# dram_rd_pipe

==> dram_rd_pipe/wires.png <==
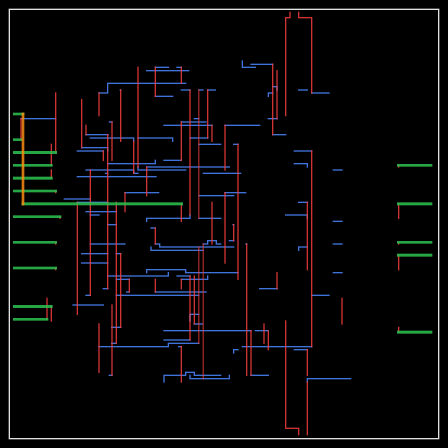

$ cat config.mk
export PLATFORM = sky130hd
export DESIGN_NAME = dram_rd_pipe
export DESIGN_NICKNAME = d
export VERILOG_FILES = /design/src/rtl/dram_rd_pipe.sv
export SDC_FILE = /design/constraint.sdc
export NUM_CORES = 1
export LEC_CHECK = 0
export ABC_AREA = 0
export CORE_MARGIN = 3
export CORE_UTILIZATION = 37
export DETAILED_ROUTE_END_ITERATION = 7
export MAX_ROUTING_LAYER = met4
export PLACE_DENSITY = 0.78
export SETUP_SLACK_MARGIN = 0.4
export SYNTH_ARGS = -nofsm -noshare
export SYNTH_HDL_FRONTEND = slang
export SYNTH_SLANG_ARGS = --single-unit
$ cat constraint.sdc
create_clock -name i_clk -period 0.8 [get_ports i_clk]
set_input_delay 0.12 -clock i_clk [delete_from_list [all_inputs] [get_ports i_clk]]
set_output_delay 0.12 -clock i_clk [all_outputs]
set_load 0.05 [all_outputs]
$ cat src/rtl/dram_rd_pipe.sv
// Read-response pipeline: RD_LAT stages of valid+data with synchronous flush.
// Data is forced to zero whenever the matching valid is low.
module dram_rd_pipe #(
  parameter int DATA_W = 8,
  parameter int RD_LAT = 2
) (
  input  logic              i_clk,
  input  logic              i_flush,
  input  logic              i_valid,
  input  logic [DATA_W-1:0] i_data,
  output logic              o_valid,
  output logic [DATA_W-1:0] o_data
);

  logic [RD_LAT-1:0] r_vld;
  logic [DATA_W-1:0] r_dat [RD_LAT];

  always_ff @(posedge i_clk) begin
    if (i_flush) begin
      r_vld <= '0;
      for (int i = 0; i < RD_LAT; i++) r_dat[i] <= '0;
    end else begin
      r_vld[0] <= i_valid;
      r_dat[0] <= i_valid ? i_data : '0;
      for (int i = 1; i < RD_LAT; i++) begin
        r_vld[i] <= r_vld[i-1];
        r_dat[i] <= r_dat[i-1];
      end
    end
  end

  assign o_valid = r_vld[RD_LAT-1];
  assign o_data  = r_vld[RD_LAT-1] ? r_dat[RD_LAT-1] : '0;

endmodule

# airlock_request_scheduler

**src/rtl/airlock_request_scheduler.sv**
```systemverilog
// Airlock request scheduler: edge-detects operator buttons, queues requests, and issues
// start pulses while tracking acknowledge/completion. Optional macro: AIRLOCK_REQ_DEDUP_EN.
module airlock_request_scheduler #(
   parameter int unsigned DEPTH       = 4,
   parameter int unsigned ACK_TIMEOUT = 8
) (
   input  logic                     clock,
   input  logic                     reset,
   input  logic                     reqArrival,
   input  logic                     reqDeparture,
   input  logic                     arrivalBusy,
   input  logic                     departureBusy,
   output logic                     startArrival,
   output logic                     startDeparture,
   output logic [$clog2(DEPTH):0]   queueCount,
   output logic                     queueFull,
   output logic                     dropped,
   output logic                     timeoutError
);

   localparam int unsigned PtrW = $clog2(DEPTH);
   localparam int unsigned CntW = PtrW + 1;

   typedef enum logic [1:0] {StIdle, StIssue, StWaitAck, StRun} stateT;

   stateT            stateQ, stateD;
   logic             prevArrival, prevDeparture;
   logic [DEPTH-1:0] fifoMem;
   logic [PtrW-1:0]  rdPtr, wrPtr;
   logic [CntW-1:0]  count;
   logic             curTypeQ, curTypeD;
   logic [7:0]       ackCntQ, ackCntD;
   logic             timeoutQ, timeoutD;
   logic             droppedQ;

   logic             arrEdge, depEdge, doPop;
   logic             arrDup, depDup, arrPush, depPush, dropNext;
   logic [CntW-1:0]  remain, freeSlots;
   logic             matchBusy;

   assign arrEdge   = reqArrival & ~prevArrival;
   assign depEdge   = reqDeparture & ~prevDeparture;
   assign doPop     = (stateQ == StIdle) && (count != '0) && !arrivalBusy && !departureBusy;
   // A same-cycle pop frees its slot before pushes are judged.
   assign remain    = count - CntW'(doPop);
   assign freeSlots = CntW'(DEPTH) - remain;

`ifdef AIRLOCK_REQ_DEDUP_EN
   logic lastType;
   assign lastType = fifoMem[wrPtr - PtrW'(1)];
   assign arrDup   = arrEdge && (remain != '0) && !lastType;
   // An arrival pushed this cycle becomes the newest entry, so departure cannot match it.
   assign depDup   = depEdge && !arrPush && (remain != '0) && lastType;
`else
   assign arrDup   = 1'b0;
   assign depDup   = 1'b0;
`endif

   assign arrPush  = arrEdge && !arrDup && (freeSlots != '0);
   assign depPush  = depEdge && !depDup && (freeSlots > CntW'(arrPush));
   assign dropNext = (arrEdge && !arrDup && !arrPush) || (depEdge && !depDup && !depPush);

   always_ff @(posedge clock) begin
      if (reset) begin
         prevArrival   <= 1'b0;
         prevDeparture <= 1'b0;
         fifoMem       <= '0;
         rdPtr         <= '0;
         wrPtr         <= '0;
         count         <= '0;
         droppedQ      <= 1'b0;
      end else begin
         prevArrival   <= reqArrival;
         prevDeparture <= reqDeparture;
         if (arrPush) fifoMem[wrPtr] <= 1'b0;
         if (depPush) fifoMem[wrPtr + PtrW'(arrPush)] <= 1'b1;
         wrPtr    <= wrPtr + PtrW'(arrPush) + PtrW'(depPush);
         if (doPop) rdPtr <= rdPtr + PtrW'(1);
         count    <= count + CntW'(arrPush) + CntW'(depPush) - CntW'(doPop);
         droppedQ <= dropNext;
      end
   end

   always_ff @(posedge clock) begin
      if (reset) begin
         stateQ   <= StIdle;
         curTypeQ <= 1'b0;
         ackCntQ  <= '0;
         timeoutQ <= 1'b0;
      end else begin
         stateQ   <= stateD;
         curTypeQ <= curTypeD;
         ackCntQ  <= ackCntD;
         timeoutQ <= timeoutD;
      end
   end

   assign matchBusy = curTypeQ ? departureBusy : arrivalBusy;

   always_comb begin
      stateD         = stateQ;
      curTypeD       = curTypeQ;
      ackCntD        = ackCntQ;
      timeoutD       = timeoutQ;
      startArrival   = 1'b0;
      startDeparture = 1'b0;
      unique case (stateQ)
         StIdle: begin
            if (doPop) begin
               curTypeD = fifoMem[rdPtr];
               stateD   = StIssue;
            end
         end
         StIssue: begin
            startArrival   = !curTypeQ;
            startDeparture = curTypeQ;
            ackCntD        = '0;
            stateD         = StWaitAck;
         end
         StWaitAck: begin
            if (matchBusy) begin
               stateD = StRun;
            end else if (ackCntQ == 8'(ACK_TIMEOUT - 1)) begin
               timeoutD = 1'b1;
               stateD   = StIdle;
            end else begin
               ackCntD = ackCntQ + 8'd1;
            end
         end
         StRun: begin
            if (!matchBusy) stateD = StIdle;
         end
         default: stateD = StIdle;
      endcase
   end

   assign queueCount   = count;
   assign queueFull    = (count == CntW'(DEPTH));
   assign dropped      = droppedQ;
   assign timeoutError = timeoutQ;

endmodule
```
**config.mk**
```make
export PLATFORM = sky130hd
export DESIGN_NAME = airlock_request_scheduler
export DESIGN_NICKNAME = d
export VERILOG_FILES = /design/src/rtl/airlock_request_scheduler.sv
export SDC_FILE = /design/constraint.sdc
export NUM_CORES = 1
export LEC_CHECK = 0
export CORE_MARGIN = 2
export CORE_UTILIZATION = 56
export CTS_CLUSTER_SIZE = 10
export DETAILED_ROUTE_END_ITERATION = 10
export GPL_ROUTABILITY_DRIVEN = 0
export HOLD_SLACK_MARGIN = 0.05
export MAX_ROUTING_LAYER = met4
export PLACE_DENSITY_LB_ADDON = 0.15
export SETUP_SLACK_MARGIN = 0.4
export SYNTH_ARGS = -nofsm -noshare
export SYNTH_HDL_FRONTEND = slang
export SYNTH_SLANG_ARGS = --single-unit
```
**constraint.sdc**
```tcl
create_clock -name clock -period 5.15 [get_ports clock]
set_clock_uncertainty 0.15 [all_clocks]
set_input_delay 0.7725 -clock clock [delete_from_list [all_inputs] [get_ports clock]]
set_output_delay 0.7725 -clock clock [all_outputs]
set_load 0.05 [all_outputs]
```
# board_uart_dumper_flat

## config.mk

```make
export PLATFORM = sky130hd
export DESIGN_NAME = board_uart_dumper_flat
export DESIGN_NICKNAME = d
export VERILOG_FILES = /design/src/rtl/board_uart_dumper_pkg.sv /design/src/rtl/board_uart_dumper_if.sv /design/src/rtl/board_uart_dumper_uart_tx_byte.sv /design/src/rtl/board_uart_dumper.sv /design/src/flat_wrapper.sv
export SDC_FILE = /design/constraint.sdc
export NUM_CORES = 1
export LEC_CHECK = 0
export CELL_PAD_IN_SITES_DETAIL_PLACEMENT = 1
export CELL_PAD_IN_SITES_GLOBAL_PLACEMENT = 2
export CORE_MARGIN = 8
export CORE_UTILIZATION = 36
export CTS_BUF_LIST = sky130_fd_sc_hd__clkbuf_4
export DETAILED_ROUTE_END_ITERATION = 6
export PLACE_DENSITY_LB_ADDON = 0.1
export SYNTH_ARGS = -nofsm -noshare
export SYNTH_HDL_FRONTEND = slang
export SYNTH_SLANG_ARGS = --single-unit
```

## constraint.sdc

```tcl
create_clock -name clk -period 2.38 [get_ports clk]
set_clock_uncertainty 0.15 [all_clocks]
set_input_delay 0.714 -clock clk [delete_from_list [all_inputs] [get_ports clk]]
set_output_delay 0.714 -clock clk [all_outputs]
set_load 0.02 [all_outputs]
```

## src/rtl/board_uart_dumper_pkg.sv

```systemverilog
// Shared constants and FSM state type for the board UART dumper.
// Character codes and the dump sequencer states.
package board_dump_pkg;

    localparam logic [7:0] CH_ALIVE = 8'h23;
    localparam logic [7:0] CH_DEAD  = 8'h2E;
    localparam logic [7:0] CH_CR    = 8'h0D;
    localparam logic [7:0] CH_LF    = 8'h0A;

    typedef enum logic [2:0] {
        IDLE,
        READ,
        WAIT_DATA,
        SEND_CELL,
        SEND_CR,
        SEND_LF,
        FINISH
    } dump_state_t;

    function automatic logic [7:0] cell_char(input logic alive);
        return alive ? CH_ALIVE : CH_DEAD;
    endfunction

endpackage

```

## src/rtl/board_uart_dumper_if.sv

```systemverilog
// Board memory read port: the dumper issues strobed reads, memory answers a cycle later.
interface board_uart_dumper_if #(
    parameter int w_x = 7,
    parameter int w_y = 6
);
    logic           cell_rd;
    logic [w_x-1:0] cell_x;
    logic [w_y-1:0] cell_y;
    logic           cell_alive;

    modport master (output cell_rd, output cell_x, output cell_y, input cell_alive);
    modport slave  (input cell_rd, input cell_x, input cell_y, output cell_alive);
endinterface

```

## src/rtl/board_uart_dumper_uart_tx_byte.sv

```systemverilog
// 8N1 UART transmitter, LSB first; accepts one byte whenever idle.
module uart_tx_byte #(
    parameter int clks_per_bit = 434
) (
    input  logic       clk,
    input  logic       rst,
    input  logic [7:0] tx_data,
    input  logic       tx_valid,
    output logic       tx_ready,
    output logic       uart_tx
);

    localparam int w_cnt = $clog2(clks_per_bit + 1);
    localparam logic [w_cnt-1:0] cnt_last = w_cnt'(clks_per_bit - 1);

    logic             active;
    logic [w_cnt-1:0] bit_cnt;
    logic [3:0]       bit_idx;
    logic [8:0]       shreg;

    assign tx_ready = !active;

    // Bit index 0 is the start bit; the stop bit is shifted in as the ninth bit of shreg.
    always_ff @(posedge clk) begin
        if (!rst) begin
            active  <= 1'b0;
            bit_cnt <= '0;
            bit_idx <= '0;
            shreg   <= '1;
            uart_tx <= 1'b1;
        end else if (!active) begin
            if (tx_valid) begin
                active  <= 1'b1;
                uart_tx <= 1'b0;
                shreg   <= {1'b1, tx_data};
                bit_cnt <= '0;
                bit_idx <= '0;
            end
        end else if (bit_cnt == cnt_last) begin
            bit_cnt <= '0;
            if (bit_idx == 4'd9) begin
                active <= 1'b0;
            end else begin
                bit_idx <= bit_idx + 4'd1;
                uart_tx <= shreg[0];
                shreg   <= {1'b1, shreg[8:1]};
            end
        end else begin
            bit_cnt <= bit_cnt + 1'b1;
        end
    end

endmodule

```

## src/rtl/board_uart_dumper.sv

```systemverilog
// Streams the Game of Life board over UART as '#'/'.' characters, one CR LF per row.
module board_uart_dumper
    import board_dump_pkg::*;
#(
    parameter int clk_mhz = 50,
    parameter int baud    = 115200,
    parameter int board_w = 80,
    parameter int board_h = 60,
    parameter int w_x     = $clog2(board_w),
    parameter int w_y     = $clog2(board_h)
) (
    input  logic                clk,
    input  logic                rst,
    input  logic                start,
    output logic                busy,
    output logic                done,
    output logic                uart_tx,
    board_uart_dumper_if.master mem
);

    localparam int clks_per_bit = (clk_mhz * 1000000 + baud / 2) / baud;
    localparam logic [w_x-1:0] x_last = w_x'(board_w - 1);
    localparam logic [w_y-1:0] y_last = w_y'(board_h - 1);

    dump_state_t    state;
    logic [w_x-1:0] x;
    logic [w_y-1:0] y;
    logic           rd_q;
    logic [7:0]     cell_byte;
    logic           tx_valid;
    logic           tx_ready;
    logic [7:0]     tx_data;

    assign mem.cell_rd = rd_q;
    assign mem.cell_x  = x;
    assign mem.cell_y  = y;

    always_comb begin
        tx_valid = 1'b0;
        tx_data  = cell_byte;
        case (state)
            SEND_CELL: tx_valid = 1'b1;
            SEND_CR: begin
                tx_valid = 1'b1;
                tx_data  = CH_CR;
            end
            SEND_LF: begin
                tx_valid = 1'b1;
                tx_data  = CH_LF;
            end
            default: ;
        endcase
    end

    // The read strobe is raised on the edge entering READ so it is high for exactly that cycle.
    always_ff @(posedge clk) begin
        if (!rst) begin
            state     <= IDLE;
            busy      <= 1'b0;
            done      <= 1'b0;
            rd_q      <= 1'b0;
            x         <= '0;
            y         <= '0;
            cell_byte <= CH_DEAD;
        end else begin
            done <= 1'b0;
            rd_q <= 1'b0;
            case (state)
                IDLE: begin
                    if (start && !done) begin
                        x     <= '0;
                        y     <= '0;
                        busy  <= 1'b1;
                        rd_q  <= 1'b1;
                        state <= READ;
                    end
                end
                READ: state <= WAIT_DATA;
                WAIT_DATA: begin
                    cell_byte <= cell_char(mem.cell_alive);
                    state     <= SEND_CELL;
                end
                SEND_CELL: begin
                    if (tx_ready) begin
                        if (x < x_last) begin
                            x     <= x + 1'b1;
                            rd_q  <= 1'b1;
                            state <= READ;
                        end else begin
                            state <= SEND_CR;
                        end
                    end
                end
                SEND_CR: if (tx_ready) state <= SEND_LF;
                SEND_LF: begin
                    if (tx_ready) begin
                        x <= '0;
                        if (y < y_last) begin
                            y     <= y + 1'b1;
                            rd_q  <= 1'b1;
                            state <= READ;
                        end else begin
                            state <= FINISH;
                        end
                    end
                end
                FINISH: begin
                    if (tx_ready) begin
                        done  <= 1'b1;
                        busy  <= 1'b0;
                        state <= IDLE;
                    end
                end
                default: state <= IDLE;
            endcase
        end
    end

    uart_tx_byte #(.clks_per_bit(clks_per_bit)) u_tx (
        .clk      (clk),
        .rst      (rst),
        .tx_data  (tx_data),
        .tx_valid (tx_valid),
        .tx_ready (tx_ready),
        .uart_tx  (uart_tx)
    );

endmodule

```

## src/flat_wrapper.sv

```systemverilog
// flat-port wrapper written by rule: the top's interface ports become plain ports
module board_uart_dumper_flat import board_dump_pkg::*;
#(
    parameter int clk_mhz = 50,
    parameter int baud    = 115200,
    parameter int board_w = 80,
    parameter int board_h = 60,
    parameter int w_x     = $clog2(board_w),
    parameter int w_y     = $clog2(board_h)
)
  (clk, rst, start, busy, done, uart_tx, mem_cell_rd, mem_cell_x, mem_cell_y, mem_cell_alive);
  board_uart_dumper_if #(.w_x(w_x), .w_y(w_y)) mem_i ();
  input  logic clk;
  input  logic rst;
  input  logic start;
  output logic busy;
  output logic done;
  output logic uart_tx;
  output wire logic [$bits(mem_i.cell_rd)-1:0] mem_cell_rd;
  output wire logic [$bits(mem_i.cell_x)-1:0] mem_cell_x;
  output wire logic [$bits(mem_i.cell_y)-1:0] mem_cell_y;
  input wire logic [$bits(mem_i.cell_alive)-1:0] mem_cell_alive;
  assign mem_cell_rd = mem_i.cell_rd;
  assign mem_cell_x = mem_i.cell_x;
  assign mem_cell_y = mem_i.cell_y;
  assign mem_i.cell_alive = mem_cell_alive;
  board_uart_dumper #(.clk_mhz(clk_mhz), .baud(baud), .board_w(board_w), .board_h(board_h), .w_x(w_x), .w_y(w_y)) u_core (.clk(clk), .rst(rst), .start(start), .busy(busy), .done(done), .uart_tx(uart_tx), .mem(mem_i));
endmodule
```

# genius_round_ctrl

--- config.mk ---
export PLATFORM = sky130hd
export DESIGN_NAME = genius_round_ctrl
export DESIGN_NICKNAME = d
export VERILOG_FILES = /design/src/rtl/genius_round_ctrl.sv
export SDC_FILE = /design/constraint.sdc
export NUM_CORES = 1
export LEC_CHECK = 0
export CORE_ASPECT_RATIO = 2
export CORE_MARGIN = 4
export CORE_UTILIZATION = 34
export CTS_BUF_LIST = sky130_fd_sc_hd__clkbuf_4
export DETAILED_ROUTE_END_ITERATION = 16
export PLACE_DENSITY = 0.53
export SETUP_SLACK_MARGIN = 0.2
export SYNTH_ARGS = -nofsm -noshare
export SYNTH_HDL_FRONTEND = slang
export SYNTH_SLANG_ARGS = --single-unit
--- constraint.sdc ---
create_clock -name CLOCK -period 2.7 [get_ports CLOCK]
set_input_delay 0.54 -clock CLOCK [delete_from_list [all_inputs] [get_ports CLOCK]]
set_output_delay 0.54 -clock CLOCK [all_outputs]
set_load 0.01 [all_outputs]
--- src/rtl/genius_round_ctrl.sv ---
// Round sequencer for the GENIUS (Simon) game: latches setup, runs show/input rounds,
// keeps the round counter and the registered score, and times out idle players.
module genius_round_ctrl #(
   parameter int MAX_ROUND   = 15,
   parameter int TIMEOUT_CYC = 5000
) (
   input  logic       CLOCK,
   input  logic       RESET,
   input  logic       ENTER,
   input  logic [1:0] SETUP_LEVEL,
   input  logic [1:0] SETUP_MAPA,
   input  logic       SEQ_DONE,
   input  logic       BTN_VALID,
   input  logic       BTN_MATCH,
   input  logic       BTN_LAST,
   output logic [1:0] REG_SetupLEVEL,
   output logic [1:0] REG_SetupMAPA,
   output logic [3:0] ROUND,
   output logic [7:0] POINTS,
   output logic       SHOW_START,
   output logic       INPUT_EN,
   output logic       WIN,
   output logic       LOSE
);

   localparam logic [2:0] ST_IDLE     = 3'd0;
   localparam logic [2:0] ST_SETUP    = 3'd1;
   localparam logic [2:0] ST_SHOW     = 3'd2;
   localparam logic [2:0] ST_WAIT_SEQ = 3'd3;
   localparam logic [2:0] ST_INPUT    = 3'd4;
   localparam logic [2:0] ST_NEXT     = 3'd5;
   localparam logic [2:0] ST_WIN      = 3'd6;
   localparam logic [2:0] ST_LOSE     = 3'd7;

   localparam int               CNT_W        = $clog2(TIMEOUT_CYC);
   localparam logic [CNT_W-1:0] TIMEOUT_LAST = CNT_W'(TIMEOUT_CYC - 1);
   localparam logic [3:0]       ROUND_LAST   = 4'(MAX_ROUND);

   logic [2:0]       state_reg, state_next;
   logic [1:0]       level_reg, map_reg;
   logic [3:0]       round_reg;
   logic [7:0]       points_reg;
   logic [CNT_W-1:0] idle_cnt_reg, idle_cnt_next;

   logic             start_ok;
   logic             timed_out;
   logic             final_round;
   logic [3:0]       round_inc;
   logic [7:0]       points_next;

   assign start_ok    = ENTER && (SETUP_LEVEL != 2'b00);
   assign timed_out   = (idle_cnt_reg == TIMEOUT_LAST);
   assign round_inc   = round_reg + 4'd1;
   // Score is recomputed from the latched level, never accumulated, so it cannot drift.
   assign points_next = {6'd0, level_reg} * {4'd0, round_inc};
   assign final_round = (round_inc == ROUND_LAST);

   always_comb begin
      state_next = state_reg;
      case (state_reg)
         ST_IDLE:     if (start_ok) state_next = ST_SETUP;
         ST_SETUP:    state_next = ST_SHOW;
         ST_SHOW:     state_next = ST_WAIT_SEQ;
         ST_WAIT_SEQ: if (SEQ_DONE) state_next = ST_INPUT;
         ST_INPUT: begin
            // A press in the timeout cycle takes priority over the timeout.
            if (BTN_VALID) begin
               if (!BTN_MATCH)    state_next = ST_LOSE;
               else if (BTN_LAST) state_next = ST_NEXT;
            end else if (timed_out) begin
               state_next = ST_LOSE;
            end
         end
         ST_NEXT:     state_next = final_round ? ST_WIN : ST_SHOW;
         ST_WIN:      if (ENTER) state_next = ST_IDLE;
         ST_LOSE:     if (ENTER) state_next = ST_IDLE;
         default:     state_next = ST_IDLE;
      endcase
   end

   // Idle counter only runs inside INPUT; any other state parks it at zero.
   always_comb begin
      idle_cnt_next = '0;
      if (state_reg == ST_INPUT && !BTN_VALID && !timed_out)
         idle_cnt_next = idle_cnt_reg + CNT_W'(1);
   end

   always_ff @(posedge CLOCK or negedge RESET) begin
      if (!RESET) begin
         state_reg    <= ST_IDLE;
         idle_cnt_reg <= '0;
         level_reg    <= 2'b00;
         map_reg      <= 2'b00;
         round_reg    <= 4'd0;
         points_reg   <= 8'd0;
      end else begin
         state_reg    <= state_next;
         idle_cnt_reg <= idle_cnt_next;
         if (state_reg == ST_SETUP) begin
            level_reg  <= SETUP_LEVEL;
            map_reg    <= SETUP_MAPA;
            round_reg  <= 4'd0;
            points_reg <= 8'd0;
         end else if (state_reg == ST_NEXT) begin
            round_reg  <= round_inc;
            points_reg <= points_next;
         end
      end
   end

   assign REG_SetupLEVEL = level_reg;
   assign REG_SetupMAPA  = map_reg;
   assign ROUND          = round_reg;
   assign POINTS         = points_reg;
   assign SHOW_START     = (state_reg == ST_SHOW);
   assign INPUT_EN       = (state_reg == ST_INPUT);
   assign WIN            = (state_reg == ST_WIN);
   assign LOSE           = (state_reg == ST_LOSE);

endmodule

# binact_pool

**src/rtl/binact_pool.sv**
```systemverilog
// Binarise signed conv sums against a folded-BN threshold, then 2x2/stride-2 max-pool
// (an OR on binary data). Two layer geometries share one line buffer sized for the wider.
module binact_pool #(
    parameter int DW   = 5,
    parameter int W_L0 = 24,
    parameter int H_L0 = 24,
    parameter int W_L1 = 8,
    parameter int H_L1 = 8
) (
    input  logic                 clk,
    input  logic                 rstn,
    input  logic                 start,
    input  logic                 state,
    input  logic                 thr_en,
    input  logic signed [DW-1:0] thr,
    input  logic signed [DW-1:0] din,
    input  logic                 ivalid,
    input  logic                 idone,
    output logic                 dout,
    output logic                 ovalid,
    output logic                 done,
    output logic                 err
);

    localparam int WMAX = (W_L0 > W_L1) ? W_L0 : W_L1;
    localparam int HMAX = (H_L0 > H_L1) ? H_L0 : H_L1;
    localparam int CW   = $clog2(WMAX);
    localparam int RW   = $clog2(HMAX);
    localparam int LB   = WMAX / 2;

    logic signed [DW-1:0] r_thr;
    logic                 r_layer;
    logic [CW-1:0]        r_col;
    logic [RW-1:0]        r_row;
    logic                 r_pair;
    logic [LB-1:0]        r_line;
    logic                 r_dout_p1;
    logic                 r_vld_p1;
    logic                 r_done_p1;
    logic                 r_err;

    logic                 w_layer;
    logic [CW-1:0]        w_col;
    logic [RW-1:0]        w_row;
    logic                 w_col_last;
    logic                 w_row_last;
    logic                 w_bit;
    logic                 w_frame_end;
    logic                 w_abort;
    logic                 w_lb_rd;

    // A start in the same cycle as ivalid makes that sample pixel (0,0) of the new layer.
    always_comb begin
        w_layer     = start ? state : r_layer;
        w_col       = start ? '0 : r_col;
        w_row       = start ? '0 : r_row;
        w_col_last  = (w_col == (w_layer ? CW'(W_L1 - 1) : CW'(W_L0 - 1)));
        w_row_last  = (w_row == (w_layer ? RW'(H_L1 - 1) : RW'(H_L0 - 1)));
        w_bit       = (din >= r_thr);
        w_frame_end = ivalid && w_col_last && w_row_last;
        w_abort     = !start && idone && ((r_col != '0) || (r_row != '0)) && !w_frame_end;
        w_lb_rd     = r_line[w_col[CW-1:1]];
    end

    always_ff @(posedge clk) begin
        if (!rstn) begin
            r_thr     <= '0;
            r_layer   <= 1'b0;
            r_col     <= '0;
            r_row     <= '0;
            r_pair    <= 1'b0;
            r_line    <= '0;
            r_dout_p1 <= 1'b0;
            r_vld_p1  <= 1'b0;
            r_done_p1 <= 1'b0;
            r_err     <= 1'b0;
        end else begin
            r_vld_p1  <= 1'b0;
            r_done_p1 <= 1'b0;
            if (thr_en) begin
                r_thr <= thr;
            end
            if (start) begin
                r_layer <= state;
                r_col   <= '0;
                r_row   <= '0;
                r_pair  <= 1'b0;
                r_line  <= '0;
                r_err   <= 1'b0;
            end
            if (w_abort) begin
                r_err <= 1'b1;
                r_col <= '0;
                r_row <= '0;
            end else if (ivalid) begin
                // stage p0 -> p1: pooled pixel registered on the odd/odd sample
                if (!w_col[0]) begin
                    r_pair <= w_bit;
                end else if (!w_row[0]) begin
                    r_line[w_col[CW-1:1]] <= r_pair | w_bit;
                end else begin
                    r_dout_p1 <= w_lb_rd | r_pair | w_bit;
                    r_vld_p1  <= 1'b1;
                    r_done_p1 <= w_frame_end;
                end
                if (w_col_last) begin
                    r_col <= '0;
                    r_row <= w_row_last ? '0 : w_row + 1'b1;
                end else begin
                    r_col <= w_col + 1'b1;
                end
            end
        end
    end

    assign dout   = r_dout_p1;
    assign ovalid = r_vld_p1;
    assign done   = r_done_p1;
    assign err    = r_err;

endmodule
```
**config.mk**
```make
export PLATFORM = sky130hd
export DESIGN_NAME = binact_pool
export DESIGN_NICKNAME = d
export VERILOG_FILES = /design/src/rtl/binact_pool.sv
export SDC_FILE = /design/constraint.sdc
export NUM_CORES = 1
export LEC_CHECK = 0
export CAP_MARGIN = 20
export CORE_ASPECT_RATIO = 0.8
export CORE_MARGIN = 8
export CORE_UTILIZATION = 25
export CTS_CLUSTER_DIAMETER = 40
export DETAILED_ROUTE_END_ITERATION = 10
export GPL_TIMING_DRIVEN = 0
export PLACE_DENSITY = 0.53
export SYNTH_ARGS = -nofsm -noshare
export SYNTH_HDL_FRONTEND = slang
export SYNTH_SLANG_ARGS = --single-unit
```
**constraint.sdc**
```tcl
create_clock -name clk -period 2.7 [get_ports clk]
set_input_delay 0.405 -clock clk [delete_from_list [all_inputs] [get_ports clk]]
set_output_delay 0.405 -clock clk [all_outputs]
set_load 0.02 [all_outputs]
```
==> dram_rd_pipe/placement_by_type.png <==
Scale bar: 10 um.
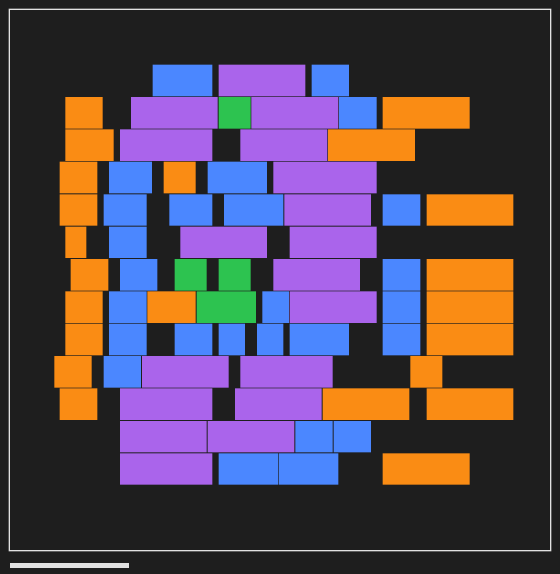
other buffers and delay cells -> orange  # cells 22
flops -> purple  # cells 18
combinational and other logic -> blue  # cells 26
clock drivers and dummy loads -> green  # cells 4

About dram_rd_pipe/wires.png:
metal 2 -> red  # wire length 368 um
metal 4 -> orange  # wire length 9.50 um
metal 3 -> green  # wire length 73.1 um
metal 1 -> blue  # wire length 278 um

==> flow_summary.json, dram_rd_pipe <==
{
  "fin_ws_ps": -278.4,
  "intPower_uw": 1289,
  "finalSetupViolations": 9,
  "cts_htree_levels": 1,
  "detail_route.wirelength.met1_um": 278,
  "worstPathArrival_ps": 960,
  "stdcell_area_sq_um": 970.9,
  "async_reset_ff_frac": 0,
  "maxUsedRoutingLayer": "met4",
  "fp.dieH_um": 45.36,
  "fin_total_pwr_uw": 1592,
  "layout.clock_buffers": 4,
  "achievable-frequency_ghz": 0.9273,
  "hp-class": "in2reg",
  "summed_standard_cell_area_reported_by_yosys_sq_um": 573.0,
  "grt_util_met2": 0.1384,
  "grt_overflow": 0,
  "relative_contribution_of_sequential_cells_to_total_power": 0.589,
  "finalHoldViolCount": 0,
  "grt.met1_usage": 0.08889,
  "status": "complete, but fails checks",
  "pwr.group.sequential_uw": 938,
  "post_layout_cell_count": 85,
  "yosys_cells": 45,
  "synth-seq-cells": 18,
  "fin_clk_skew_ps": 1.216,
  "portBuffers": 19,
  "place.gp.congestion": 0.6174,
  "failed_checks": "setup timing",
  "layout.area.seq_sq_um": 369.1
}
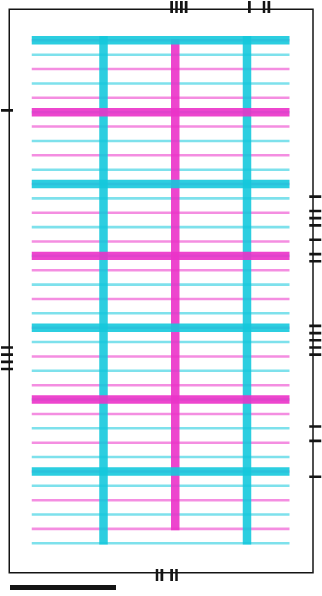
(genius_round_ctrl/power_grid.png)
Scale bar: 20 um. Pins as bars on the die edge.
VDD -> magenta
VSS -> cyan
rows = 35
met5 straps = 7
signal pins = 31
met4 straps = 3
met1 rails = 36
peak ir drop on the vdd network: 0.3891 mV
die outline height: 106.4 um
die span in x: 57.19 um
core footprint: 4642 sq um

==> flow_summary.json, genius_round_ctrl <==
{
  "lay_top_cells": "sky130_fd_sc_hd__dfrtp_1, sky130_fd_sc_hd__clkdlybuf4s50_1, sky130_fd_sc_hd__nand2_1, sky130_fd_sc_hd__nor2_1, sky130_fd_sc_hd__o21ai_0",
  "max-clock-path-buffers": 2,
  "placed_cells_incl_taps": 250,
  "fin_total_pwr_uw": 1626,
  "finalSetupViolations": 0,
  "tapcell.inserted": 55,
  "layout_worst_path_cycle_share": 0.8853,
  "length_of_the_first_detailed_routing_pass_in_iterations": 4,
  "fa_ha_area_frac": 0.05779,
  "synth-seq-cells": 30,
  "grt.total_usage": 0.1407,
  "largest_register_ff_count": 13,
  "core.rowCount": 35,
  "top_usage_layer": "met2",
  "non_clock_inverter_count": 7,
  "status": "completed"
}
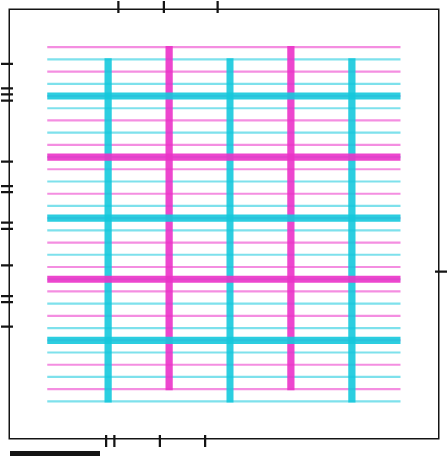
(board_uart_dumper_flat/power_grid.png)
Scale bar: 20 um. Pins as bars on the die edge.
VSS -> cyan
VDD -> magenta
met4 straps = 5
signal pins = 21
met1 rails = 30
core footprint: 6205 sq um
peak ir drop on the vdd network: 0.2950 mV

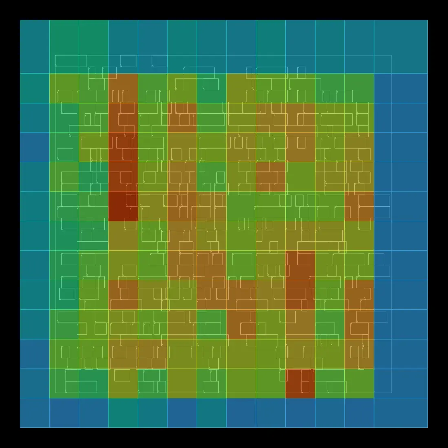
(board_uart_dumper_flat/congestion.png)
all-layer global routing usage: 0.1409
met1 track utilization from global routing: 0.1892
utilization of the core after routing: 0.4356
Most Used Layer, Global Route: met2

==> flow_summary.json, board_uart_dumper_flat <==
{
  "status": "completed",
  "use_met3": 0.03150,
  "critical_path.endpoint": "mem_cell_x[5]",
  "worst_reg2reg_path_startpoint": "u_core.state[1]$_SDFFE_PN0P_",
  "synth-seq-cells": 44,
  "synth.cell_area_sq_um": 2265,
  "final_nets": 297,
  "core.rowCount": 29,
  "place.gp.congestion": 0.7178,
  "n_all_buffers": 38,
  "ys_sh_aoi": 0.2541,
  "cts.reportedPaths.clkPinSlew_ps": 130,
  "layout.area.seq_sq_um": 880.8,
  "timing.slew.headroom": 0.4954,
  "first_iter_violations": 36,
  "maxUsedRoutingLayer": "met4",
  "length_of_the_first_detailed_routing_pass_in_iterations": 4,
  "cts_tree": "built",
  "final-nonclk-buf-share": 0.1259,
  "powerComb_uw": 159,
  "fin_ws_ps": 72.17,
  "dpl_worst_slack_ps": -114.3,
  "wire_length_of_the_first_global_routing_pass_mm": 10.36,
  "area.combinational_sq_um": 1279,
  "wire_per_inst_um": 16.69,
  "layout_worst_path_cycle_share": 0.9697,
  "yosys-top-cells-area": "sky130_fd_sc_hd__dfxtp_1, sky130_fd_sc_hd__o21ai_0, sky130_fd_sc_hd__nor2_1",
  "vias": 2114,
  "async_reset_ff_frac": 0,
  "warning_count": 28,
  "post_route_cells_drive_above_1_share": 0.1354
}
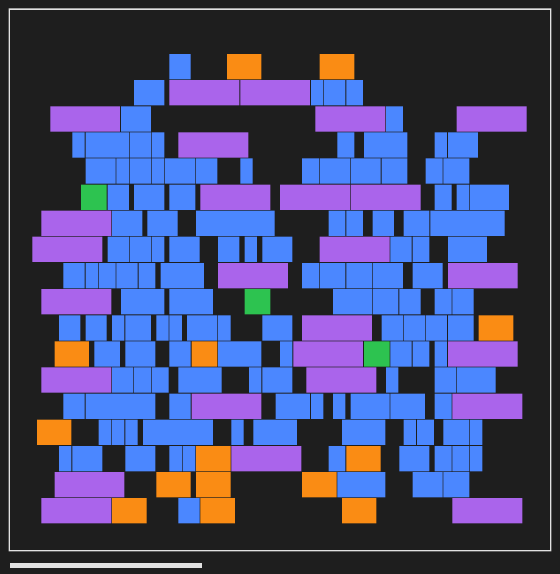
(airlock_request_scheduler/placement_by_type.png)
Scale bar: 20 um.
other buffers and delay cells -> orange  # cells 14
combinational and other logic -> blue  # cells 134
flops -> purple  # cells 26
clock drivers -> green  # cells 3
core footprint: 2522 sq um
Rows: 18
final instance area: 1678 sq um

==> flow_summary.json, airlock_request_scheduler <==
{
  "grt_setup_unrepaired": "false",
  "intPower_uw": 422.2,
  "met2_length_mm": 1.555,
  "fin_ws_ps": 719.9,
  "tns_ps": 0,
  "timing_worst_setup_path_type": "in2reg",
  "finish.utilization": 0.6652,
  "grt_overflow": 0,
  "lay_top_cells": "sky130_fd_sc_hd__dfxtp_1, sky130_fd_sc_hd__nor2_1, sky130_fd_sc_hd__inv_1, sky130_fd_sc_hd__clkdlybuf4s50_1, sky130_fd_sc_hd__nor2b_1",
  "pwr.group.sequential_uw": 276,
  "detail_route.drc_violations": 0,
  "status": "completed",
  "critical_path.endpoint": "queueCount[1]$_SDFF_PP0_",
  "post_cts_buffers": 0,
  "flop_cell": "sky130_fd_sc_hd__dfxtp_1",
  "post_cts_resize_count": 0,
  "largest-register": "ackCntQ",
  "first_global_vias": 1272,
  "die_span_in_x_um": 56.21,
  "critPathMostFrequentCell": "sky130_fd_sc_hd__inv_1",
  "ys_seq_frac": 0.3410,
  "sh_comb_area": 0.5429,
  "finalSetupViolations": 0,
  "holdPathStages": 2,
  "wire_length_of_the_first_global_routing_pass_mm": 5.278,
  "numClockSinks": 26,
  "relative_contribution_of_sequential_cells_to_total_power": 0.374,
  "grt.total_usage": 0.2140,
  "max_slew_violation_count": 0,
  "cts_htree_levels": 1,
  "post_route_cells_drive_above_1_share": 0.1017
}
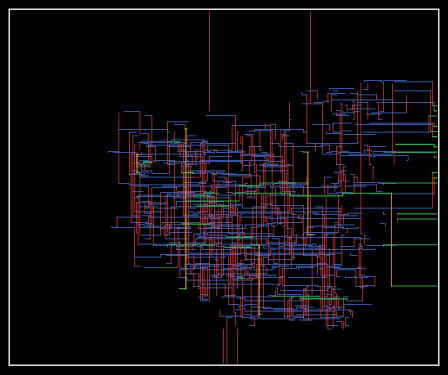
(binact_pool/wires.png)
metal 3 -> green  # wire length 265 um
metal 2 -> red  # wire length 2200 um
metal 4 -> orange  # wire length 112 um
metal 1 -> blue  # wire length 2640 um
total vias in the final route: 1734
wire per inst: 15.48 um
all-layer global routing usage: 0.1025
wire length reported by the detailed router: 5.218 mm

==> flow_summary.json, binact_pool <==
{
  "status": "completed",
  "sh_comb_area": 0.5061,
  "fillCellCount": 769,
  "slowest_stage": "sky130_fd_sc_hd__a31oi_2",
  "grt_setup_unrepaired": "false",
  "fin_ws_ps": 205.4,
  "power.share.switching": 0.2737,
  "area.combinational_sq_um": 1237,
  "layout.area.seq_sq_um": 661.9,
  "path_depth": 7,
  "warning_count": 26,
  "use_met3": 0.02769,
  "cts_hold_repair.buffers": 0,
  "critical-path-max-stage-delay_ps": 480,
  "routed_antenna_nets": 0,
  "wire_length_of_the_first_global_routing_pass_mm": 8.590,
  "synth-seq-cells": 33
}

==> notes/layouts.md <==
Pictures saved along the way, in no particular order.

Clock distribution.
picture 1
Scale bar: 20 um.
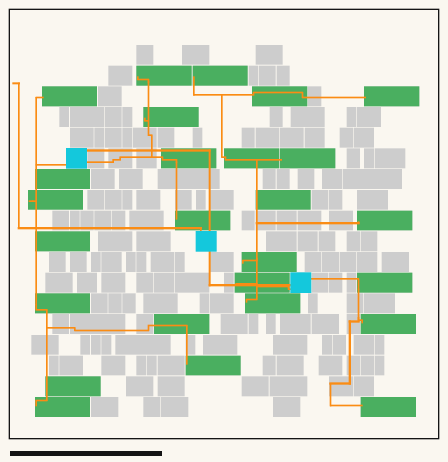
picture 2
Scale bar: 20 um.
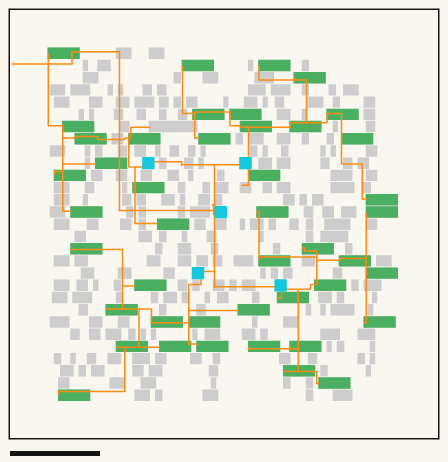
picture 3
Scale bar: 20 um.
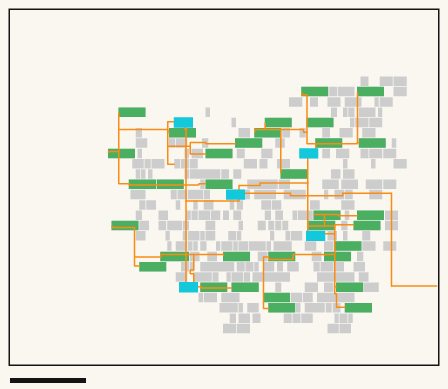
picture 4
Scale bar: 10 um.
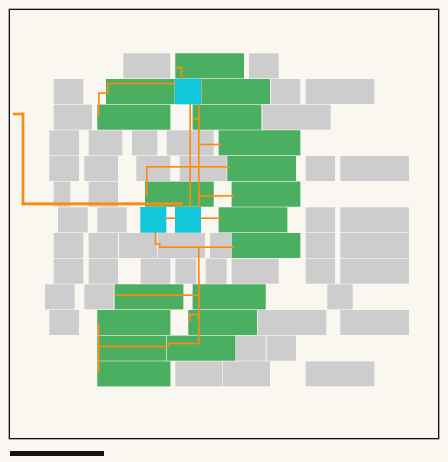
picture 5
Scale bar: 20 um.
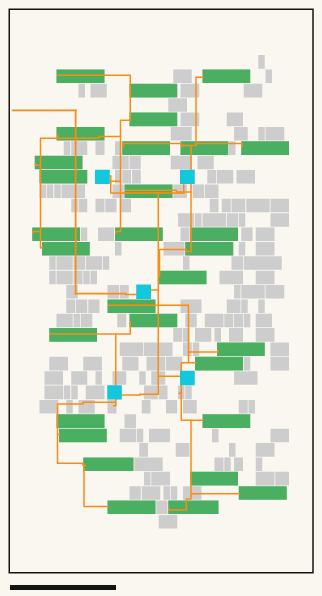
board_uart_dumper_flat -> picture 2
genius_round_ctrl -> picture 5
binact_pool -> picture 3
dram_rd_pipe -> picture 4
airlock_request_scheduler -> picture 1
The one with the most sequential cells is picture 2.


# uart_rx_8n1

==> uart_rx_8n1/wires.png <==
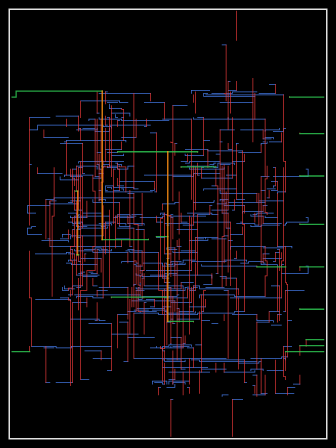

`src/rtl/uart_rx_8n1.sv`:
```
// uart_rx_8n1: 8N1 UART receiver, LSB first, mid-bit sampling off an oversampling clock.
// Emits the byte with a one-clock new_data pulse, or a one-clock frame_error pulse on a bad stop bit.
module uart_rx_8n1 #(
    parameter int CLK_FREQ  = 50_000_000,
    parameter int BAUD_RATE = 9600
) (
    input  logic       clock,
    input  logic       reset,
    input  logic       rx,
    output logic [7:0] data,
    output logic       new_data,
    output logic       frame_error,
    output logic       busy
);
    localparam int CLKS_PER_BIT = CLK_FREQ / BAUD_RATE;
    localparam int CW = $clog2(CLKS_PER_BIT);
    localparam logic [CW-1:0] HALF = CW'(CLKS_PER_BIT / 2 - 1);
    localparam logic [CW-1:0] LAST = CW'(CLKS_PER_BIT - 1);

    typedef enum logic [2:0] {IDLE, START, DATA, STOP, WAIT_IDLE} state_t;

    state_t          state, next;
    logic            rx_m, rx_s;
    logic [CW-1:0]   clk_cnt;
    logic [2:0]      bit_idx;
    logic [7:0]      shift;
    logic            half_done, bit_done;
    logic            sample, stop_ok, stop_bad, bad_state;

    assign half_done = clk_cnt == HALF;
    assign bit_done  = clk_cnt == LAST;

    // Synchronizer flops reset high so a reset never looks like a start bit.
    always_ff @(posedge clock or posedge reset) begin
        if (reset) begin
            rx_m <= 1'b1;
            rx_s <= 1'b1;
        end else begin
            rx_m <= rx;
            rx_s <= rx_m;
        end
    end

    always_ff @(posedge clock or posedge reset) begin
        if (reset) begin
            state       <= IDLE;
            clk_cnt     <= '0;
            bit_idx     <= '0;
            shift       <= '0;
            data        <= '0;
            new_data    <= 1'b0;
            frame_error <= 1'b0;
        end else begin
            state       <= next;
            clk_cnt     <= (next != state || sample || state == IDLE || state == WAIT_IDLE) ? '0 : clk_cnt + 1'b1;
            bit_idx     <= (state == START) ? 3'd0 : sample ? bit_idx + 3'd1 : bit_idx;
            if (sample)
                shift[bit_idx] <= rx_s;
            data        <= bad_state ? 8'h00 : stop_ok ? shift : data;
            new_data    <= stop_ok;
            frame_error <= stop_bad;
        end
    end

    always_comb begin
        next = state;
        case (state)
            IDLE:      next = rx_s ? IDLE : START;
            START:     next = half_done ? (rx_s ? IDLE : DATA) : START;
            DATA:      next = (bit_done && bit_idx == 3'd7) ? STOP : DATA;
            STOP:      next = bit_done ? (rx_s ? IDLE : WAIT_IDLE) : STOP;
            WAIT_IDLE: next = rx_s ? IDLE : WAIT_IDLE;
            default:   next = IDLE;
        endcase
    end

    always_comb begin
        bad_state = !(state inside {IDLE, START, DATA, STOP, WAIT_IDLE});
        busy      = !bad_state && state != IDLE;
        sample    = state == DATA && bit_done;
        stop_ok   = state == STOP && bit_done && rx_s;
        stop_bad  = state == STOP && bit_done && !rx_s;
    end
endmodule
```
`config.mk`:
```
export PLATFORM = sky130hd
export DESIGN_NAME = uart_rx_8n1
export DESIGN_NICKNAME = d
export VERILOG_FILES = /design/src/rtl/uart_rx_8n1.sv
export SDC_FILE = /design/constraint.sdc
export NUM_CORES = 1
export LEC_CHECK = 0
export CAP_MARGIN = 20
export CORE_ASPECT_RATIO = 1.4
export CORE_MARGIN = 4
export CORE_UTILIZATION = 35
export DETAILED_ROUTE_END_ITERATION = 7
export PLACE_DENSITY = 0.54
export SLEW_MARGIN = 40
export SYNTH_ARGS = -nofsm -noshare
export SYNTH_HDL_FRONTEND = slang
export SYNTH_SLANG_ARGS = --single-unit
```
`constraint.sdc`:
```
create_clock -name clock -period 2.5 [get_ports clock]
set_input_delay 0.625 -clock clock [delete_from_list [all_inputs] [get_ports clock]]
set_output_delay 0.625 -clock clock [all_outputs]
set_load 0.02 [all_outputs]
```
# gray_counter_ud_flat

===== config.mk =====
export PLATFORM = sky130hd
export DESIGN_NAME = gray_counter_ud_flat
export DESIGN_NICKNAME = d
export VERILOG_FILES = /design/src/rtl/gray_pkg.sv /design/src/rtl/gray_counter_ud_if.sv /design/src/rtl/gray_step.sv /design/src/rtl/gray_counter_ud.sv /design/src/flat_wrapper.sv
export SDC_FILE = /design/constraint.sdc
export NUM_CORES = 1
export LEC_CHECK = 0
export CORE_MARGIN = 2
export CORE_UTILIZATION = 43
export CTS_CLUSTER_SIZE = 10
export DETAILED_ROUTE_END_ITERATION = 7
export PLACE_DENSITY = 0.77
export SETUP_SLACK_MARGIN = 0.05
export SKIP_CTS_REPAIR_TIMING = 1
export SYNTH_ARGS = -nofsm -noshare
export SYNTH_HDL_FRONTEND = slang
export SYNTH_SLANG_ARGS = --single-unit

===== constraint.sdc =====
create_clock -name CLK -period 2.59 [get_ports CLK]
set_input_delay 0.777 -clock CLK [delete_from_list [all_inputs] [get_ports CLK]]
set_output_delay 0.777 -clock CLK [all_outputs]
set_load 0.01 [all_outputs]

===== src/rtl/gray_pkg.sv =====
// Shared types and max-width Gray/binary conversions for the
// Gray counter slice; callers cast results down to their own width.
package gray_pkg;

    localparam int unsigned MAX_WIDTH = 32;

    typedef enum logic {DIR_DOWN, DIR_UP} dir_e;

    function automatic logic [MAX_WIDTH-1:0] bin2gray(
        input logic [MAX_WIDTH-1:0] b
    );
        return b ^ (b >> 1);
    endfunction

    // Prefix XOR from the MSB down; zero upper bits leave it exact.
    function automatic logic [MAX_WIDTH-1:0] gray2bin(
        input logic [MAX_WIDTH-1:0] g
    );
        logic [MAX_WIDTH-1:0] b;
        b[MAX_WIDTH-1] = g[MAX_WIDTH-1];
        for (int i = MAX_WIDTH - 2; i >= 0; i--)
            b[i] = b[i+1] ^ g[i];
        return b;
    endfunction

endpackage


===== src/rtl/gray_counter_ud_if.sv =====
// Control/status bundle of the Gray up/down counter.
// QBIN exists only when GRAY_CNT_BIN_OUT_EN is defined.
interface gray_counter_ud_if #(
    parameter int unsigned width = 8
);

    logic             EN;
    logic             UP;
    logic             LD;
    logic [width-1:0] D;
    logic [width-1:0] Q;
    logic             TC;
    logic             OVF;

`ifdef GRAY_CNT_BIN_OUT_EN
    logic [width-1:0] QBIN;

    modport master (
        output EN, UP, LD, D,
        input  Q, TC, OVF, QBIN
    );

    modport slave (
        input  EN, UP, LD, D,
        output Q, TC, OVF, QBIN
    );
`else
    modport master (
        output EN, UP, LD, D,
        input  Q, TC, OVF
    );

    modport slave (
        input  EN, UP, LD, D,
        output Q, TC, OVF
    );
`endif

endinterface


===== src/rtl/gray_step.sv =====
// Combinational one-step Gray increment/decrement using the
// parity rule, plus a boundary flag for the chosen direction.
module gray_step #(
    parameter int unsigned width = 8
) (
    input  logic [width-1:0] A,
    input  logic             UP,
    input  logic             CI,
    output logic [width-1:0] Z,
    output logic             BND
);

    localparam logic [width-1:0] MSB =
        {1'b1, {(width-1){1'b0}}};

    logic             par;
    logic [width-1:0] low;
    logic [width-1:0] left;
    logic [width-1:0] flip;

    always_comb begin
        par  = ^A;
        low  = A & (~A + width'(1));
        left = low << 1;
        // No set bit, or lowest set bit is the MSB: flip the MSB.
        if (left == '0)
            left = MSB;
        flip = (par ^ ~UP) ? left : width'(1);
        Z    = CI ? (A ^ flip) : A;
        BND  = UP ? (A == MSB) : (A == '0);
    end

endmodule


===== src/rtl/gray_counter_ud.sv =====
// Registered Gray up/down counter with load, wrap/saturate and flags.
// Define GRAY_CNT_BIN_OUT_EN to add the registered binary output QBIN.
module gray_counter_ud
    import gray_pkg::*;
#(
    parameter int unsigned          width   = 8,
    parameter bit                   WRAP    = 1'b1,
    parameter logic [MAX_WIDTH-1:0] RST_VAL = '0
) (
    input logic              CLK,
    input logic              RST,
    gray_counter_ud_if.slave bus
);

    localparam logic [width-1:0] RST_Q =
        width'(bin2gray(RST_VAL));

    dir_e             dir;
    logic [width-1:0] q_r;
    logic [width-1:0] step_z;
    logic [width-1:0] q_nxt;
    logic [width-1:0] q_run;
    logic             bnd;
    logic             ovf_r;

    assign dir = bus.UP ? DIR_UP : DIR_DOWN;

    gray_step #(
        .width(width)
    ) u_step (
        .A   (q_r),
        .UP  (dir == DIR_UP),
        .CI  (bus.EN),
        .Z   (step_z),
        .BND (bnd)
    );

    // Saturating mode parks on the boundary instead of wrapping.
    assign q_nxt = (bnd && !WRAP) ? q_r : step_z;
    assign q_run = bus.LD ? bus.D : q_nxt;

    always_ff @(posedge CLK) begin
        if (RST) begin
            q_r   <= RST_Q;
            ovf_r <= 1'b0;
        end else begin
            q_r   <= q_run;
            ovf_r <= !bus.LD && bus.EN && bnd;
        end
    end

    assign bus.Q   = q_r;
    assign bus.TC  = bnd;
    assign bus.OVF = ovf_r;

`ifdef GRAY_CNT_BIN_OUT_EN
    localparam logic [width-1:0] RST_B = width'(RST_VAL);

    logic [width-1:0] qbin_r;

    always_ff @(posedge CLK) begin
        if (RST)
            qbin_r <= RST_B;
        else
            qbin_r <= width'(gray2bin(MAX_WIDTH'(q_run)));
    end

    assign bus.QBIN = qbin_r;
`endif

endmodule


===== src/flat_wrapper.sv =====
// flat-port wrapper written by rule: the top's interface ports become plain ports
module gray_counter_ud_flat import gray_pkg::*;
#(
    parameter int unsigned          width   = 8,
    parameter bit                   WRAP    = 1'b1,
    parameter logic [MAX_WIDTH-1:0] RST_VAL = '0
)
  (CLK, RST, bus_EN, bus_UP, bus_LD, bus_D, bus_Q, bus_TC, bus_OVF);
  gray_counter_ud_if #(.width(width)) bus_i ();
  input logic CLK;
  input logic RST;
  input wire logic [$bits(bus_i.EN)-1:0] bus_EN;
  input wire logic [$bits(bus_i.UP)-1:0] bus_UP;
  input wire logic [$bits(bus_i.LD)-1:0] bus_LD;
  input wire logic [$bits(bus_i.D)-1:0] bus_D;
  output wire logic [$bits(bus_i.Q)-1:0] bus_Q;
  output wire logic [$bits(bus_i.TC)-1:0] bus_TC;
  output wire logic [$bits(bus_i.OVF)-1:0] bus_OVF;
  assign bus_i.EN = bus_EN;
  assign bus_i.UP = bus_UP;
  assign bus_i.LD = bus_LD;
  assign bus_i.D = bus_D;
  assign bus_Q = bus_i.Q;
  assign bus_TC = bus_i.TC;
  assign bus_OVF = bus_i.OVF;
  gray_counter_ud #(.width(width), .WRAP(WRAP), .RST_VAL(RST_VAL)) u_core (.CLK(CLK), .RST(RST), .bus(bus_i));
endmodule

# uart_rx_ctrl_flat

File: src/rtl/uart_rx_ctrl_if.sv
// uart_rx_ctrl_if: line, strobe and host-handshake bundle for uart_rx_ctrl
//   master (host/datapath side) drives ena, rx, frame_ack
//   slave  (uart_rx_ctrl) drives rx_bit, shift_en, bit_idx, busy,
//          frame_valid, frame_err, overrun
interface uart_rx_ctrl_if;
  logic       ena;
  logic       rx;
  logic       frame_ack;
  logic       rx_bit;
  logic       shift_en;
  logic [2:0] bit_idx;
  logic       busy;
  logic       frame_valid;
  logic       frame_err;
  logic       overrun;
  modport master (
    output ena, rx, frame_ack,
    input  rx_bit, shift_en, bit_idx, busy, frame_valid, frame_err, overrun
  );
  modport slave (
    input  ena, rx, frame_ack,
    output rx_bit, shift_en, bit_idx, busy, frame_valid, frame_err, overrun
  );
endinterface

File: src/rtl/uart_rx_ctrl.sv
// uart_rx_ctrl: UART receive bit-timing controller and frame sequencer
//   clk, rst_n (async, active-low)
//   bus.ena/rx/frame_ack in; bus.rx_bit/shift_en/bit_idx/busy/frame_valid/
//   frame_err/overrun out
//   Define UART_RX_MAJORITY_EN to vote each decision over the last three ticks.
module uart_rx_ctrl #(
  parameter int CLK_DIV    = 4,
  parameter int OVERSAMPLE = 16,
  parameter int DATA_BITS  = 8
) (
  input logic          clk,
  input logic          rst_n,
  uart_rx_ctrl_if.slave bus
);
  localparam int DW  = $clog2(CLK_DIV);
  localparam int OSW = $clog2(OVERSAMPLE);
  localparam logic [DW-1:0]  DIV_LAST = DW'(CLK_DIV - 1);
  localparam logic [OSW-1:0] OS_HALF  = OSW'(OVERSAMPLE / 2 - 1);
  localparam logic [OSW-1:0] OS_LAST  = OSW'(OVERSAMPLE - 1);
  localparam logic [2:0]     BIT_LAST = 3'(DATA_BITS - 1);
  typedef enum logic [1:0] {IDLE, START, DATA, STOP} state_t;
  state_t         r_state;
  logic [1:0]     r_sync;
  logic [DW-1:0]  r_div_cnt;
  logic [OSW-1:0] r_os_cnt;
  logic [2:0]     r_bit_idx;
  logic           r_rx_bit;
  logic           r_shift_en;
  logic           r_frame_valid;
  logic           r_frame_err;
  logic           r_overrun;
  logic           w_tick;
  logic           w_rx_s;
  logic           w_sample;
  assign w_rx_s = r_sync[1];
  assign w_tick = bus.ena && r_div_cnt == DIV_LAST;
`ifdef UART_RX_MAJORITY_EN
  // rx_s captured on the two ticks preceding the current one
  logic [1:0] r_vote;
  always_ff @(posedge clk or negedge rst_n)
    if (!rst_n) r_vote <= 2'b11;
    else if (w_tick) r_vote <= {r_vote[0], w_rx_s};
  assign w_sample = (r_vote[1] & r_vote[0]) | (r_vote[1] & w_rx_s) | (r_vote[0] & w_rx_s);
`else
  assign w_sample = w_rx_s;
`endif
  always_ff @(posedge clk or negedge rst_n) begin
    if (!rst_n) begin
      r_sync        <= 2'b11;
      r_div_cnt     <= '0;
      r_os_cnt      <= '0;
      r_state       <= IDLE;
      r_bit_idx     <= '0;
      r_rx_bit      <= 1'b1;
      r_shift_en    <= 1'b0;
      r_frame_valid <= 1'b0;
      r_frame_err   <= 1'b0;
      r_overrun     <= 1'b0;
    end else begin
      r_sync      <= {r_sync[0], bus.rx};
      r_shift_en  <= 1'b0;
      r_frame_err <= 1'b0;
      if (bus.frame_ack) begin
        r_frame_valid <= 1'b0;
        r_overrun     <= 1'b0;
      end
      if (!bus.ena) begin
        r_state   <= IDLE;
        r_div_cnt <= '0;
        r_os_cnt  <= '0;
        r_bit_idx <= '0;
      end else begin
        r_div_cnt <= w_tick ? '0 : r_div_cnt + 1'b1;
        if (w_tick) begin
          case (r_state)
            IDLE: if (!w_rx_s) begin
              r_state  <= START;
              r_os_cnt <= '0;
            end
            START: if (r_os_cnt == OS_HALF) begin
              r_os_cnt  <= '0;
              r_bit_idx <= '0;
              r_state   <= w_sample ? IDLE : DATA;
            end else r_os_cnt <= r_os_cnt + 1'b1;
            DATA: if (r_os_cnt == OS_LAST) begin
              r_os_cnt   <= '0;
              r_shift_en <= 1'b1;
              r_rx_bit   <= w_sample;
              if (r_bit_idx == BIT_LAST) r_state <= STOP;
              else r_bit_idx <= r_bit_idx + 1'b1;
            end else r_os_cnt <= r_os_cnt + 1'b1;
            STOP: if (r_os_cnt == OS_LAST) begin
              r_os_cnt  <= '0;
              r_bit_idx <= '0;
              r_state   <= IDLE;
              if (w_sample) begin
                // a frame landing in the same clk as an ack replaces the acked one cleanly
                r_frame_valid <= 1'b1;
                if (r_frame_valid && !bus.frame_ack) r_overrun <= 1'b1;
              end else r_frame_err <= 1'b1;
            end else r_os_cnt <= r_os_cnt + 1'b1;
            default: r_state <= IDLE;
          endcase
        end
      end
    end
  end
  assign bus.rx_bit      = r_rx_bit;
  assign bus.shift_en    = r_shift_en;
  assign bus.bit_idx     = r_bit_idx;
  assign bus.busy        = r_state != IDLE;
  assign bus.frame_valid = r_frame_valid;
  assign bus.frame_err   = r_frame_err;
  assign bus.overrun     = r_overrun;
endmodule
File: src/flat_wrapper.sv
// flat-port wrapper written by rule: the top's interface ports become plain ports
module uart_rx_ctrl_flat 
#(
  parameter int CLK_DIV    = 4,
  parameter int OVERSAMPLE = 16,
  parameter int DATA_BITS  = 8
)
  (clk, rst_n, bus_ena, bus_rx, bus_frame_ack, bus_rx_bit, bus_shift_en, bus_bit_idx, bus_busy, bus_frame_valid, bus_frame_err, bus_overrun);
  uart_rx_ctrl_if bus_i ();
  input logic clk;
  input logic rst_n;
  input wire logic [$bits(bus_i.ena)-1:0] bus_ena;
  input wire logic [$bits(bus_i.rx)-1:0] bus_rx;
  input wire logic [$bits(bus_i.frame_ack)-1:0] bus_frame_ack;
  output wire logic [$bits(bus_i.rx_bit)-1:0] bus_rx_bit;
  output wire logic [$bits(bus_i.shift_en)-1:0] bus_shift_en;
  output wire logic [$bits(bus_i.bit_idx)-1:0] bus_bit_idx;
  output wire logic [$bits(bus_i.busy)-1:0] bus_busy;
  output wire logic [$bits(bus_i.frame_valid)-1:0] bus_frame_valid;
  output wire logic [$bits(bus_i.frame_err)-1:0] bus_frame_err;
  output wire logic [$bits(bus_i.overrun)-1:0] bus_overrun;
  assign bus_i.ena = bus_ena;
  assign bus_i.rx = bus_rx;
  assign bus_i.frame_ack = bus_frame_ack;
  assign bus_rx_bit = bus_i.rx_bit;
  assign bus_shift_en = bus_i.shift_en;
  assign bus_bit_idx = bus_i.bit_idx;
  assign bus_busy = bus_i.busy;
  assign bus_frame_valid = bus_i.frame_valid;
  assign bus_frame_err = bus_i.frame_err;
  assign bus_overrun = bus_i.overrun;
  uart_rx_ctrl #(.CLK_DIV(CLK_DIV), .OVERSAMPLE(OVERSAMPLE), .DATA_BITS(DATA_BITS)) u_core (.clk(clk), .rst_n(rst_n), .bus(bus_i));
endmodule
File: config.mk
export PLATFORM = sky130hd
export DESIGN_NAME = uart_rx_ctrl_flat
export DESIGN_NICKNAME = d
export VERILOG_FILES = /design/src/rtl/uart_rx_ctrl_if.sv /design/src/rtl/uart_rx_ctrl.sv /design/src/flat_wrapper.sv
export SDC_FILE = /design/constraint.sdc
export NUM_CORES = 1
export LEC_CHECK = 0
export CORE_MARGIN = 3
export CORE_UTILIZATION = 46
export DETAILED_ROUTE_END_ITERATION = 12
export PLACE_DENSITY = 0.73
export SYNTH_ARGS = -nofsm -noshare
export SYNTH_HDL_FRONTEND = slang
export SYNTH_SLANG_ARGS = --single-unit
File: constraint.sdc
create_clock -name clk -period 1.7 [get_ports clk]
set_clock_uncertainty 0.2 [all_clocks]
set_input_delay 0.17 -clock clk [delete_from_list [all_inputs] [get_ports clk]]
set_output_delay 0.17 -clock clk [all_outputs]
set_load 0.05 [all_outputs]
# mem_access_stage

### src/rtl/cpu_pkg.sv
// Shared types and default widths for the MEM pipeline stage.
package cpu_pkg;

  localparam int DATA_W = 32;
  localparam int PC_W   = 5;
  localparam int REG_W  = 5;
  localparam int JT_W   = 3;

  // IDLE accepts a new instruction; ACCESS waits for the data memory ack.
  typedef enum logic {
    IDLE   = 1'b0,
    ACCESS = 1'b1
  } state_t;

endpackage

### src/rtl/mem_access_stage.sv
// MEM pipeline stage: takes one EX/MEM instruction per cycle, runs loads and
// stores over a req/ack data-memory handshake, stalls upstream while an access
// is outstanding and registers the result into the MEM/WB outputs.
// Optional build macro MEM_ALIGN_CHECK_EN: memory ops whose byte address is
// not word aligned are not issued; they retire in one cycle with register
// write suppressed and a misalign_err pulse.
module mem_access_stage
  import cpu_pkg::*;
#(
  parameter int DATA_W = cpu_pkg::DATA_W,
  parameter int PC_W   = cpu_pkg::PC_W,
  parameter int REG_W  = cpu_pkg::REG_W,
  parameter int JT_W   = cpu_pkg::JT_W
) (
  input  logic              clk,
  input  logic              rst,
  input  logic              in_valid,
  input  logic [PC_W-1:0]   in_pc,
  input  logic [DATA_W-1:0] in_alu_res,
  input  logic [DATA_W-1:0] in_write_data,
  input  logic [JT_W-1:0]   in_jump_type,
  input  logic              in_reg_wrenable,
  input  logic [REG_W-1:0]  in_write_reg,
  input  logic              in_mem_wrenable,
  input  logic              in_mem_to_reg,
  output logic              stall,
  output logic              dmem_req,
  output logic              dmem_we,
  output logic [DATA_W-1:0] dmem_addr,
  output logic [DATA_W-1:0] dmem_wdata,
  input  logic              dmem_ack,
  input  logic [DATA_W-1:0] dmem_rdata,
  output logic              wb_valid,
  output logic [PC_W-1:0]   wb_pc,
  output logic [DATA_W-1:0] wb_data,
  output logic              wb_reg_wrenable,
  output logic [REG_W-1:0]  wb_write_reg,
  output logic [JT_W-1:0]   wb_jump_type,
  output logic              misalign_err
);

  state_t state_q;

  // Instruction captured when an access is issued; upstream may move on
  // only after ack, but WB is built from these copies regardless.
  logic [PC_W-1:0]   hold_pc_q;
  logic [DATA_W-1:0] hold_alu_q;
  logic [JT_W-1:0]   hold_jt_q;
  logic              hold_reg_we_q;
  logic [REG_W-1:0]  hold_wreg_q;
  logic              hold_load_q;

  logic              req_q;
  logic              we_q;
  logic [DATA_W-1:0] addr_q;
  logic [DATA_W-1:0] wdata_q;

  logic              wb_valid_q;
  logic [PC_W-1:0]   wb_pc_q;
  logic [DATA_W-1:0] wb_data_q;
  logic              wb_reg_we_q;
  logic [REG_W-1:0]  wb_wreg_q;
  logic [JT_W-1:0]   wb_jt_q;
  logic              misalign_q;

  logic mem_op;
  logic misaligned;
  logic issue;

  assign mem_op = in_valid & (in_mem_to_reg | in_mem_wrenable);

`ifdef MEM_ALIGN_CHECK_EN
  assign misaligned = |in_alu_res[1:0];
`else
  assign misaligned = 1'b0;
`endif

  // A misaligned op (checked build only) is retired like an ALU op instead.
  assign issue = mem_op & ~misaligned;

  // Upstream holds while a memory op is being issued or is still awaiting ack.
  assign stall = (state_q == IDLE) ? issue : ~dmem_ack;

  // Stage FSM with hold, memory-interface and writeback registers.
  always_ff @(posedge clk) begin
    if (rst) begin
      state_q       <= IDLE;
      hold_pc_q     <= '0;
      hold_alu_q    <= '0;
      hold_jt_q     <= '0;
      hold_reg_we_q <= 1'b0;
      hold_wreg_q   <= '0;
      hold_load_q   <= 1'b0;
      req_q         <= 1'b0;
      we_q          <= 1'b0;
      addr_q        <= '0;
      wdata_q       <= '0;
      wb_valid_q    <= 1'b0;
      wb_pc_q       <= '0;
      wb_data_q     <= '0;
      wb_reg_we_q   <= 1'b0;
      wb_wreg_q     <= '0;
      wb_jt_q       <= '0;
      misalign_q    <= 1'b0;
    end else begin
      misalign_q <= 1'b0;
      case (state_q)
        IDLE: begin
          if (issue) begin
            hold_pc_q     <= in_pc;
            hold_alu_q    <= in_alu_res;
            hold_jt_q     <= in_jump_type;
            hold_reg_we_q <= in_reg_wrenable;
            hold_wreg_q   <= in_write_reg;
            // A store that also claims mem_to_reg is treated purely as a store.
            hold_load_q   <= in_mem_to_reg & ~in_mem_wrenable;
            req_q         <= 1'b1;
            we_q          <= in_mem_wrenable;
            addr_q        <= {in_alu_res[DATA_W-1:2], 2'b00};
            wdata_q       <= in_write_data;
            wb_valid_q    <= 1'b0;
            wb_reg_we_q   <= 1'b0;
            state_q       <= ACCESS;
          end else if (in_valid) begin
            wb_valid_q  <= 1'b1;
            wb_pc_q     <= in_pc;
            wb_data_q   <= in_alu_res;
            wb_reg_we_q <= in_reg_wrenable & ~(mem_op & misaligned);
            wb_wreg_q   <= in_write_reg;
            wb_jt_q     <= in_jump_type;
            misalign_q  <= mem_op & misaligned;
          end else begin
            wb_valid_q  <= 1'b0;
            wb_reg_we_q <= 1'b0;
          end
        end
        ACCESS: begin
          if (dmem_ack) begin
            req_q       <= 1'b0;
            we_q        <= 1'b0;
            wb_valid_q  <= 1'b1;
            wb_pc_q     <= hold_pc_q;
            wb_data_q   <= hold_load_q ? dmem_rdata : hold_alu_q;
            wb_reg_we_q <= hold_reg_we_q;
            wb_wreg_q   <= hold_wreg_q;
            wb_jt_q     <= hold_jt_q;
            state_q     <= IDLE;
          end else begin
            wb_valid_q  <= 1'b0;
            wb_reg_we_q <= 1'b0;
          end
        end
        default: state_q <= IDLE;
      endcase
    end
  end

  assign dmem_req        = req_q;
  assign dmem_we         = we_q;
  assign dmem_addr       = addr_q;
  assign dmem_wdata      = wdata_q;
  assign wb_valid        = wb_valid_q;
  assign wb_pc           = wb_pc_q;
  assign wb_data         = wb_data_q;
  assign wb_reg_wrenable = wb_reg_we_q;
  assign wb_write_reg    = wb_wreg_q;
  assign wb_jump_type    = wb_jt_q;
  assign misalign_err    = misalign_q;

endmodule
### config.mk
export PLATFORM = sky130hd
export DESIGN_NAME = mem_access_stage
export DESIGN_NICKNAME = d
export VERILOG_FILES = /design/src/rtl/cpu_pkg.sv /design/src/rtl/mem_access_stage.sv
export SDC_FILE = /design/constraint.sdc
export NUM_CORES = 1
export LEC_CHECK = 0
export CORE_MARGIN = 3
export CORE_UTILIZATION = 40
export DETAILED_ROUTE_END_ITERATION = 8
export PLACE_DENSITY = 0.75
export SYNTH_ARGS = -nofsm -noshare
export SYNTH_HDL_FRONTEND = slang
export SYNTH_SLANG_ARGS = --single-unit
### constraint.sdc
create_clock -name clk -period 3.23 [get_ports clk]
set_input_delay 0.646 -clock clk [delete_from_list [all_inputs] [get_ports clk]]
set_output_delay 0.646 -clock clk [all_outputs]
set_load 0.03 [all_outputs]
==> uart_rx_8n1/clk_routes.png <==
Scale bar: 20 um.
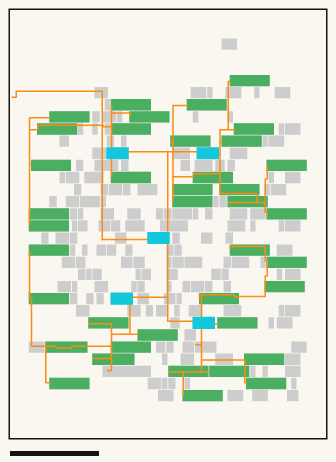
flip-flops -> green  # count 39
clock wires -> orange  # length 490 um
clock drivers -> cyan  # count 5
routed clock nets = 6

About uart_rx_8n1/wires.png:
metal 4 -> orange  # wire length 85.7 um
metal 2 -> red  # wire length 1840 um
metal 1 -> blue  # wire length 1560 um
metal 3 -> green  # wire length 141 um

==> flow_summary.json, uart_rx_8n1 <==
{
  "status": "completed",
  "post_cts_resize_count": 0,
  "regToRegEndpoint": "shift[2]$_DFFE_PP0P_",
  "critical_path.endpoint": "busy",
  "crit_path_cell_trace": "nor2_1 > xnor2_1 > clkdlybuf4s50_1",
  "power_density_nw_per_um2": 529.7,
  "final_layout_top_logic_cell": "sky130_fd_sc_hd__dfrtp_1",
  "worst_slew_pin_slew_ps": 649.6,
  "tapcell.inserted": 66,
  "stdcell_area_sq_um": 2245,
  "final_nets": 210,
  "largest-register": "clk_cnt",
  "non_clock_inverter_count": 6,
  "io_pins": 14,
  "synth-xor-area-share": 0.05419,
  "fp.dieH_um": 96.08,
  "timing_worst_setup_path_type": "reg2out",
  "cts_inserted_buffers": 5,
  "cts_htree_levels": 2,
  "antenna_violations_before_repair": 0,
  "first_iter_violations": 70,
  "synth.cell_area_sq_um": 1939,
  "area.growth.synth_to_final_pct": 15.74,
  "clock_insertion_delay_at_the_later_pin_of_the_skew_report_ps": 290,
  "logic_gate_count": 135,
  "yosys-top-cells-area": "sky130_fd_sc_hd__dfrtp_1, sky130_fd_sc_hd__nand2_1, sky130_fd_sc_hd__xnor2_1",
  "final-nonclk-buf-share": 0.07135,
  "edf_count": 0,
  "ys_seq_frac": 0.5045,
  "finalSetupViolations": 0,
  "seqAreaFraction": 0.4359,
  "power.ir.vdd_worst_mv": 0.2816,
  "intPower_uw": 960.3,
  "cts_tree": "built",
  "layout_top_registers": "clk_cnt (13), data (8), shift (8)"
}
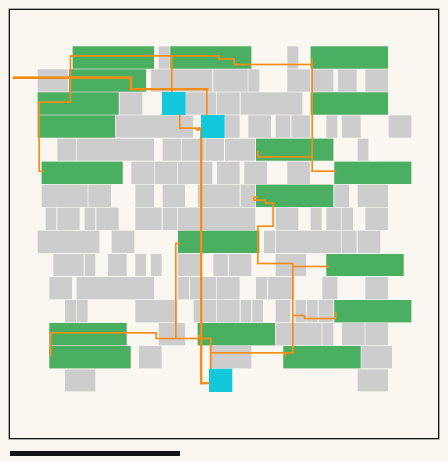
(uart_rx_ctrl_flat/clk_routes.png)
Scale bar: 20 um.
flip-flops -> green  # count 18
clock drivers -> cyan  # count 3
clock wires -> orange  # length 230 um
routed clock nets = 4
flops lie = widely spread

==> flow_summary.json, uart_rx_ctrl_flat <==
{
  "status": "complete, but fails checks",
  "failed_checks": "setup timing",
  "met2_length_mm": 1.104,
  "power.ir.vdd_worst_mv": 0.8802,
  "finalSetupViolations": 3,
  "holdPathStages": 1,
  "wire_per_inst_um": 14.16,
  "achievable-frequency_ghz": 0.5644,
  "yosys_cells": 87,
  "post_route_cells_drive_above_1_share": 0.4390,
  "stdcell_area_sq_um": 1333,
  "diodes": 0,
  "layout_worst_path_cycle_share": 1.042,
  "synth.cell_area_sq_um": 909.6,
  "cts_htree_levels": 1,
  "synth.logic.top_family": "simple AND/OR/NAND/NOR gates",
  "fin_ws_ps": -71.75,
  "fin_total_pwr_uw": 1480
}
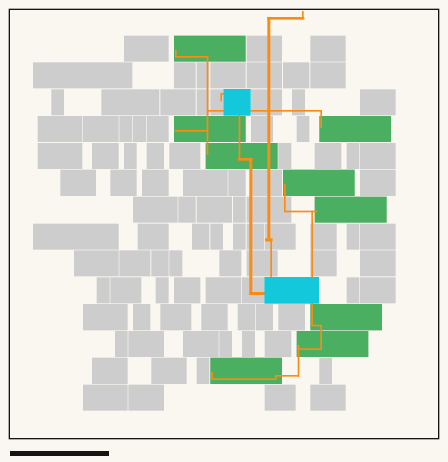
(gray_counter_ud_flat/clk_routes.png)
Scale bar: 10 um.
clock wires -> orange  # length 127 um
clock drivers -> cyan  # count 3
flip-flops -> green  # count 9
routed clock nets = 4

==> flow_summary.json, gray_counter_ud_flat <==
{
  "area.combinational_sq_um": 442.9,
  "powerComb_uw": 300,
  "fa_ha_area_frac": 0.1316,
  "first_global_vias": 593,
  "met3RoutedLength_um": 68,
  "length_of_the_first_detailed_routing_pass_in_iterations": 4,
  "post_layout_cell_count": 122,
  "slowest_stage": "sky130_fd_sc_hd__clkdlybuf4s50_1",
  "clock_insertion_delay_at_the_later_pin_of_the_skew_report_ps": 260,
  "largest_register_ff_count": 8,
  "path_depth": 4,
  "non_clock_inverter_count": 10,
  "async_reset_ff_frac": 0,
  "final_worst_path_period_need_ps": 2466,
  "portBuffers": 22,
  "leading_power_group": "combinational cells",
  "area.growth.synth_to_final_pct": 44.17,
  "layout_worst_path_cycle_share": 0.9520,
  "biggestCellCategory": "multi-input combinational cells",
  "syn_inst": 79,
  "setup_slack_on_the_worst_flop_to_flop_path_ps": 440,
  "status": "completed",
  "final_layout_top_logic_cell": "sky130_fd_sc_hd__clkdlybuf4s50_1",
  "fin_total_pwr_uw": 574.2,
  "finish.utilization": 0.6522,
  "combinationalPowerShare": 0.522,
  "lay_top_cells": "sky130_fd_sc_hd__clkdlybuf4s50_1, sky130_fd_sc_hd__nor2_1, sky130_fd_sc_hd__inv_1, sky130_fd_sc_hd__dfxtp_1",
  "cts_htree_levels": 1,
  "seqAreaFraction": 0.1877
}
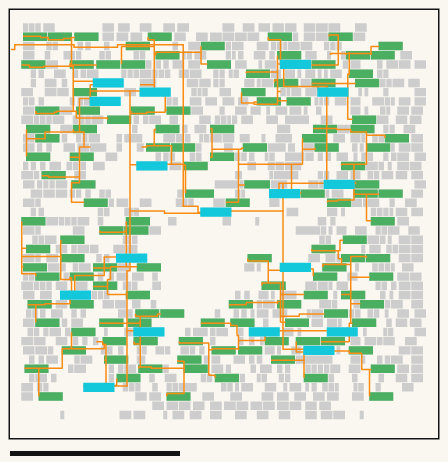
(mem_access_stage/clk_routes.png)
Scale bar: 50 um.
clock drivers -> cyan  # count 17
flip-flops -> green  # count 129
clock wires -> orange  # length 1610 um
flops lie = widely spread

==> flow_summary.json, mem_access_stage <==
{
  "root_buffer_selected_by_cts": "sky130_fd_sc_hd__clkbuf_16",
  "post_cts_resize_count": 0,
  "area.growth.synth_to_final_pct": 45.36,
  "chip_area_sq_um": 15930,
  "status": "completed",
  "syn_inst": 693,
  "detail_route.vias_per_cell": 5.433,
  "setup.worst_path.start": "in_mem_to_reg",
  "max-clock-path-buffers": 2,
  "placeableCoreArea_sq_um": 13990,
  "stdcell_area_sq_um": 8404,
  "detail_route.wirelength.met1_mm": 7.285,
  "critical-path-max-stage-delay_ps": 540,
  "wire_length_of_the_first_global_routing_pass_mm": 28.21,
  "met2_length_mm": 8.226,
  "synth_cell_type_count": 29,
  "post_synth_most_frequent_cells": "sky130_fd_sc_hd__dfxtp_1, sky130_fd_sc_hd__a21oi_1, sky130_fd_sc_hd__nand3_1",
  "powerComb_uw": 899,
  "fin_ws_ps": 684.1,
  "initCoreUtil": 0.4133,
  "async_reset_ff_frac": 0,
  "wire_per_inst_um": 17.09,
  "antenna_violations_before_repair": 0,
  "use_met3": 0.08991,
  "core.rowCount": 43,
  "final-nonclk-buf-share": 0.2838,
  "flop_cell": "sky130_fd_sc_hd__dfxtp_1",
  "fillCellCount": 1282,
  "holdPathStages": 2,
  "die_span_in_x_um": 126.2,
  "synth-seq-cells": 129,
  "whs_ps": 457.4,
  "worst_reg2reg_path_startpoint": "state_q$_SDFF_PP0_",
  "power_clock_uw": 1780,
  "synth-warning-count": 0
}

# uart_rx_fifo

==> uart_rx_fifo/wires.png <==
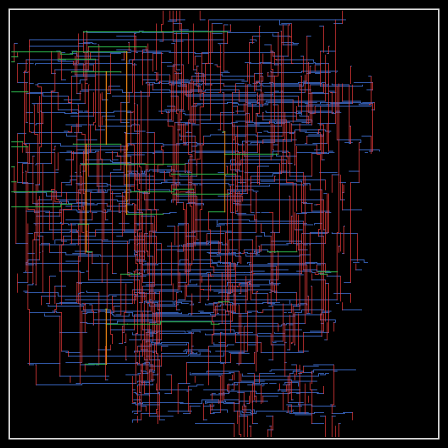

### src/rtl/uart_pkg.sv
// -----------------------------------------------------------------------------
// uart_pkg
// Shared definitions for the UART receive path, transmit path and the receive
// byte buffer.
//   uart_byte_t         : one UART data byte
//   UART_RX_FIFO_DEPTH  : default number of entries in the receive buffer
//   fill_state_e        : logical occupancy of a byte buffer (EMPTY/PARTIAL/FULL)
//   fill_state_of()     : maps an occupancy count onto fill_state_e
// -----------------------------------------------------------------------------
package uart_pkg;

   typedef logic [7:0] uart_byte_t;

   localparam int UART_RX_FIFO_DEPTH = 16;

   typedef enum logic [1:0] {
      FILL_EMPTY,
      FILL_PARTIAL,
      FILL_FULL
   } fill_state_e;

   function automatic fill_state_e fill_state_of(input int lvl, input int depth);
      if (lvl == 0)
         return FILL_EMPTY;
      else if (lvl >= depth)
         return FILL_FULL;
      else
         return FILL_PARTIAL;
   endfunction

endpackage

### src/rtl/uart_rx_fifo.sv
// -----------------------------------------------------------------------------
// uart_rx_fifo
// Receive-side circular byte buffer behind the UART receiver. Bytes arrive on a
// one-cycle write strobe (no backpressure is possible) and leave on a
// first-word-fall-through valid/ready interface. Bytes arriving while the
// buffer is full and not being drained are dropped and flagged in a sticky
// overflow bit.
//
// Optional feature macro: UART_RX_FIFO_AFULL_EN adds the afull output
// (level >= AFULL_THRESH), intended for XOFF generation.
//
// Parameters:
//   DEPTH         number of byte entries, power of two, >= 2
//   AFULL_THRESH  almost-full threshold 1..DEPTH (afull build only)
// Ports:
//   clk        clock
//   rst        asynchronous, active-high reset
//   in_data    received byte, captured when in_valid is high
//   in_valid   write strobe, one write per high cycle
//   out_data   head-of-queue byte, valid when out_valid is high
//   out_valid  buffer non-empty
//   out_ready  consumer takes the head byte when out_valid & out_ready
//   level      number of stored bytes, 0..DEPTH
//   overflow   sticky lost-byte flag
//   ovf_clr    synchronous clear of overflow (a simultaneous drop wins)
//   afull      (UART_RX_FIFO_AFULL_EN only) level >= AFULL_THRESH
// -----------------------------------------------------------------------------
module uart_rx_fifo
   import uart_pkg::*;
#(
   parameter int DEPTH        = UART_RX_FIFO_DEPTH,
   parameter int AFULL_THRESH = 12
) (
   input  logic                   clk,
   input  logic                   rst,
   input  uart_byte_t             in_data,
   input  logic                   in_valid,
   output uart_byte_t             out_data,
   output logic                   out_valid,
   input  logic                   out_ready,
   output logic [$clog2(DEPTH):0] level,
   output logic                   overflow,
   input  logic                   ovf_clr
`ifdef UART_RX_FIFO_AFULL_EN
   ,
   output logic                   afull
`endif
);

   localparam int AW = $clog2(DEPTH);
   localparam int LW = AW + 1;

   // Elaboration-time sanity check of the configuration.
   if (DEPTH < 2 || (DEPTH & (DEPTH - 1)) != 0 ||
       AFULL_THRESH < 1 || AFULL_THRESH > DEPTH) begin : g_param_check
      $error("uart_rx_fifo: illegal DEPTH/AFULL_THRESH");
   end

   uart_byte_t        mem [DEPTH];
   logic [AW-1:0]     wr_ptr_reg;
   logic [AW-1:0]     rd_ptr_reg;
   logic [LW-1:0]     level_reg;
   logic [LW-1:0]     level_next;
   logic              overflow_reg;
   fill_state_e       fill_state;
   logic              full;
   logic              push;
   logic              pop;
   logic              drop;

   assign fill_state = fill_state_of(int'(level_reg), DEPTH);
   assign full       = (fill_state == FILL_FULL);
   assign out_valid  = (fill_state != FILL_EMPTY);

   // A full buffer still accepts a byte when the head leaves in the same
   // cycle, so a continuously drained buffer never drops data.
   assign pop  = out_valid & out_ready;
   assign push = in_valid & (~full | pop);
   assign drop = in_valid & full & ~pop;

   // Storage has no reset; only the pointers define which entries are live.
   always_ff @(posedge clk) begin
      if (push)
         mem[wr_ptr_reg] <= in_data;
   end

   assign out_data = mem[rd_ptr_reg];

   always_comb begin
      level_next = level_reg;
      if (push && !pop)
         level_next = level_reg + LW'(1);
      else if (pop && !push)
         level_next = level_reg - LW'(1);
   end

   // Pointers wrap naturally because DEPTH is a power of two.
   always_ff @(posedge clk or posedge rst) begin
      if (rst) begin
         wr_ptr_reg   <= '0;
         rd_ptr_reg   <= '0;
         level_reg    <= '0;
         overflow_reg <= 1'b0;
      end else begin
         if (push)
            wr_ptr_reg <= wr_ptr_reg + AW'(1);
         if (pop)
            rd_ptr_reg <= rd_ptr_reg + AW'(1);
         level_reg <= level_next;
         // A drop in the same cycle as a clear keeps the flag set.
         if (drop)
            overflow_reg <= 1'b1;
         else if (ovf_clr)
            overflow_reg <= 1'b0;
      end
   end

   assign level    = level_reg;
   assign overflow = overflow_reg;

`ifdef UART_RX_FIFO_AFULL_EN
   assign afull = (level_reg >= LW'(AFULL_THRESH));
`endif

endmodule

### config.mk
export PLATFORM = sky130hd
export DESIGN_NAME = uart_rx_fifo
export DESIGN_NICKNAME = d
export VERILOG_FILES = /design/src/rtl/uart_pkg.sv /design/src/rtl/uart_rx_fifo.sv
export SDC_FILE = /design/constraint.sdc
export NUM_CORES = 1
export LEC_CHECK = 0
export CAP_MARGIN = 20
export CORE_MARGIN = 1.5
export CORE_UTILIZATION = 45
export CTS_CLUSTER_SIZE = 10
export DETAILED_ROUTE_END_ITERATION = 10
export GPL_ROUTABILITY_DRIVEN = 0
export PLACE_DENSITY_LB_ADDON = 0.3
export SLEW_MARGIN = 20
export SYNTH_ARGS = -nofsm -noshare
export SYNTH_HDL_FRONTEND = slang
export SYNTH_SLANG_ARGS = --single-unit
export TNS_END_PERCENT = 20
### constraint.sdc
create_clock -name clk -period 3.1 [get_ports clk]
set_input_delay 0.465 -clock clk [delete_from_list [all_inputs] [get_ports clk]]
set_output_delay 0.465 -clock clk [all_outputs]
set_load 0.01 [all_outputs]
# truth_table_scanner

[config.mk]
export PLATFORM = sky130hd
export DESIGN_NAME = truth_table_scanner
export DESIGN_NICKNAME = d
export VERILOG_FILES = /design/src/rtl/scan_pkg.sv /design/src/rtl/settle_timer.sv /design/src/rtl/truth_table_scanner.sv
export SDC_FILE = /design/constraint.sdc
export NUM_CORES = 1
export LEC_CHECK = 0
export CORE_MARGIN = 4
export CORE_UTILIZATION = 35
export CTS_BUF_LIST = sky130_fd_sc_hd__clkbuf_2
export CTS_CLUSTER_SIZE = 24
export DETAILED_ROUTE_END_ITERATION = 10
export PLACE_DENSITY = 0.68
export SLEW_MARGIN = 20
export SYNTH_ARGS = -nofsm -noshare
export SYNTH_HDL_FRONTEND = slang
export SYNTH_SLANG_ARGS = --single-unit
[constraint.sdc]
create_clock -name clk -period 1.5 [get_ports clk]
set_input_delay 0.3 -clock clk [delete_from_list [all_inputs] [get_ports clk]]
set_output_delay 0.3 -clock clk [all_outputs]
set_load 0.02 [all_outputs]
[src/rtl/scan_pkg.sv]
// ---------------------------------------------------------------------------
// scan_pkg
// Shared definitions for the truth-table scanner:
//   IDX_W  - width of the input vector {A,B,C,D}
//   TT_W   - number of truth-table entries (2**IDX_W)
//   CNT_W  - width of the minterm counter (wide enough to hold TT_W)
//   scan_state_t - scanner FSM states
// ---------------------------------------------------------------------------
package scan_pkg;

    localparam int IDX_W = 4;
    localparam int TT_W  = 16;
    localparam int CNT_W = 5;

    typedef enum logic [1:0] {
        IDLE   = 2'd0,
        DRIVE  = 2'd1,
        SAMPLE = 2'd2,
        DONE   = 2'd3
    } scan_state_t;

endpackage

[src/rtl/settle_timer.sv]
// ---------------------------------------------------------------------------
// settle_timer
// 4-bit down-counter that measures how long the scanner holds one input
// vector before sampling. While 'run' is high it asserts 'expire' on the
// HOLD_CYCLES-th consecutive run cycle, then returns to zero ready for the
// next vector.
//
// Ports:
//   clk     in   clock
//   rst_n   in   asynchronous active-low reset (count -> 0)
//   clear   in   force the count to zero (start of a scan)
//   run     in   high during each hold cycle
//   expire  out  combinational: this run cycle is the last hold cycle
//
// HOLD_CYCLES legal range is 1..15.
// ---------------------------------------------------------------------------
module settle_timer #(
    parameter int unsigned HOLD_CYCLES = 1
) (
    input  logic clk,
    input  logic rst_n,
    input  logic clear,
    input  logic run,
    output logic expire
);

    localparam logic [3:0] HOLD    = 4'(HOLD_CYCLES);
    localparam logic [3:0] HOLD_M1 = 4'(HOLD_CYCLES - 1);

    logic [3:0] count_reg;
    logic [3:0] count_next;

    // A count of zero means "first cycle of a hold": the counter is loaded
    // there, so the zero state needs no extra arming flag. A one-cycle hold
    // expires directly from zero.
    always_comb begin
        expire     = run && (((count_reg == 4'd0) && (HOLD == 4'd1)) ||
                             (count_reg == 4'd1));
        count_next = count_reg;
        if (clear) begin
            count_next = 4'd0;
        end else if (run) begin
            if (expire) begin
                count_next = 4'd0;
            end else if (count_reg == 4'd0) begin
                count_next = HOLD_M1;
            end else begin
                count_next = count_reg - 4'd1;
            end
        end
    end

    always_ff @(posedge clk or negedge rst_n) begin
        if (!rst_n) begin
            count_reg <= 4'd0;
        end else begin
            count_reg <= count_next;
        end
    end

endmodule

[src/rtl/truth_table_scanner.sv]
// ---------------------------------------------------------------------------
// truth_table_scanner
// Walks the 4-bit input vector abcd = {A,B,C,D} through 0..15, holds each
// value for SETTLE_CYCLES cycles so the external function mux can settle,
// then samples y_in into table_q[abcd]. One scan per accepted start.
//
// Ports:
//   clk       in   clock, all state changes on the rising edge
//   rst_n     in   asynchronous active-low reset
//   start     in   scan request (level, only looked at in IDLE)
//   y_in      in   function value returned by the external mux
//   abcd      out  current input vector, A is the MSB
//   busy      out  high in DRIVE and SAMPLE
//   done      out  one-cycle pulse in DONE
//   table_q   out  captured truth table, bit i = F(abcd=i)
//   ones_cnt  out  number of ones captured (0..16)
//
// Build option: define SCAN_MINTERM_COUNT_EN to include the minterm counter;
// without it ones_cnt is a constant zero.
// ---------------------------------------------------------------------------
module truth_table_scanner
    import scan_pkg::*;
#(
    parameter int unsigned SETTLE_CYCLES = 1
) (
    input  logic             clk,
    input  logic             rst_n,
    input  logic             start,
    input  logic             y_in,
    output logic [IDX_W-1:0] abcd,
    output logic             busy,
    output logic             done,
    output logic [TT_W-1:0]  table_q,
    output logic [CNT_W-1:0] ones_cnt
);

    localparam logic [IDX_W-1:0] LAST_IDX = '1;

    scan_state_t      state_reg, state_next;
    logic [IDX_W-1:0] abcd_reg, abcd_next;
    logic [TT_W-1:0]  table_reg, table_next;
    logic             busy_reg, busy_next;
    logic             done_reg, done_next;
    logic             timer_clear;
    logic             timer_run;
    logic             timer_expire;

    settle_timer #(
        .HOLD_CYCLES (SETTLE_CYCLES)
    ) u_settle_timer (
        .clk    (clk),
        .rst_n  (rst_n),
        .clear  (timer_clear),
        .run    (timer_run),
        .expire (timer_expire)
    );

    // Next-state and next-output logic. busy/done are derived from the
    // next state so that they are registered and line up with the state.
    always_comb begin
        state_next  = state_reg;
        abcd_next   = abcd_reg;
        table_next  = table_reg;
        timer_clear = 1'b0;
        timer_run   = 1'b0;

        case (state_reg)
            IDLE: begin
                if (start) begin
                    state_next  = DRIVE;
                    abcd_next   = '0;
                    table_next  = '0;
                    timer_clear = 1'b1;
                end
            end
            DRIVE: begin
                timer_run = 1'b1;
                if (timer_expire) begin
                    state_next = SAMPLE;
                end
            end
            SAMPLE: begin
                table_next[abcd_reg] = y_in;
                if (abcd_reg == LAST_IDX) begin
                    // abcd stays at the last vector; no wrap to zero
                    state_next = DONE;
                end else begin
                    abcd_next  = abcd_reg + 1'b1;
                    state_next = DRIVE;
                end
            end
            DONE: begin
                state_next = IDLE;
            end
            default: begin
                state_next = IDLE;
            end
        endcase

        busy_next = (state_next == DRIVE) || (state_next == SAMPLE);
        done_next = (state_next == DONE);
    end

    always_ff @(posedge clk or negedge rst_n) begin
        if (!rst_n) begin
            state_reg <= IDLE;
            abcd_reg  <= '0;
            table_reg <= '0;
            busy_reg  <= 1'b0;
            done_reg  <= 1'b0;
        end else begin
            state_reg <= state_next;
            abcd_reg  <= abcd_next;
            table_reg <= table_next;
            busy_reg  <= busy_next;
            done_reg  <= done_next;
        end
    end

`ifdef SCAN_MINTERM_COUNT_EN
    logic [CNT_W-1:0] ones_reg, ones_next;

    always_comb begin
        ones_next = ones_reg;
        if ((state_reg == IDLE) && start) begin
            ones_next = '0;
        end else if (state_reg == SAMPLE) begin
            ones_next = ones_reg + CNT_W'(y_in);
        end
    end

    always_ff @(posedge clk or negedge rst_n) begin
        if (!rst_n) begin
            ones_reg <= '0;
        end else begin
            ones_reg <= ones_next;
        end
    end

    assign ones_cnt = ones_reg;
`else
    assign ones_cnt = '0;
`endif

    assign abcd    = abcd_reg;
    assign busy    = busy_reg;
    assign done    = done_reg;
    assign table_q = table_reg;

endmodule

# subleq_sys

==> config.mk <==
export PLATFORM = sky130hd
export DESIGN_NAME = subleq_sys
export DESIGN_NICKNAME = d
export VERILOG_FILES = /design/src/rtl/subleq_pkg.sv /design/src/rtl/subleq_sys_if.sv /design/src/rtl/subleq_ram.sv /design/src/rtl/subleq_sys.sv
export SDC_FILE = /design/constraint.sdc
export NUM_CORES = 2
export LEC_CHECK = 0
export ABC_AREA = 1
export CORE_MARGIN = 4
export CORE_UTILIZATION = 57
export CTS_CLUSTER_DIAMETER = 40
export DETAILED_ROUTE_END_ITERATION = 16
export HOLD_SLACK_MARGIN = 0.05
export MAX_ROUTING_LAYER = met4
export PLACE_DENSITY = 0.76
export SLEW_MARGIN = 10
export SYNTH_ARGS = -nofsm -noshare
export SYNTH_HDL_FRONTEND = slang
export SYNTH_HIERARCHICAL = 1
export SYNTH_SLANG_ARGS = --single-unit
==> constraint.sdc <==
create_clock -name i_clk -period 14.5 [get_ports i_clk]
set_input_delay 2.175 -clock i_clk [delete_from_list [all_inputs] [get_ports i_clk]]
set_output_delay 2.175 -clock i_clk [all_outputs]
set_load 0.05 [all_outputs]
==> src/rtl/subleq_pkg.sv <==
// Shared definitions for the SUBLEQ system: FSM state encoding and the
// reserved HALT/OUT addresses as functions of the address width.
package subleq_pkg;

    typedef enum logic [3:0] {
        IDLE     = 4'd0,
        F_A      = 4'd1,
        F_B      = 4'd2,
        F_C      = 4'd3,
        R_A      = 4'd4,
        R_B      = 4'd5,
        EX       = 4'd6,
        OUT_WAIT = 4'd7,
        HALT     = 4'd8
    } state_t;

    function automatic logic [31:0] halt_addr(input int unsigned aw);
        return (32'd1 << aw) - 32'd1;
    endfunction

    function automatic logic [31:0] out_addr(input int unsigned aw);
        return (32'd1 << aw) - 32'd2;
    endfunction

endpackage

==> src/rtl/subleq_sys_if.sv <==
// Single-port memory bus between the SUBLEQ core and its RAM:
// one synchronous read address/data pair plus one write port.
interface subleq_sys_if #(
    parameter int DW = 8,
    parameter int AW = 8
);
    logic [AW-1:0] rd_addr;
    logic [DW-1:0] rd_data;
    logic          we;
    logic [AW-1:0] wa;
    logic [DW-1:0] wd;

    modport master (output rd_addr, output we, output wa, output wd, input rd_data);
    modport slave  (input rd_addr, input we, input wa, input wd, output rd_data);
endinterface

==> src/rtl/subleq_ram.sv <==
// 2^AW x DW program/data memory with a registered read port; a read of the
// address being written in the same cycle returns the previous word.
module subleq_ram #(
    parameter int DW = 8,
    parameter int AW = 8
) (
    input logic         i_clk,
    subleq_sys_if.slave mem
);
    logic [DW-1:0] ram_r [0:(2**AW)-1];
    logic [DW-1:0] rd_data_r;

    // Write port and one-cycle-latency read port; no reset so contents survive it
    always_ff @(posedge i_clk) begin
        if (mem.we) begin
            ram_r[mem.wa] <= mem.wd;
        end
        rd_data_r <= ram_r[mem.rd_addr];
    end

    assign mem.rd_data = rd_data_r;
endmodule

==> src/rtl/subleq_sys.sv <==
// SUBLEQ processor: program-load port, six-cycle fetch/read/execute FSM and,
// when SUBLEQ_SYS_OUT_EN is defined, a valid/ready output port at OUT_ADDR.
module subleq_sys
    import subleq_pkg::*;
#(
    parameter int DW = 8,
    parameter int AW = 8
) (
    input  logic          i_clk,
    input  logic          i_rstn,
    input  logic          i_load_en,
    input  logic [AW-1:0] i_load_addr,
    input  logic [DW-1:0] i_load_data,
    input  logic          i_start,
    output logic [DW-1:0] o_out_data,
    output logic          o_out_valid,
    input  logic          i_out_ready,
    output logic          o_halted,
    output logic [AW-1:0] o_pc
);
    localparam logic [AW-1:0] HALT_ADDR = AW'(halt_addr(AW));
    localparam logic [AW-1:0] PC_ONE    = AW'(1);
    localparam logic [AW-1:0] PC_TWO    = AW'(2);
    localparam logic [AW-1:0] PC_STEP   = AW'(3);

    state_t        state_r, state_nx;
    logic [AW-1:0] pc_r, pc_nx;
    logic [AW-1:0] a_r, a_nx, b_r, b_nx, c_r, c_nx;
    logic [DW-1:0] va_r, va_nx;
    logic [DW-1:0] out_data_r, out_data_nx;
    logic          out_valid_r, out_valid_nx;
    logic          halted_r, halted_nx;

    logic [DW-1:0] res_s;
    logic          branch_s;
    logic          is_out_s;
    logic [AW-1:0] rd_addr_s, wr_addr_s;
    logic [DW-1:0] wr_data_s;
    logic          wr_en_s;

    subleq_sys_if #(.DW(DW), .AW(AW)) mem_bus ();

    subleq_ram #(.DW(DW), .AW(AW)) u_ram (
        .i_clk (i_clk),
        .mem   (mem_bus)
    );

    assign mem_bus.rd_addr = rd_addr_s;
    assign mem_bus.we      = wr_en_s;
    assign mem_bus.wa      = wr_addr_s;
    assign mem_bus.wd      = wr_data_s;

    // In EX the read port carries mem[B]; va_r holds mem[A]
    assign res_s    = mem_bus.rd_data - va_r;
    assign branch_s = res_s[DW-1] | (res_s == {DW{1'b0}});

`ifdef SUBLEQ_SYS_OUT_EN
    localparam logic [AW-1:0] OUT_ADDR = AW'(out_addr(AW));
    assign is_out_s = (b_r == OUT_ADDR);
`else
    logic out_ready_unused_s;
    assign is_out_s           = 1'b0;
    assign out_ready_unused_s = i_out_ready;
`endif

    // Next-state, datapath and memory-port control
    always_comb begin
        state_nx     = state_r;
        pc_nx        = pc_r;
        a_nx         = a_r;
        b_nx         = b_r;
        c_nx         = c_r;
        va_nx        = va_r;
        out_data_nx  = out_data_r;
        out_valid_nx = out_valid_r;
        halted_nx    = halted_r;
        rd_addr_s    = pc_r;
        wr_en_s      = 1'b0;
        wr_addr_s    = i_load_addr;
        wr_data_s    = i_load_data;
        case (state_r)
            IDLE, HALT: begin
                if (i_load_en) begin
                    wr_en_s = 1'b1;
                end else if (i_start) begin
                    state_nx  = F_A;
                    pc_nx     = {AW{1'b0}};
                    halted_nx = 1'b0;
                end else begin
                    state_nx = state_r;
                end
            end
            F_A: begin
                rd_addr_s = pc_r;
                state_nx  = F_B;
            end
            F_B: begin
                a_nx      = AW'(mem_bus.rd_data);
                rd_addr_s = pc_r + PC_ONE;
                state_nx  = F_C;
            end
            F_C: begin
                b_nx      = AW'(mem_bus.rd_data);
                rd_addr_s = pc_r + PC_TWO;
                state_nx  = R_A;
            end
            R_A: begin
                c_nx      = AW'(mem_bus.rd_data);
                rd_addr_s = a_r;
                state_nx  = R_B;
            end
            R_B: begin
                va_nx     = mem_bus.rd_data;
                rd_addr_s = b_r;
                state_nx  = EX;
            end
            EX: begin
                if (is_out_s) begin
                    out_data_nx  = va_r;
                    out_valid_nx = 1'b1;
                    state_nx     = OUT_WAIT;
                end else begin
                    wr_en_s   = 1'b1;
                    wr_addr_s = b_r;
                    wr_data_s = res_s;
                    if (branch_s) begin
                        pc_nx = c_r;
                        if (c_r == HALT_ADDR) begin
                            state_nx  = HALT;
                            halted_nx = 1'b1;
                        end else begin
                            state_nx = F_A;
                        end
                    end else begin
                        pc_nx    = pc_r + PC_STEP;
                        state_nx = F_A;
                    end
                end
            end
`ifdef SUBLEQ_SYS_OUT_EN
            OUT_WAIT: begin
                if (i_out_ready) begin
                    out_valid_nx = 1'b0;
                    pc_nx        = pc_r + PC_STEP;
                    state_nx     = F_A;
                end else begin
                    out_valid_nx = 1'b1;
                end
            end
`endif
            default: begin
                state_nx = IDLE;
            end
        endcase
    end

    // State and output registers
    always_ff @(posedge i_clk or negedge i_rstn) begin
        if (!i_rstn) begin
            state_r     <= IDLE;
            pc_r        <= {AW{1'b0}};
            a_r         <= {AW{1'b0}};
            b_r         <= {AW{1'b0}};
            c_r         <= {AW{1'b0}};
            va_r        <= {DW{1'b0}};
            out_data_r  <= {DW{1'b0}};
            out_valid_r <= 1'b0;
            halted_r    <= 1'b0;
        end else begin
            state_r     <= state_nx;
            pc_r        <= pc_nx;
            a_r         <= a_nx;
            b_r         <= b_nx;
            c_r         <= c_nx;
            va_r        <= va_nx;
            out_data_r  <= out_data_nx;
            out_valid_r <= out_valid_nx;
            halted_r    <= halted_nx;
        end
    end

    assign o_pc        = pc_r;
    assign o_halted    = halted_r;
    assign o_out_valid = out_valid_r;
    assign o_out_data  = out_data_r;
endmodule
# uart_tx

File: src/rtl/cnn_uart_pkg.sv
// Shared UART definitions: transmit state encoding, data width, default baud divisor.
// The PARITY state is always encoded; it is only reachable when UART_TX_PARITY_EN is defined.
package cnn_uart_pkg;

    typedef enum logic [2:0] {
        IDLE   = 3'd0,
        START  = 3'd1,
        DATA   = 3'd2,
        PARITY = 3'd3,
        STOP   = 3'd4
    } tx_state_t;

    localparam int DATA_BITS        = 8;
    localparam int BAUD_DIV_DEFAULT = 2604;

    function automatic logic even_parity(input logic [DATA_BITS-1:0] d);
        return ^d;
    endfunction

endpackage

File: src/rtl/uart_tx_fifo.sv
// Byte FIFO between the trmt strobe and the frame engine; first-word-fall-through head.
// Pointers carry one extra MSB so full and empty are told apart without a counter.
module uart_tx_fifo #(
    parameter int DEPTH = 4,
    parameter int WIDTH = 8
) (
    input  logic             clk,
    input  logic             rst_n,
    input  logic             push,
    input  logic             pop,
    input  logic [WIDTH-1:0] din,
    output logic [WIDTH-1:0] dout,
    output logic             full,
    output logic             empty
);
    localparam int AW = (DEPTH > 1) ? $clog2(DEPTH) : 1;
    localparam int PW = AW + 1;
    localparam logic [PW-1:0] PTR_ONE = PW'(1);

    logic [WIDTH-1:0] mem_r [DEPTH];
    logic [PW-1:0]    wr_ptr_r;
    logic [PW-1:0]    rd_ptr_r;
    logic             do_push_s;
    logic             do_pop_s;

    assign empty     = (wr_ptr_r == rd_ptr_r);
    assign full      = (wr_ptr_r[AW] != rd_ptr_r[AW]) && (wr_ptr_r[AW-1:0] == rd_ptr_r[AW-1:0]);
    assign do_pop_s  = pop & ~empty;
    // A push into a full FIFO still lands when the head leaves on the same edge.
    assign do_push_s = push & (~full | do_pop_s);
    assign dout      = mem_r[rd_ptr_r[AW-1:0]];

    // Storage and pointer update.
    always_ff @(posedge clk or negedge rst_n) begin
        if (!rst_n) begin
            wr_ptr_r <= '0;
            rd_ptr_r <= '0;
            for (int i = 0; i < DEPTH; i++) begin
                mem_r[i] <= '0;
            end
        end else begin
            if (do_push_s) begin
                mem_r[wr_ptr_r[AW-1:0]] <= din;
                wr_ptr_r                <= wr_ptr_r + PTR_ONE;
            end
            if (do_pop_s) begin
                rd_ptr_r <= rd_ptr_r + PTR_ONE;
            end
        end
    end

endmodule

File: src/rtl/uart_tx.sv
// UART transmitter, 8 data bits LSB first, 1 stop bit, fed by a small byte FIFO.
// Define UART_TX_PARITY_EN to insert an even-parity bit between data and stop.
module uart_tx
    import cnn_uart_pkg::*;
#(
    parameter int BAUD_DIV   = BAUD_DIV_DEFAULT,
    parameter int FIFO_DEPTH = 4
) (
    input  logic       clk,
    input  logic       RST_n,
    input  logic       trmt,
    input  logic [7:0] tx_data,
    output logic       TX,
    output logic       tx_done,
    output logic       tx_busy,
    output logic       fifo_full,
    output logic       ovf
);
    localparam int BW = (BAUD_DIV > 1) ? $clog2(BAUD_DIV) : 1;
    localparam logic [BW-1:0] BAUD_LAST = BW'(BAUD_DIV - 1);
    localparam logic [BW-1:0] BAUD_ONE  = BW'(1);
    localparam logic [2:0]    BIT_LAST  = 3'(DATA_BITS - 1);

    tx_state_t      state_r, state_nxt_s;
    logic [BW-1:0]  baud_r, baud_nxt_s;
    logic [2:0]     bit_r, bit_nxt_s;
    logic [7:0]     shift_r, shift_nxt_s;
    logic           tx_r, tx_nxt_s;
    logic           done_r, done_nxt_s;
    logic           ovf_r;
    logic           pop_s;
    logic           baud_end_s;
    logic [7:0]     fifo_dout_s;
    logic           fifo_full_s;
    logic           fifo_empty_s;
`ifdef UART_TX_PARITY_EN
    logic           parity_r, parity_nxt_s;
`endif

    uart_tx_fifo #(.DEPTH(FIFO_DEPTH), .WIDTH(8)) u_fifo (
        .clk   (clk),
        .rst_n (RST_n),
        .push  (trmt),
        .pop   (pop_s),
        .din   (tx_data),
        .dout  (fifo_dout_s),
        .full  (fifo_full_s),
        .empty (fifo_empty_s)
    );

    assign baud_end_s = (baud_r == BAUD_LAST);

    // Next-state, datapath and next TX level; TX is set for the state being entered.
    always_comb begin
        state_nxt_s = state_r;
        baud_nxt_s  = baud_end_s ? '0 : (baud_r + BAUD_ONE);
        bit_nxt_s   = bit_r;
        shift_nxt_s = shift_r;
        tx_nxt_s    = tx_r;
        done_nxt_s  = 1'b0;
        pop_s       = 1'b0;
`ifdef UART_TX_PARITY_EN
        parity_nxt_s = parity_r;
`endif
        case (state_r)
            IDLE: begin
                baud_nxt_s = '0;
                if (!fifo_empty_s) begin
                    pop_s       = 1'b1;
                    shift_nxt_s = fifo_dout_s;
`ifdef UART_TX_PARITY_EN
                    parity_nxt_s = even_parity(fifo_dout_s);
`endif
                    state_nxt_s = START;
                    tx_nxt_s    = 1'b0;
                end else begin
                    tx_nxt_s = 1'b1;
                end
            end
            START: begin
                if (baud_end_s) begin
                    state_nxt_s = DATA;
                    bit_nxt_s   = 3'd0;
                    tx_nxt_s    = shift_r[0];
                end else begin
                    tx_nxt_s = 1'b0;
                end
            end
            DATA: begin
                if (baud_end_s) begin
                    if (bit_r == BIT_LAST) begin
`ifdef UART_TX_PARITY_EN
                        state_nxt_s = PARITY;
                        tx_nxt_s    = parity_r;
`else
                        state_nxt_s = STOP;
                        tx_nxt_s    = 1'b1;
`endif
                    end else begin
                        shift_nxt_s = shift_r >> 1;
                        bit_nxt_s   = bit_r + 3'd1;
                        tx_nxt_s    = shift_r[1];
                    end
                end else begin
                    tx_nxt_s = shift_r[0];
                end
            end
            PARITY: begin
`ifdef UART_TX_PARITY_EN
                if (baud_end_s) begin
                    state_nxt_s = STOP;
                    tx_nxt_s    = 1'b1;
                end else begin
                    tx_nxt_s = parity_r;
                end
`else
                state_nxt_s = IDLE;
                tx_nxt_s    = 1'b1;
`endif
            end
            STOP: begin
                if (baud_end_s) begin
                    done_nxt_s = 1'b1;
                    // Chain straight into the next frame so queued bytes leave no idle gap.
                    if (!fifo_empty_s) begin
                        pop_s       = 1'b1;
                        shift_nxt_s = fifo_dout_s;
`ifdef UART_TX_PARITY_EN
                        parity_nxt_s = even_parity(fifo_dout_s);
`endif
                        state_nxt_s = START;
                        tx_nxt_s    = 1'b0;
                    end else begin
                        state_nxt_s = IDLE;
                        tx_nxt_s    = 1'b1;
                    end
                end else begin
                    tx_nxt_s = 1'b1;
                end
            end
            default: begin
                state_nxt_s = IDLE;
                baud_nxt_s  = '0;
                tx_nxt_s    = 1'b1;
            end
        endcase
    end

    // Frame engine registers and registered outputs.
    always_ff @(posedge clk or negedge RST_n) begin
        if (!RST_n) begin
            state_r <= IDLE;
            baud_r  <= '0;
            bit_r   <= 3'd0;
            shift_r <= 8'h00;
            tx_r    <= 1'b1;
            done_r  <= 1'b0;
            ovf_r   <= 1'b0;
`ifdef UART_TX_PARITY_EN
            parity_r <= 1'b0;
`endif
        end else begin
            state_r <= state_nxt_s;
            baud_r  <= baud_nxt_s;
            bit_r   <= bit_nxt_s;
            shift_r <= shift_nxt_s;
            tx_r    <= tx_nxt_s;
            done_r  <= done_nxt_s;
            if (trmt && fifo_full_s && !pop_s) begin
                ovf_r <= 1'b1;
            end
`ifdef UART_TX_PARITY_EN
            parity_r <= parity_nxt_s;
`endif
        end
    end

    assign TX        = tx_r;
    assign tx_done   = done_r;
    assign tx_busy   = (state_r != IDLE) | ~fifo_empty_s;
    assign fifo_full = fifo_full_s;
    assign ovf       = ovf_r;

endmodule

File: config.mk
export PLATFORM = sky130hd
export DESIGN_NAME = uart_tx
export DESIGN_NICKNAME = d
export VERILOG_FILES = /design/src/rtl/cnn_uart_pkg.sv /design/src/rtl/uart_tx_fifo.sv /design/src/rtl/uart_tx.sv
export SDC_FILE = /design/constraint.sdc
export NUM_CORES = 1
export LEC_CHECK = 0
export ABC_AREA = 1
export CAP_MARGIN = 15
export CORE_AREA = 2 2 98 100
export CTS_BUF_LIST = sky130_fd_sc_hd__clkbuf_8
export CTS_CLUSTER_SIZE = 16
export DETAILED_ROUTE_END_ITERATION = 7
export DIE_AREA = 0 0 100 102
export PLACE_DENSITY = 0.57
export SLEW_MARGIN = 20
export SYNTH_ARGS = -nofsm -noshare
export SYNTH_HDL_FRONTEND = slang
export SYNTH_SLANG_ARGS = --single-unit
File: constraint.sdc
create_clock -name clk -period 1.5 [get_ports clk]
set_clock_uncertainty 0.05 [all_clocks]
set_input_delay 0.3 -clock clk [delete_from_list [all_inputs] [get_ports clk]]
set_output_delay 0.3 -clock clk [all_outputs]
set_load 0.01 [all_outputs]
==> truth_table_scanner/power_grid.png <==
Scale bar: 20 um. Pins as bars on the die edge.
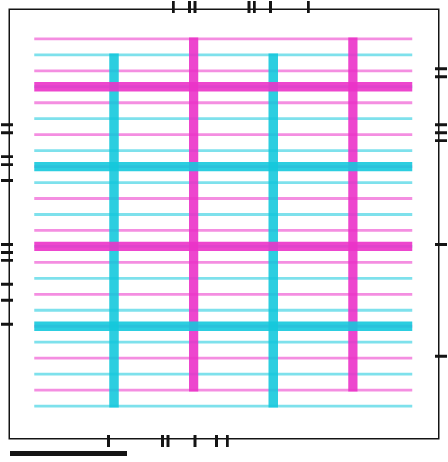
VSS -> cyan
VDD -> magenta
signal pins = 31
met5 straps = 4
met1 rails = 24
met4 straps = 4
rows = 23

==> flow_summary.json, truth_table_scanner <==
{
  "status": "completed",
  "summed_standard_cell_area_reported_by_yosys_sq_um": 1475,
  "yosys-top-cells-area": "sky130_fd_sc_hd__dfrtp_1, sky130_fd_sc_hd__mux2i_1, sky130_fd_sc_hd__nand2_1",
  "wire_per_inst_um": 13.69,
  "fp.dieH_um": 72.92,
  "place.gp.congestion": 0.8317,
  "flop_cell": "sky130_fd_sc_hd__dfrtp_1",
  "edf_count": 0,
  "cts.reportedPaths.clkPinSlew_ps": 270,
  "ys_sh_aoi": 0.1383,
  "relative_contribution_of_sequential_cells_to_total_power": 0.429,
  "place_hpwl_mm": 2.399,
  "layout.area.seq_sq_um": 703.2,
  "critPathBufInv": 1,
  "lay_top_cells": "sky130_fd_sc_hd__dfrtp_1, sky130_fd_sc_hd__nand2_1, sky130_fd_sc_hd__buf_4, sky130_fd_sc_hd__dlygate4sd2_1, sky130_fd_sc_hd__mux2i_1",
  "core.rowCount": 23,
  "synth-seq-cells": 28,
  "top_usage_layer": "met2",
  "post_synth.cell_area_avg_sq_um": 10.69,
  "area.combinational_sq_um": 686.9,
  "post_layout_cell_count": 230,
  "yosys_cells": 138,
  "dpl_worst_slack_ps": -204.1,
  "post_cts_resize_count": 22,
  "async_reset_ff_frac": 1.000,
  "fin_total_pwr_uw": 2167,
  "cts_inserted_buffers": 3,
  "final-nonclk-buf-share": 0.2044,
  "synth.logic.top_family": "simple AND/OR/NAND/NOR gates",
  "reported_max_cap_violation_count": 0,
  "critical-path-max-stage-delay_ps": 460,
  "detail_route.wirelength.met1_mm": 1.402,
  "grt_util_met2": 0.2174,
  "cts_hold_repair.buffers": 0,
  "post_route_cells_drive_above_1_share": 0.2167,
  "timing.critical_path.max_delay_family": "flip-flops"
}
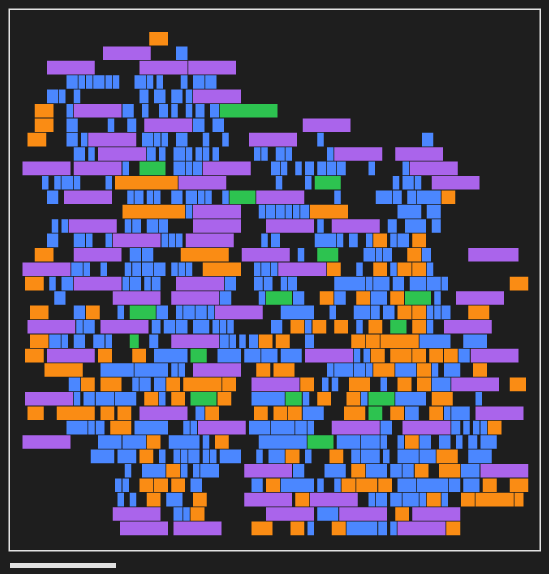
(uart_tx/placement_by_type.png)
Scale bar: 20 um.
flops -> purple  # cells 67
combinational and other logic -> blue  # cells 345
other buffers and delay cells -> orange  # cells 115
clock drivers and dummy loads -> green  # cells 16
utilization of the core after routing: 0.5698
fraction of standard cell area that is sequential: 0.3233
final instance area: 5190 sq um

==> flow_summary.json, uart_tx <==
{
  "fin_total_pwr_uw": 10490,
  "status": "complete, but fails checks",
  "fa_ha_area_frac": 0.02808,
  "detail_route.drc_violations": 0,
  "cts_hold_repair.buffers": 1,
  "post_layout_cell_count": 654,
  "fin_ws_ps": -257.8,
  "sh_comb_area": 0.3732,
  "critPathMaxFanout": 3,
  "clock_insertion_delay_at_the_later_pin_of_the_skew_report_ps": 370,
  "finalSetupViolations": 65,
  "p_leak_uw": 0.002501,
  "synth.cell_area_sq_um": 3565,
  "area.growth.synth_to_final_pct": 45.60,
  "first_iter_violations": 152,
  "failed_checks": "setup timing",
  "diodes": 0,
  "post_synth_most_frequent_cells": "sky130_fd_sc_hd__nand2_1, sky130_fd_sc_hd__dfrtp_1, sky130_fd_sc_hd__nor2_1",
  "yosys_cells": 431,
  "syn_inst": 431,
  "layout_top_registers": "u_fifo.mem_r (32), baud_r (12), shift_r (8)"
}
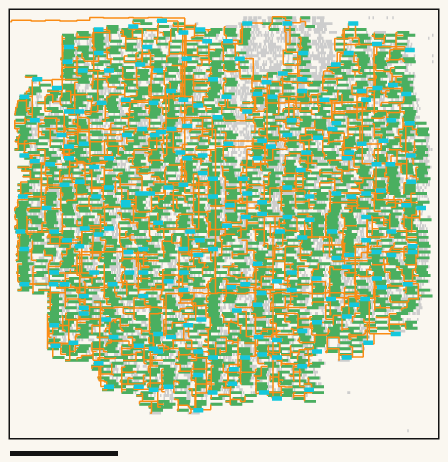
(subleq_sys/clk_routes.png)
Scale bar: 100 um.
clock wires -> orange  # length 21.8 mm
flip-flops -> green  # count 2101
clock drivers -> cyan  # count 224
flops lie = widely spread
Fin Clk Skew: 22.75 ps
clock insertion delay at the later pin of the skew report: 830 ps
clock network fraction of total power: 0.246

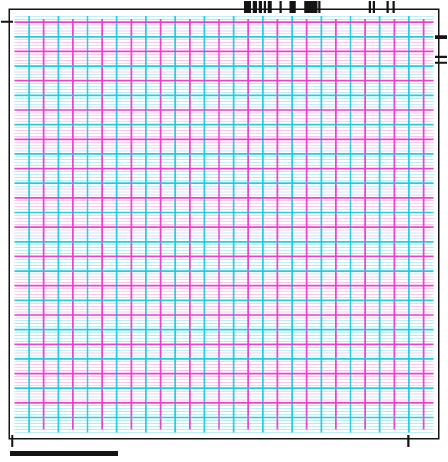
(subleq_sys/power_grid.png)
Scale bar: 100 um. Pins as bars on the die edge.
VDD -> magenta
VSS -> cyan
met1 rails = 143
met5 straps = 28
met4 straps = 28
signal pins = 39

==> flow_summary.json, subleq_sys <==
{
  "fin_total_pwr_uw": 23050,
  "slowest_stage": "sky130_fd_sc_hd__buf_4",
  "power_density_nw_per_um2": 242.4,
  "path_depth": 20,
  "placeableCoreArea_sq_um": 150300,
  "final_nets": 7314,
  "root_buffer_selected_by_cts": "sky130_fd_sc_hd__clkbuf_16",
  "syn_inst": 7443,
  "timing.slew.headroom": 0.1941,
  "post_synth_mux_area_share": 0,
  "critPathBufInv": 5,
  "worst_reg2reg_path_startpoint": "state_r[3]$_DFFE_PN0P_",
  "fin_ws_ps": 7707,
  "grt_setup_unrepaired": "false",
  "reported_max_cap_violation_count": 0,
  "first_global_vias": 55445,
  "final_worst_path_period_need_ps": 6793,
  "grt_overflow": 0,
  "top_usage_layer": "met2",
  "seqAreaFraction": 0.6601,
  "stdcell_area_sq_um": 95110,
  "final-nonclk-buf-share": 0.01058,
  "crit_path_end_kind": "flip-flop",
  "finalHoldViolCount": 0,
  "critical_path.endpoint": "u_ram/mem.rd_data[1]$_DFF_P_",
  "power.ir.vdd_worst_mv": 0.4591,
  "finalSetupViolations": 0,
  "grt.met1_usage": 0.3657,
  "worst_slew_pin_slew_ps": 1209,
  "status": "completed",
  "synth_area_leader_cell": "sky130_fd_sc_hd__edfxtp_1",
  "setup_slack_on_the_worst_flop_to_flop_path_ps": 7710,
  "worstPathArrival_ps": 7570,
  "cts_hold_repair.buffers": 0,
  "synth-xor-area-share": 0.0007089,
  "final_layout_top_logic_cell": "sky130_fd_sc_hd__nand2_1",
  "ys_seq_frac": 0.7260,
  "area.growth.synth_to_final_pct": 9.981,
  "met3RoutedLength_mm": 24.77,
  "maxUsedRoutingLayer": "met4"
}
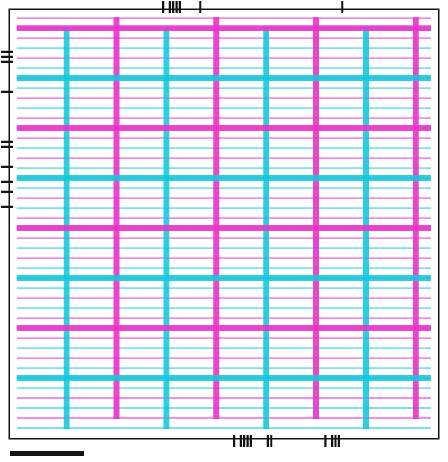
(uart_rx_fifo/power_grid.png)
Scale bar: 20 um. Pins as bars on the die edge.
VSS -> cyan
VDD -> magenta
signal pins = 28
met5 straps = 8
met4 straps = 8
met1 rails = 42
rows = 41

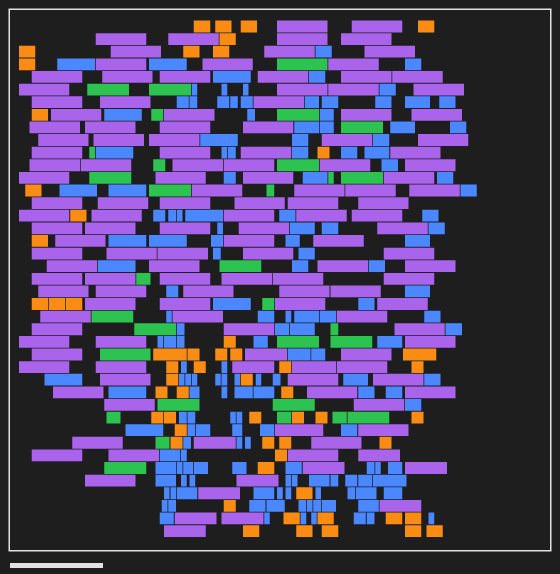
(uart_rx_fifo/placement_by_type.png)
Scale bar: 20 um.
clock drivers and dummy loads -> green  # cells 31
combinational and other logic -> blue  # cells 165
other buffers and delay cells -> orange  # cells 56
flops -> purple  # cells 142

## Picture notes: uart_rx_fifo/wires.png
metal 2 -> red  # wire length 5260 um
metal 3 -> green  # wire length 340 um
metal 1 -> blue  # wire length 5080 um
metal 4 -> orange  # wire length 130 um
total vias in the final route: 2995
wire length reported by the detailed router: 10.80 mm

==> flow_summary.json, uart_rx_fifo <==
{
  "non_clock_inverter_count": 8,
  "intPower_uw": 4637,
  "worst_slew_pin_slew_ps": 571.0,
  "synth_simple_gate_area_share": 0.03241,
  "synth.most_common_cell": "sky130_fd_sc_hd__edfxtp_1",
  "seqAreaFraction": 0.5967,
  "power_density_nw_per_um2": 955.4,
  "final_worst_path_period_need_ps": 2997,
  "routed_antenna_nets": 0,
  "tapcell.inserted": 172,
  "achievable-frequency_ghz": 0.3337,
  "maxUsedRoutingLayer": "met4",
  "worst_ep_required_time_ps": 2630,
  "max-clock-path-buffers": 2,
  "grt_max_degree": 26,
  "placeableCoreArea_sq_um": 12570,
  "pwr.group.sequential_uw": 2530,
  "post_synth_mux_area_share": 0.1232,
  "fillCellCount": 964,
  "netSwitchingPower_uw": 2086,
  "diodes": 0,
  "p_clk_frac": 0.288,
  "detail_route.drc_violations": 0,
  "synth_area_leader_cell": "sky130_fd_sc_hd__edfxtp_1",
  "summed_standard_cell_area_reported_by_yosys_sq_um": 5791,
  "sh_comb_area": 0.2146,
  "length_of_the_first_detailed_routing_pass_in_iterations": 4,
  "grt.met1_usage": 0.2518,
  "numClockSinks": 142,
  "critical-path-max-stage-delay_ps": 530,
  "relative_contribution_of_sequential_cells_to_total_power": 0.377,
  "grt_util_met2": 0.2816,
  "final_nets": 405,
  "timing.slew.headroom": 0.6181,
  "core.rowCount": 41,
  "p_leak_uw": 0.002497,
  "status": "completed",
  "clock_network_area_share": 0.08090,
  "wire_length_of_the_first_global_routing_pass_mm": 17.44
}


==> layout pictures side by side <==
Signal wires by layer.
shot_01.png
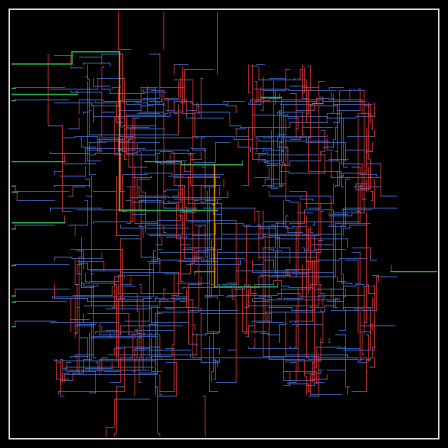
shot_02.png
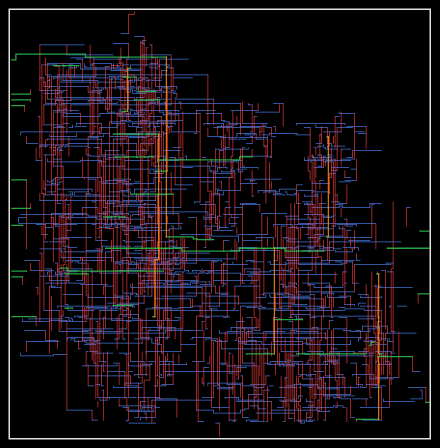
shot_03.png
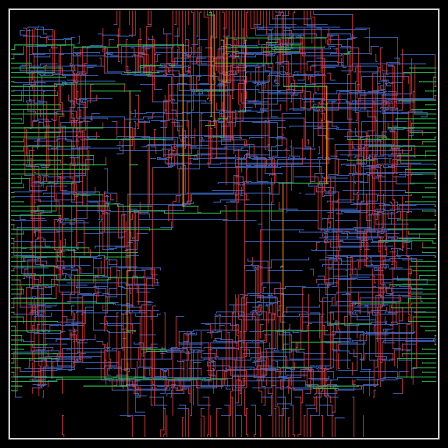
shot_04.png
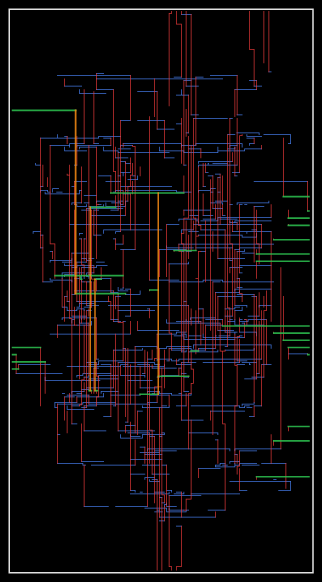
shot_05.png
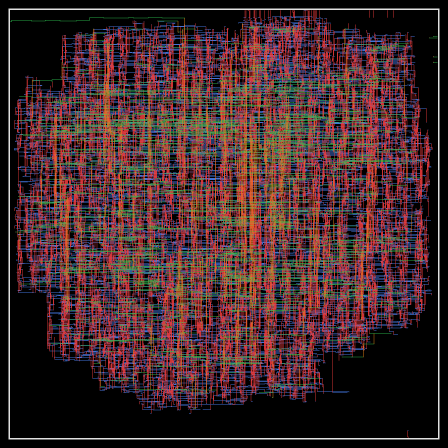
shot_06.png
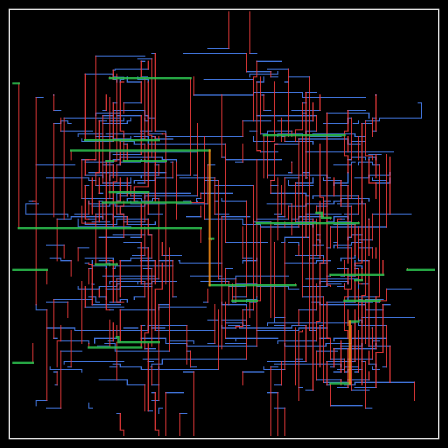
mem_access_stage -> shot_03.png
airlock_request_scheduler -> shot_06.png
subleq_sys -> shot_05.png
uart_tx -> shot_02.png
genius_round_ctrl -> shot_04.png
board_uart_dumper_flat -> shot_01.png


==> gallery <==
Signal wires by layer.
image #1
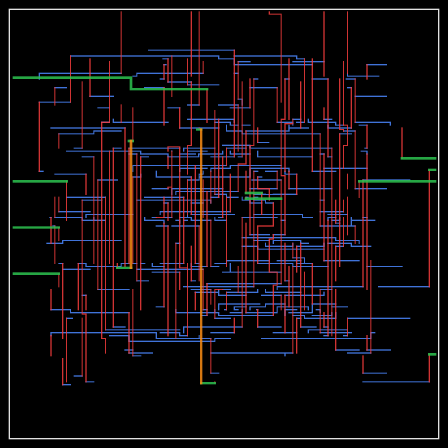
image #2
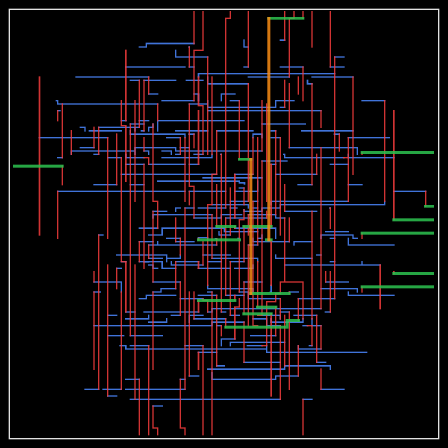
image #3
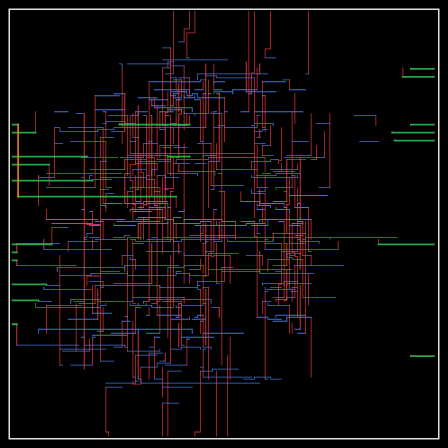
The one with the least wire is image #2.
The one with the most wire is image #3.
| from | picture |
|---|---|
| uart_rx_ctrl_flat | image #1 |
| gray_counter_ud_flat | image #2 |
| truth_table_scanner | image #3 |

No activity file was given, so power comes from the tool's default toggle rates.
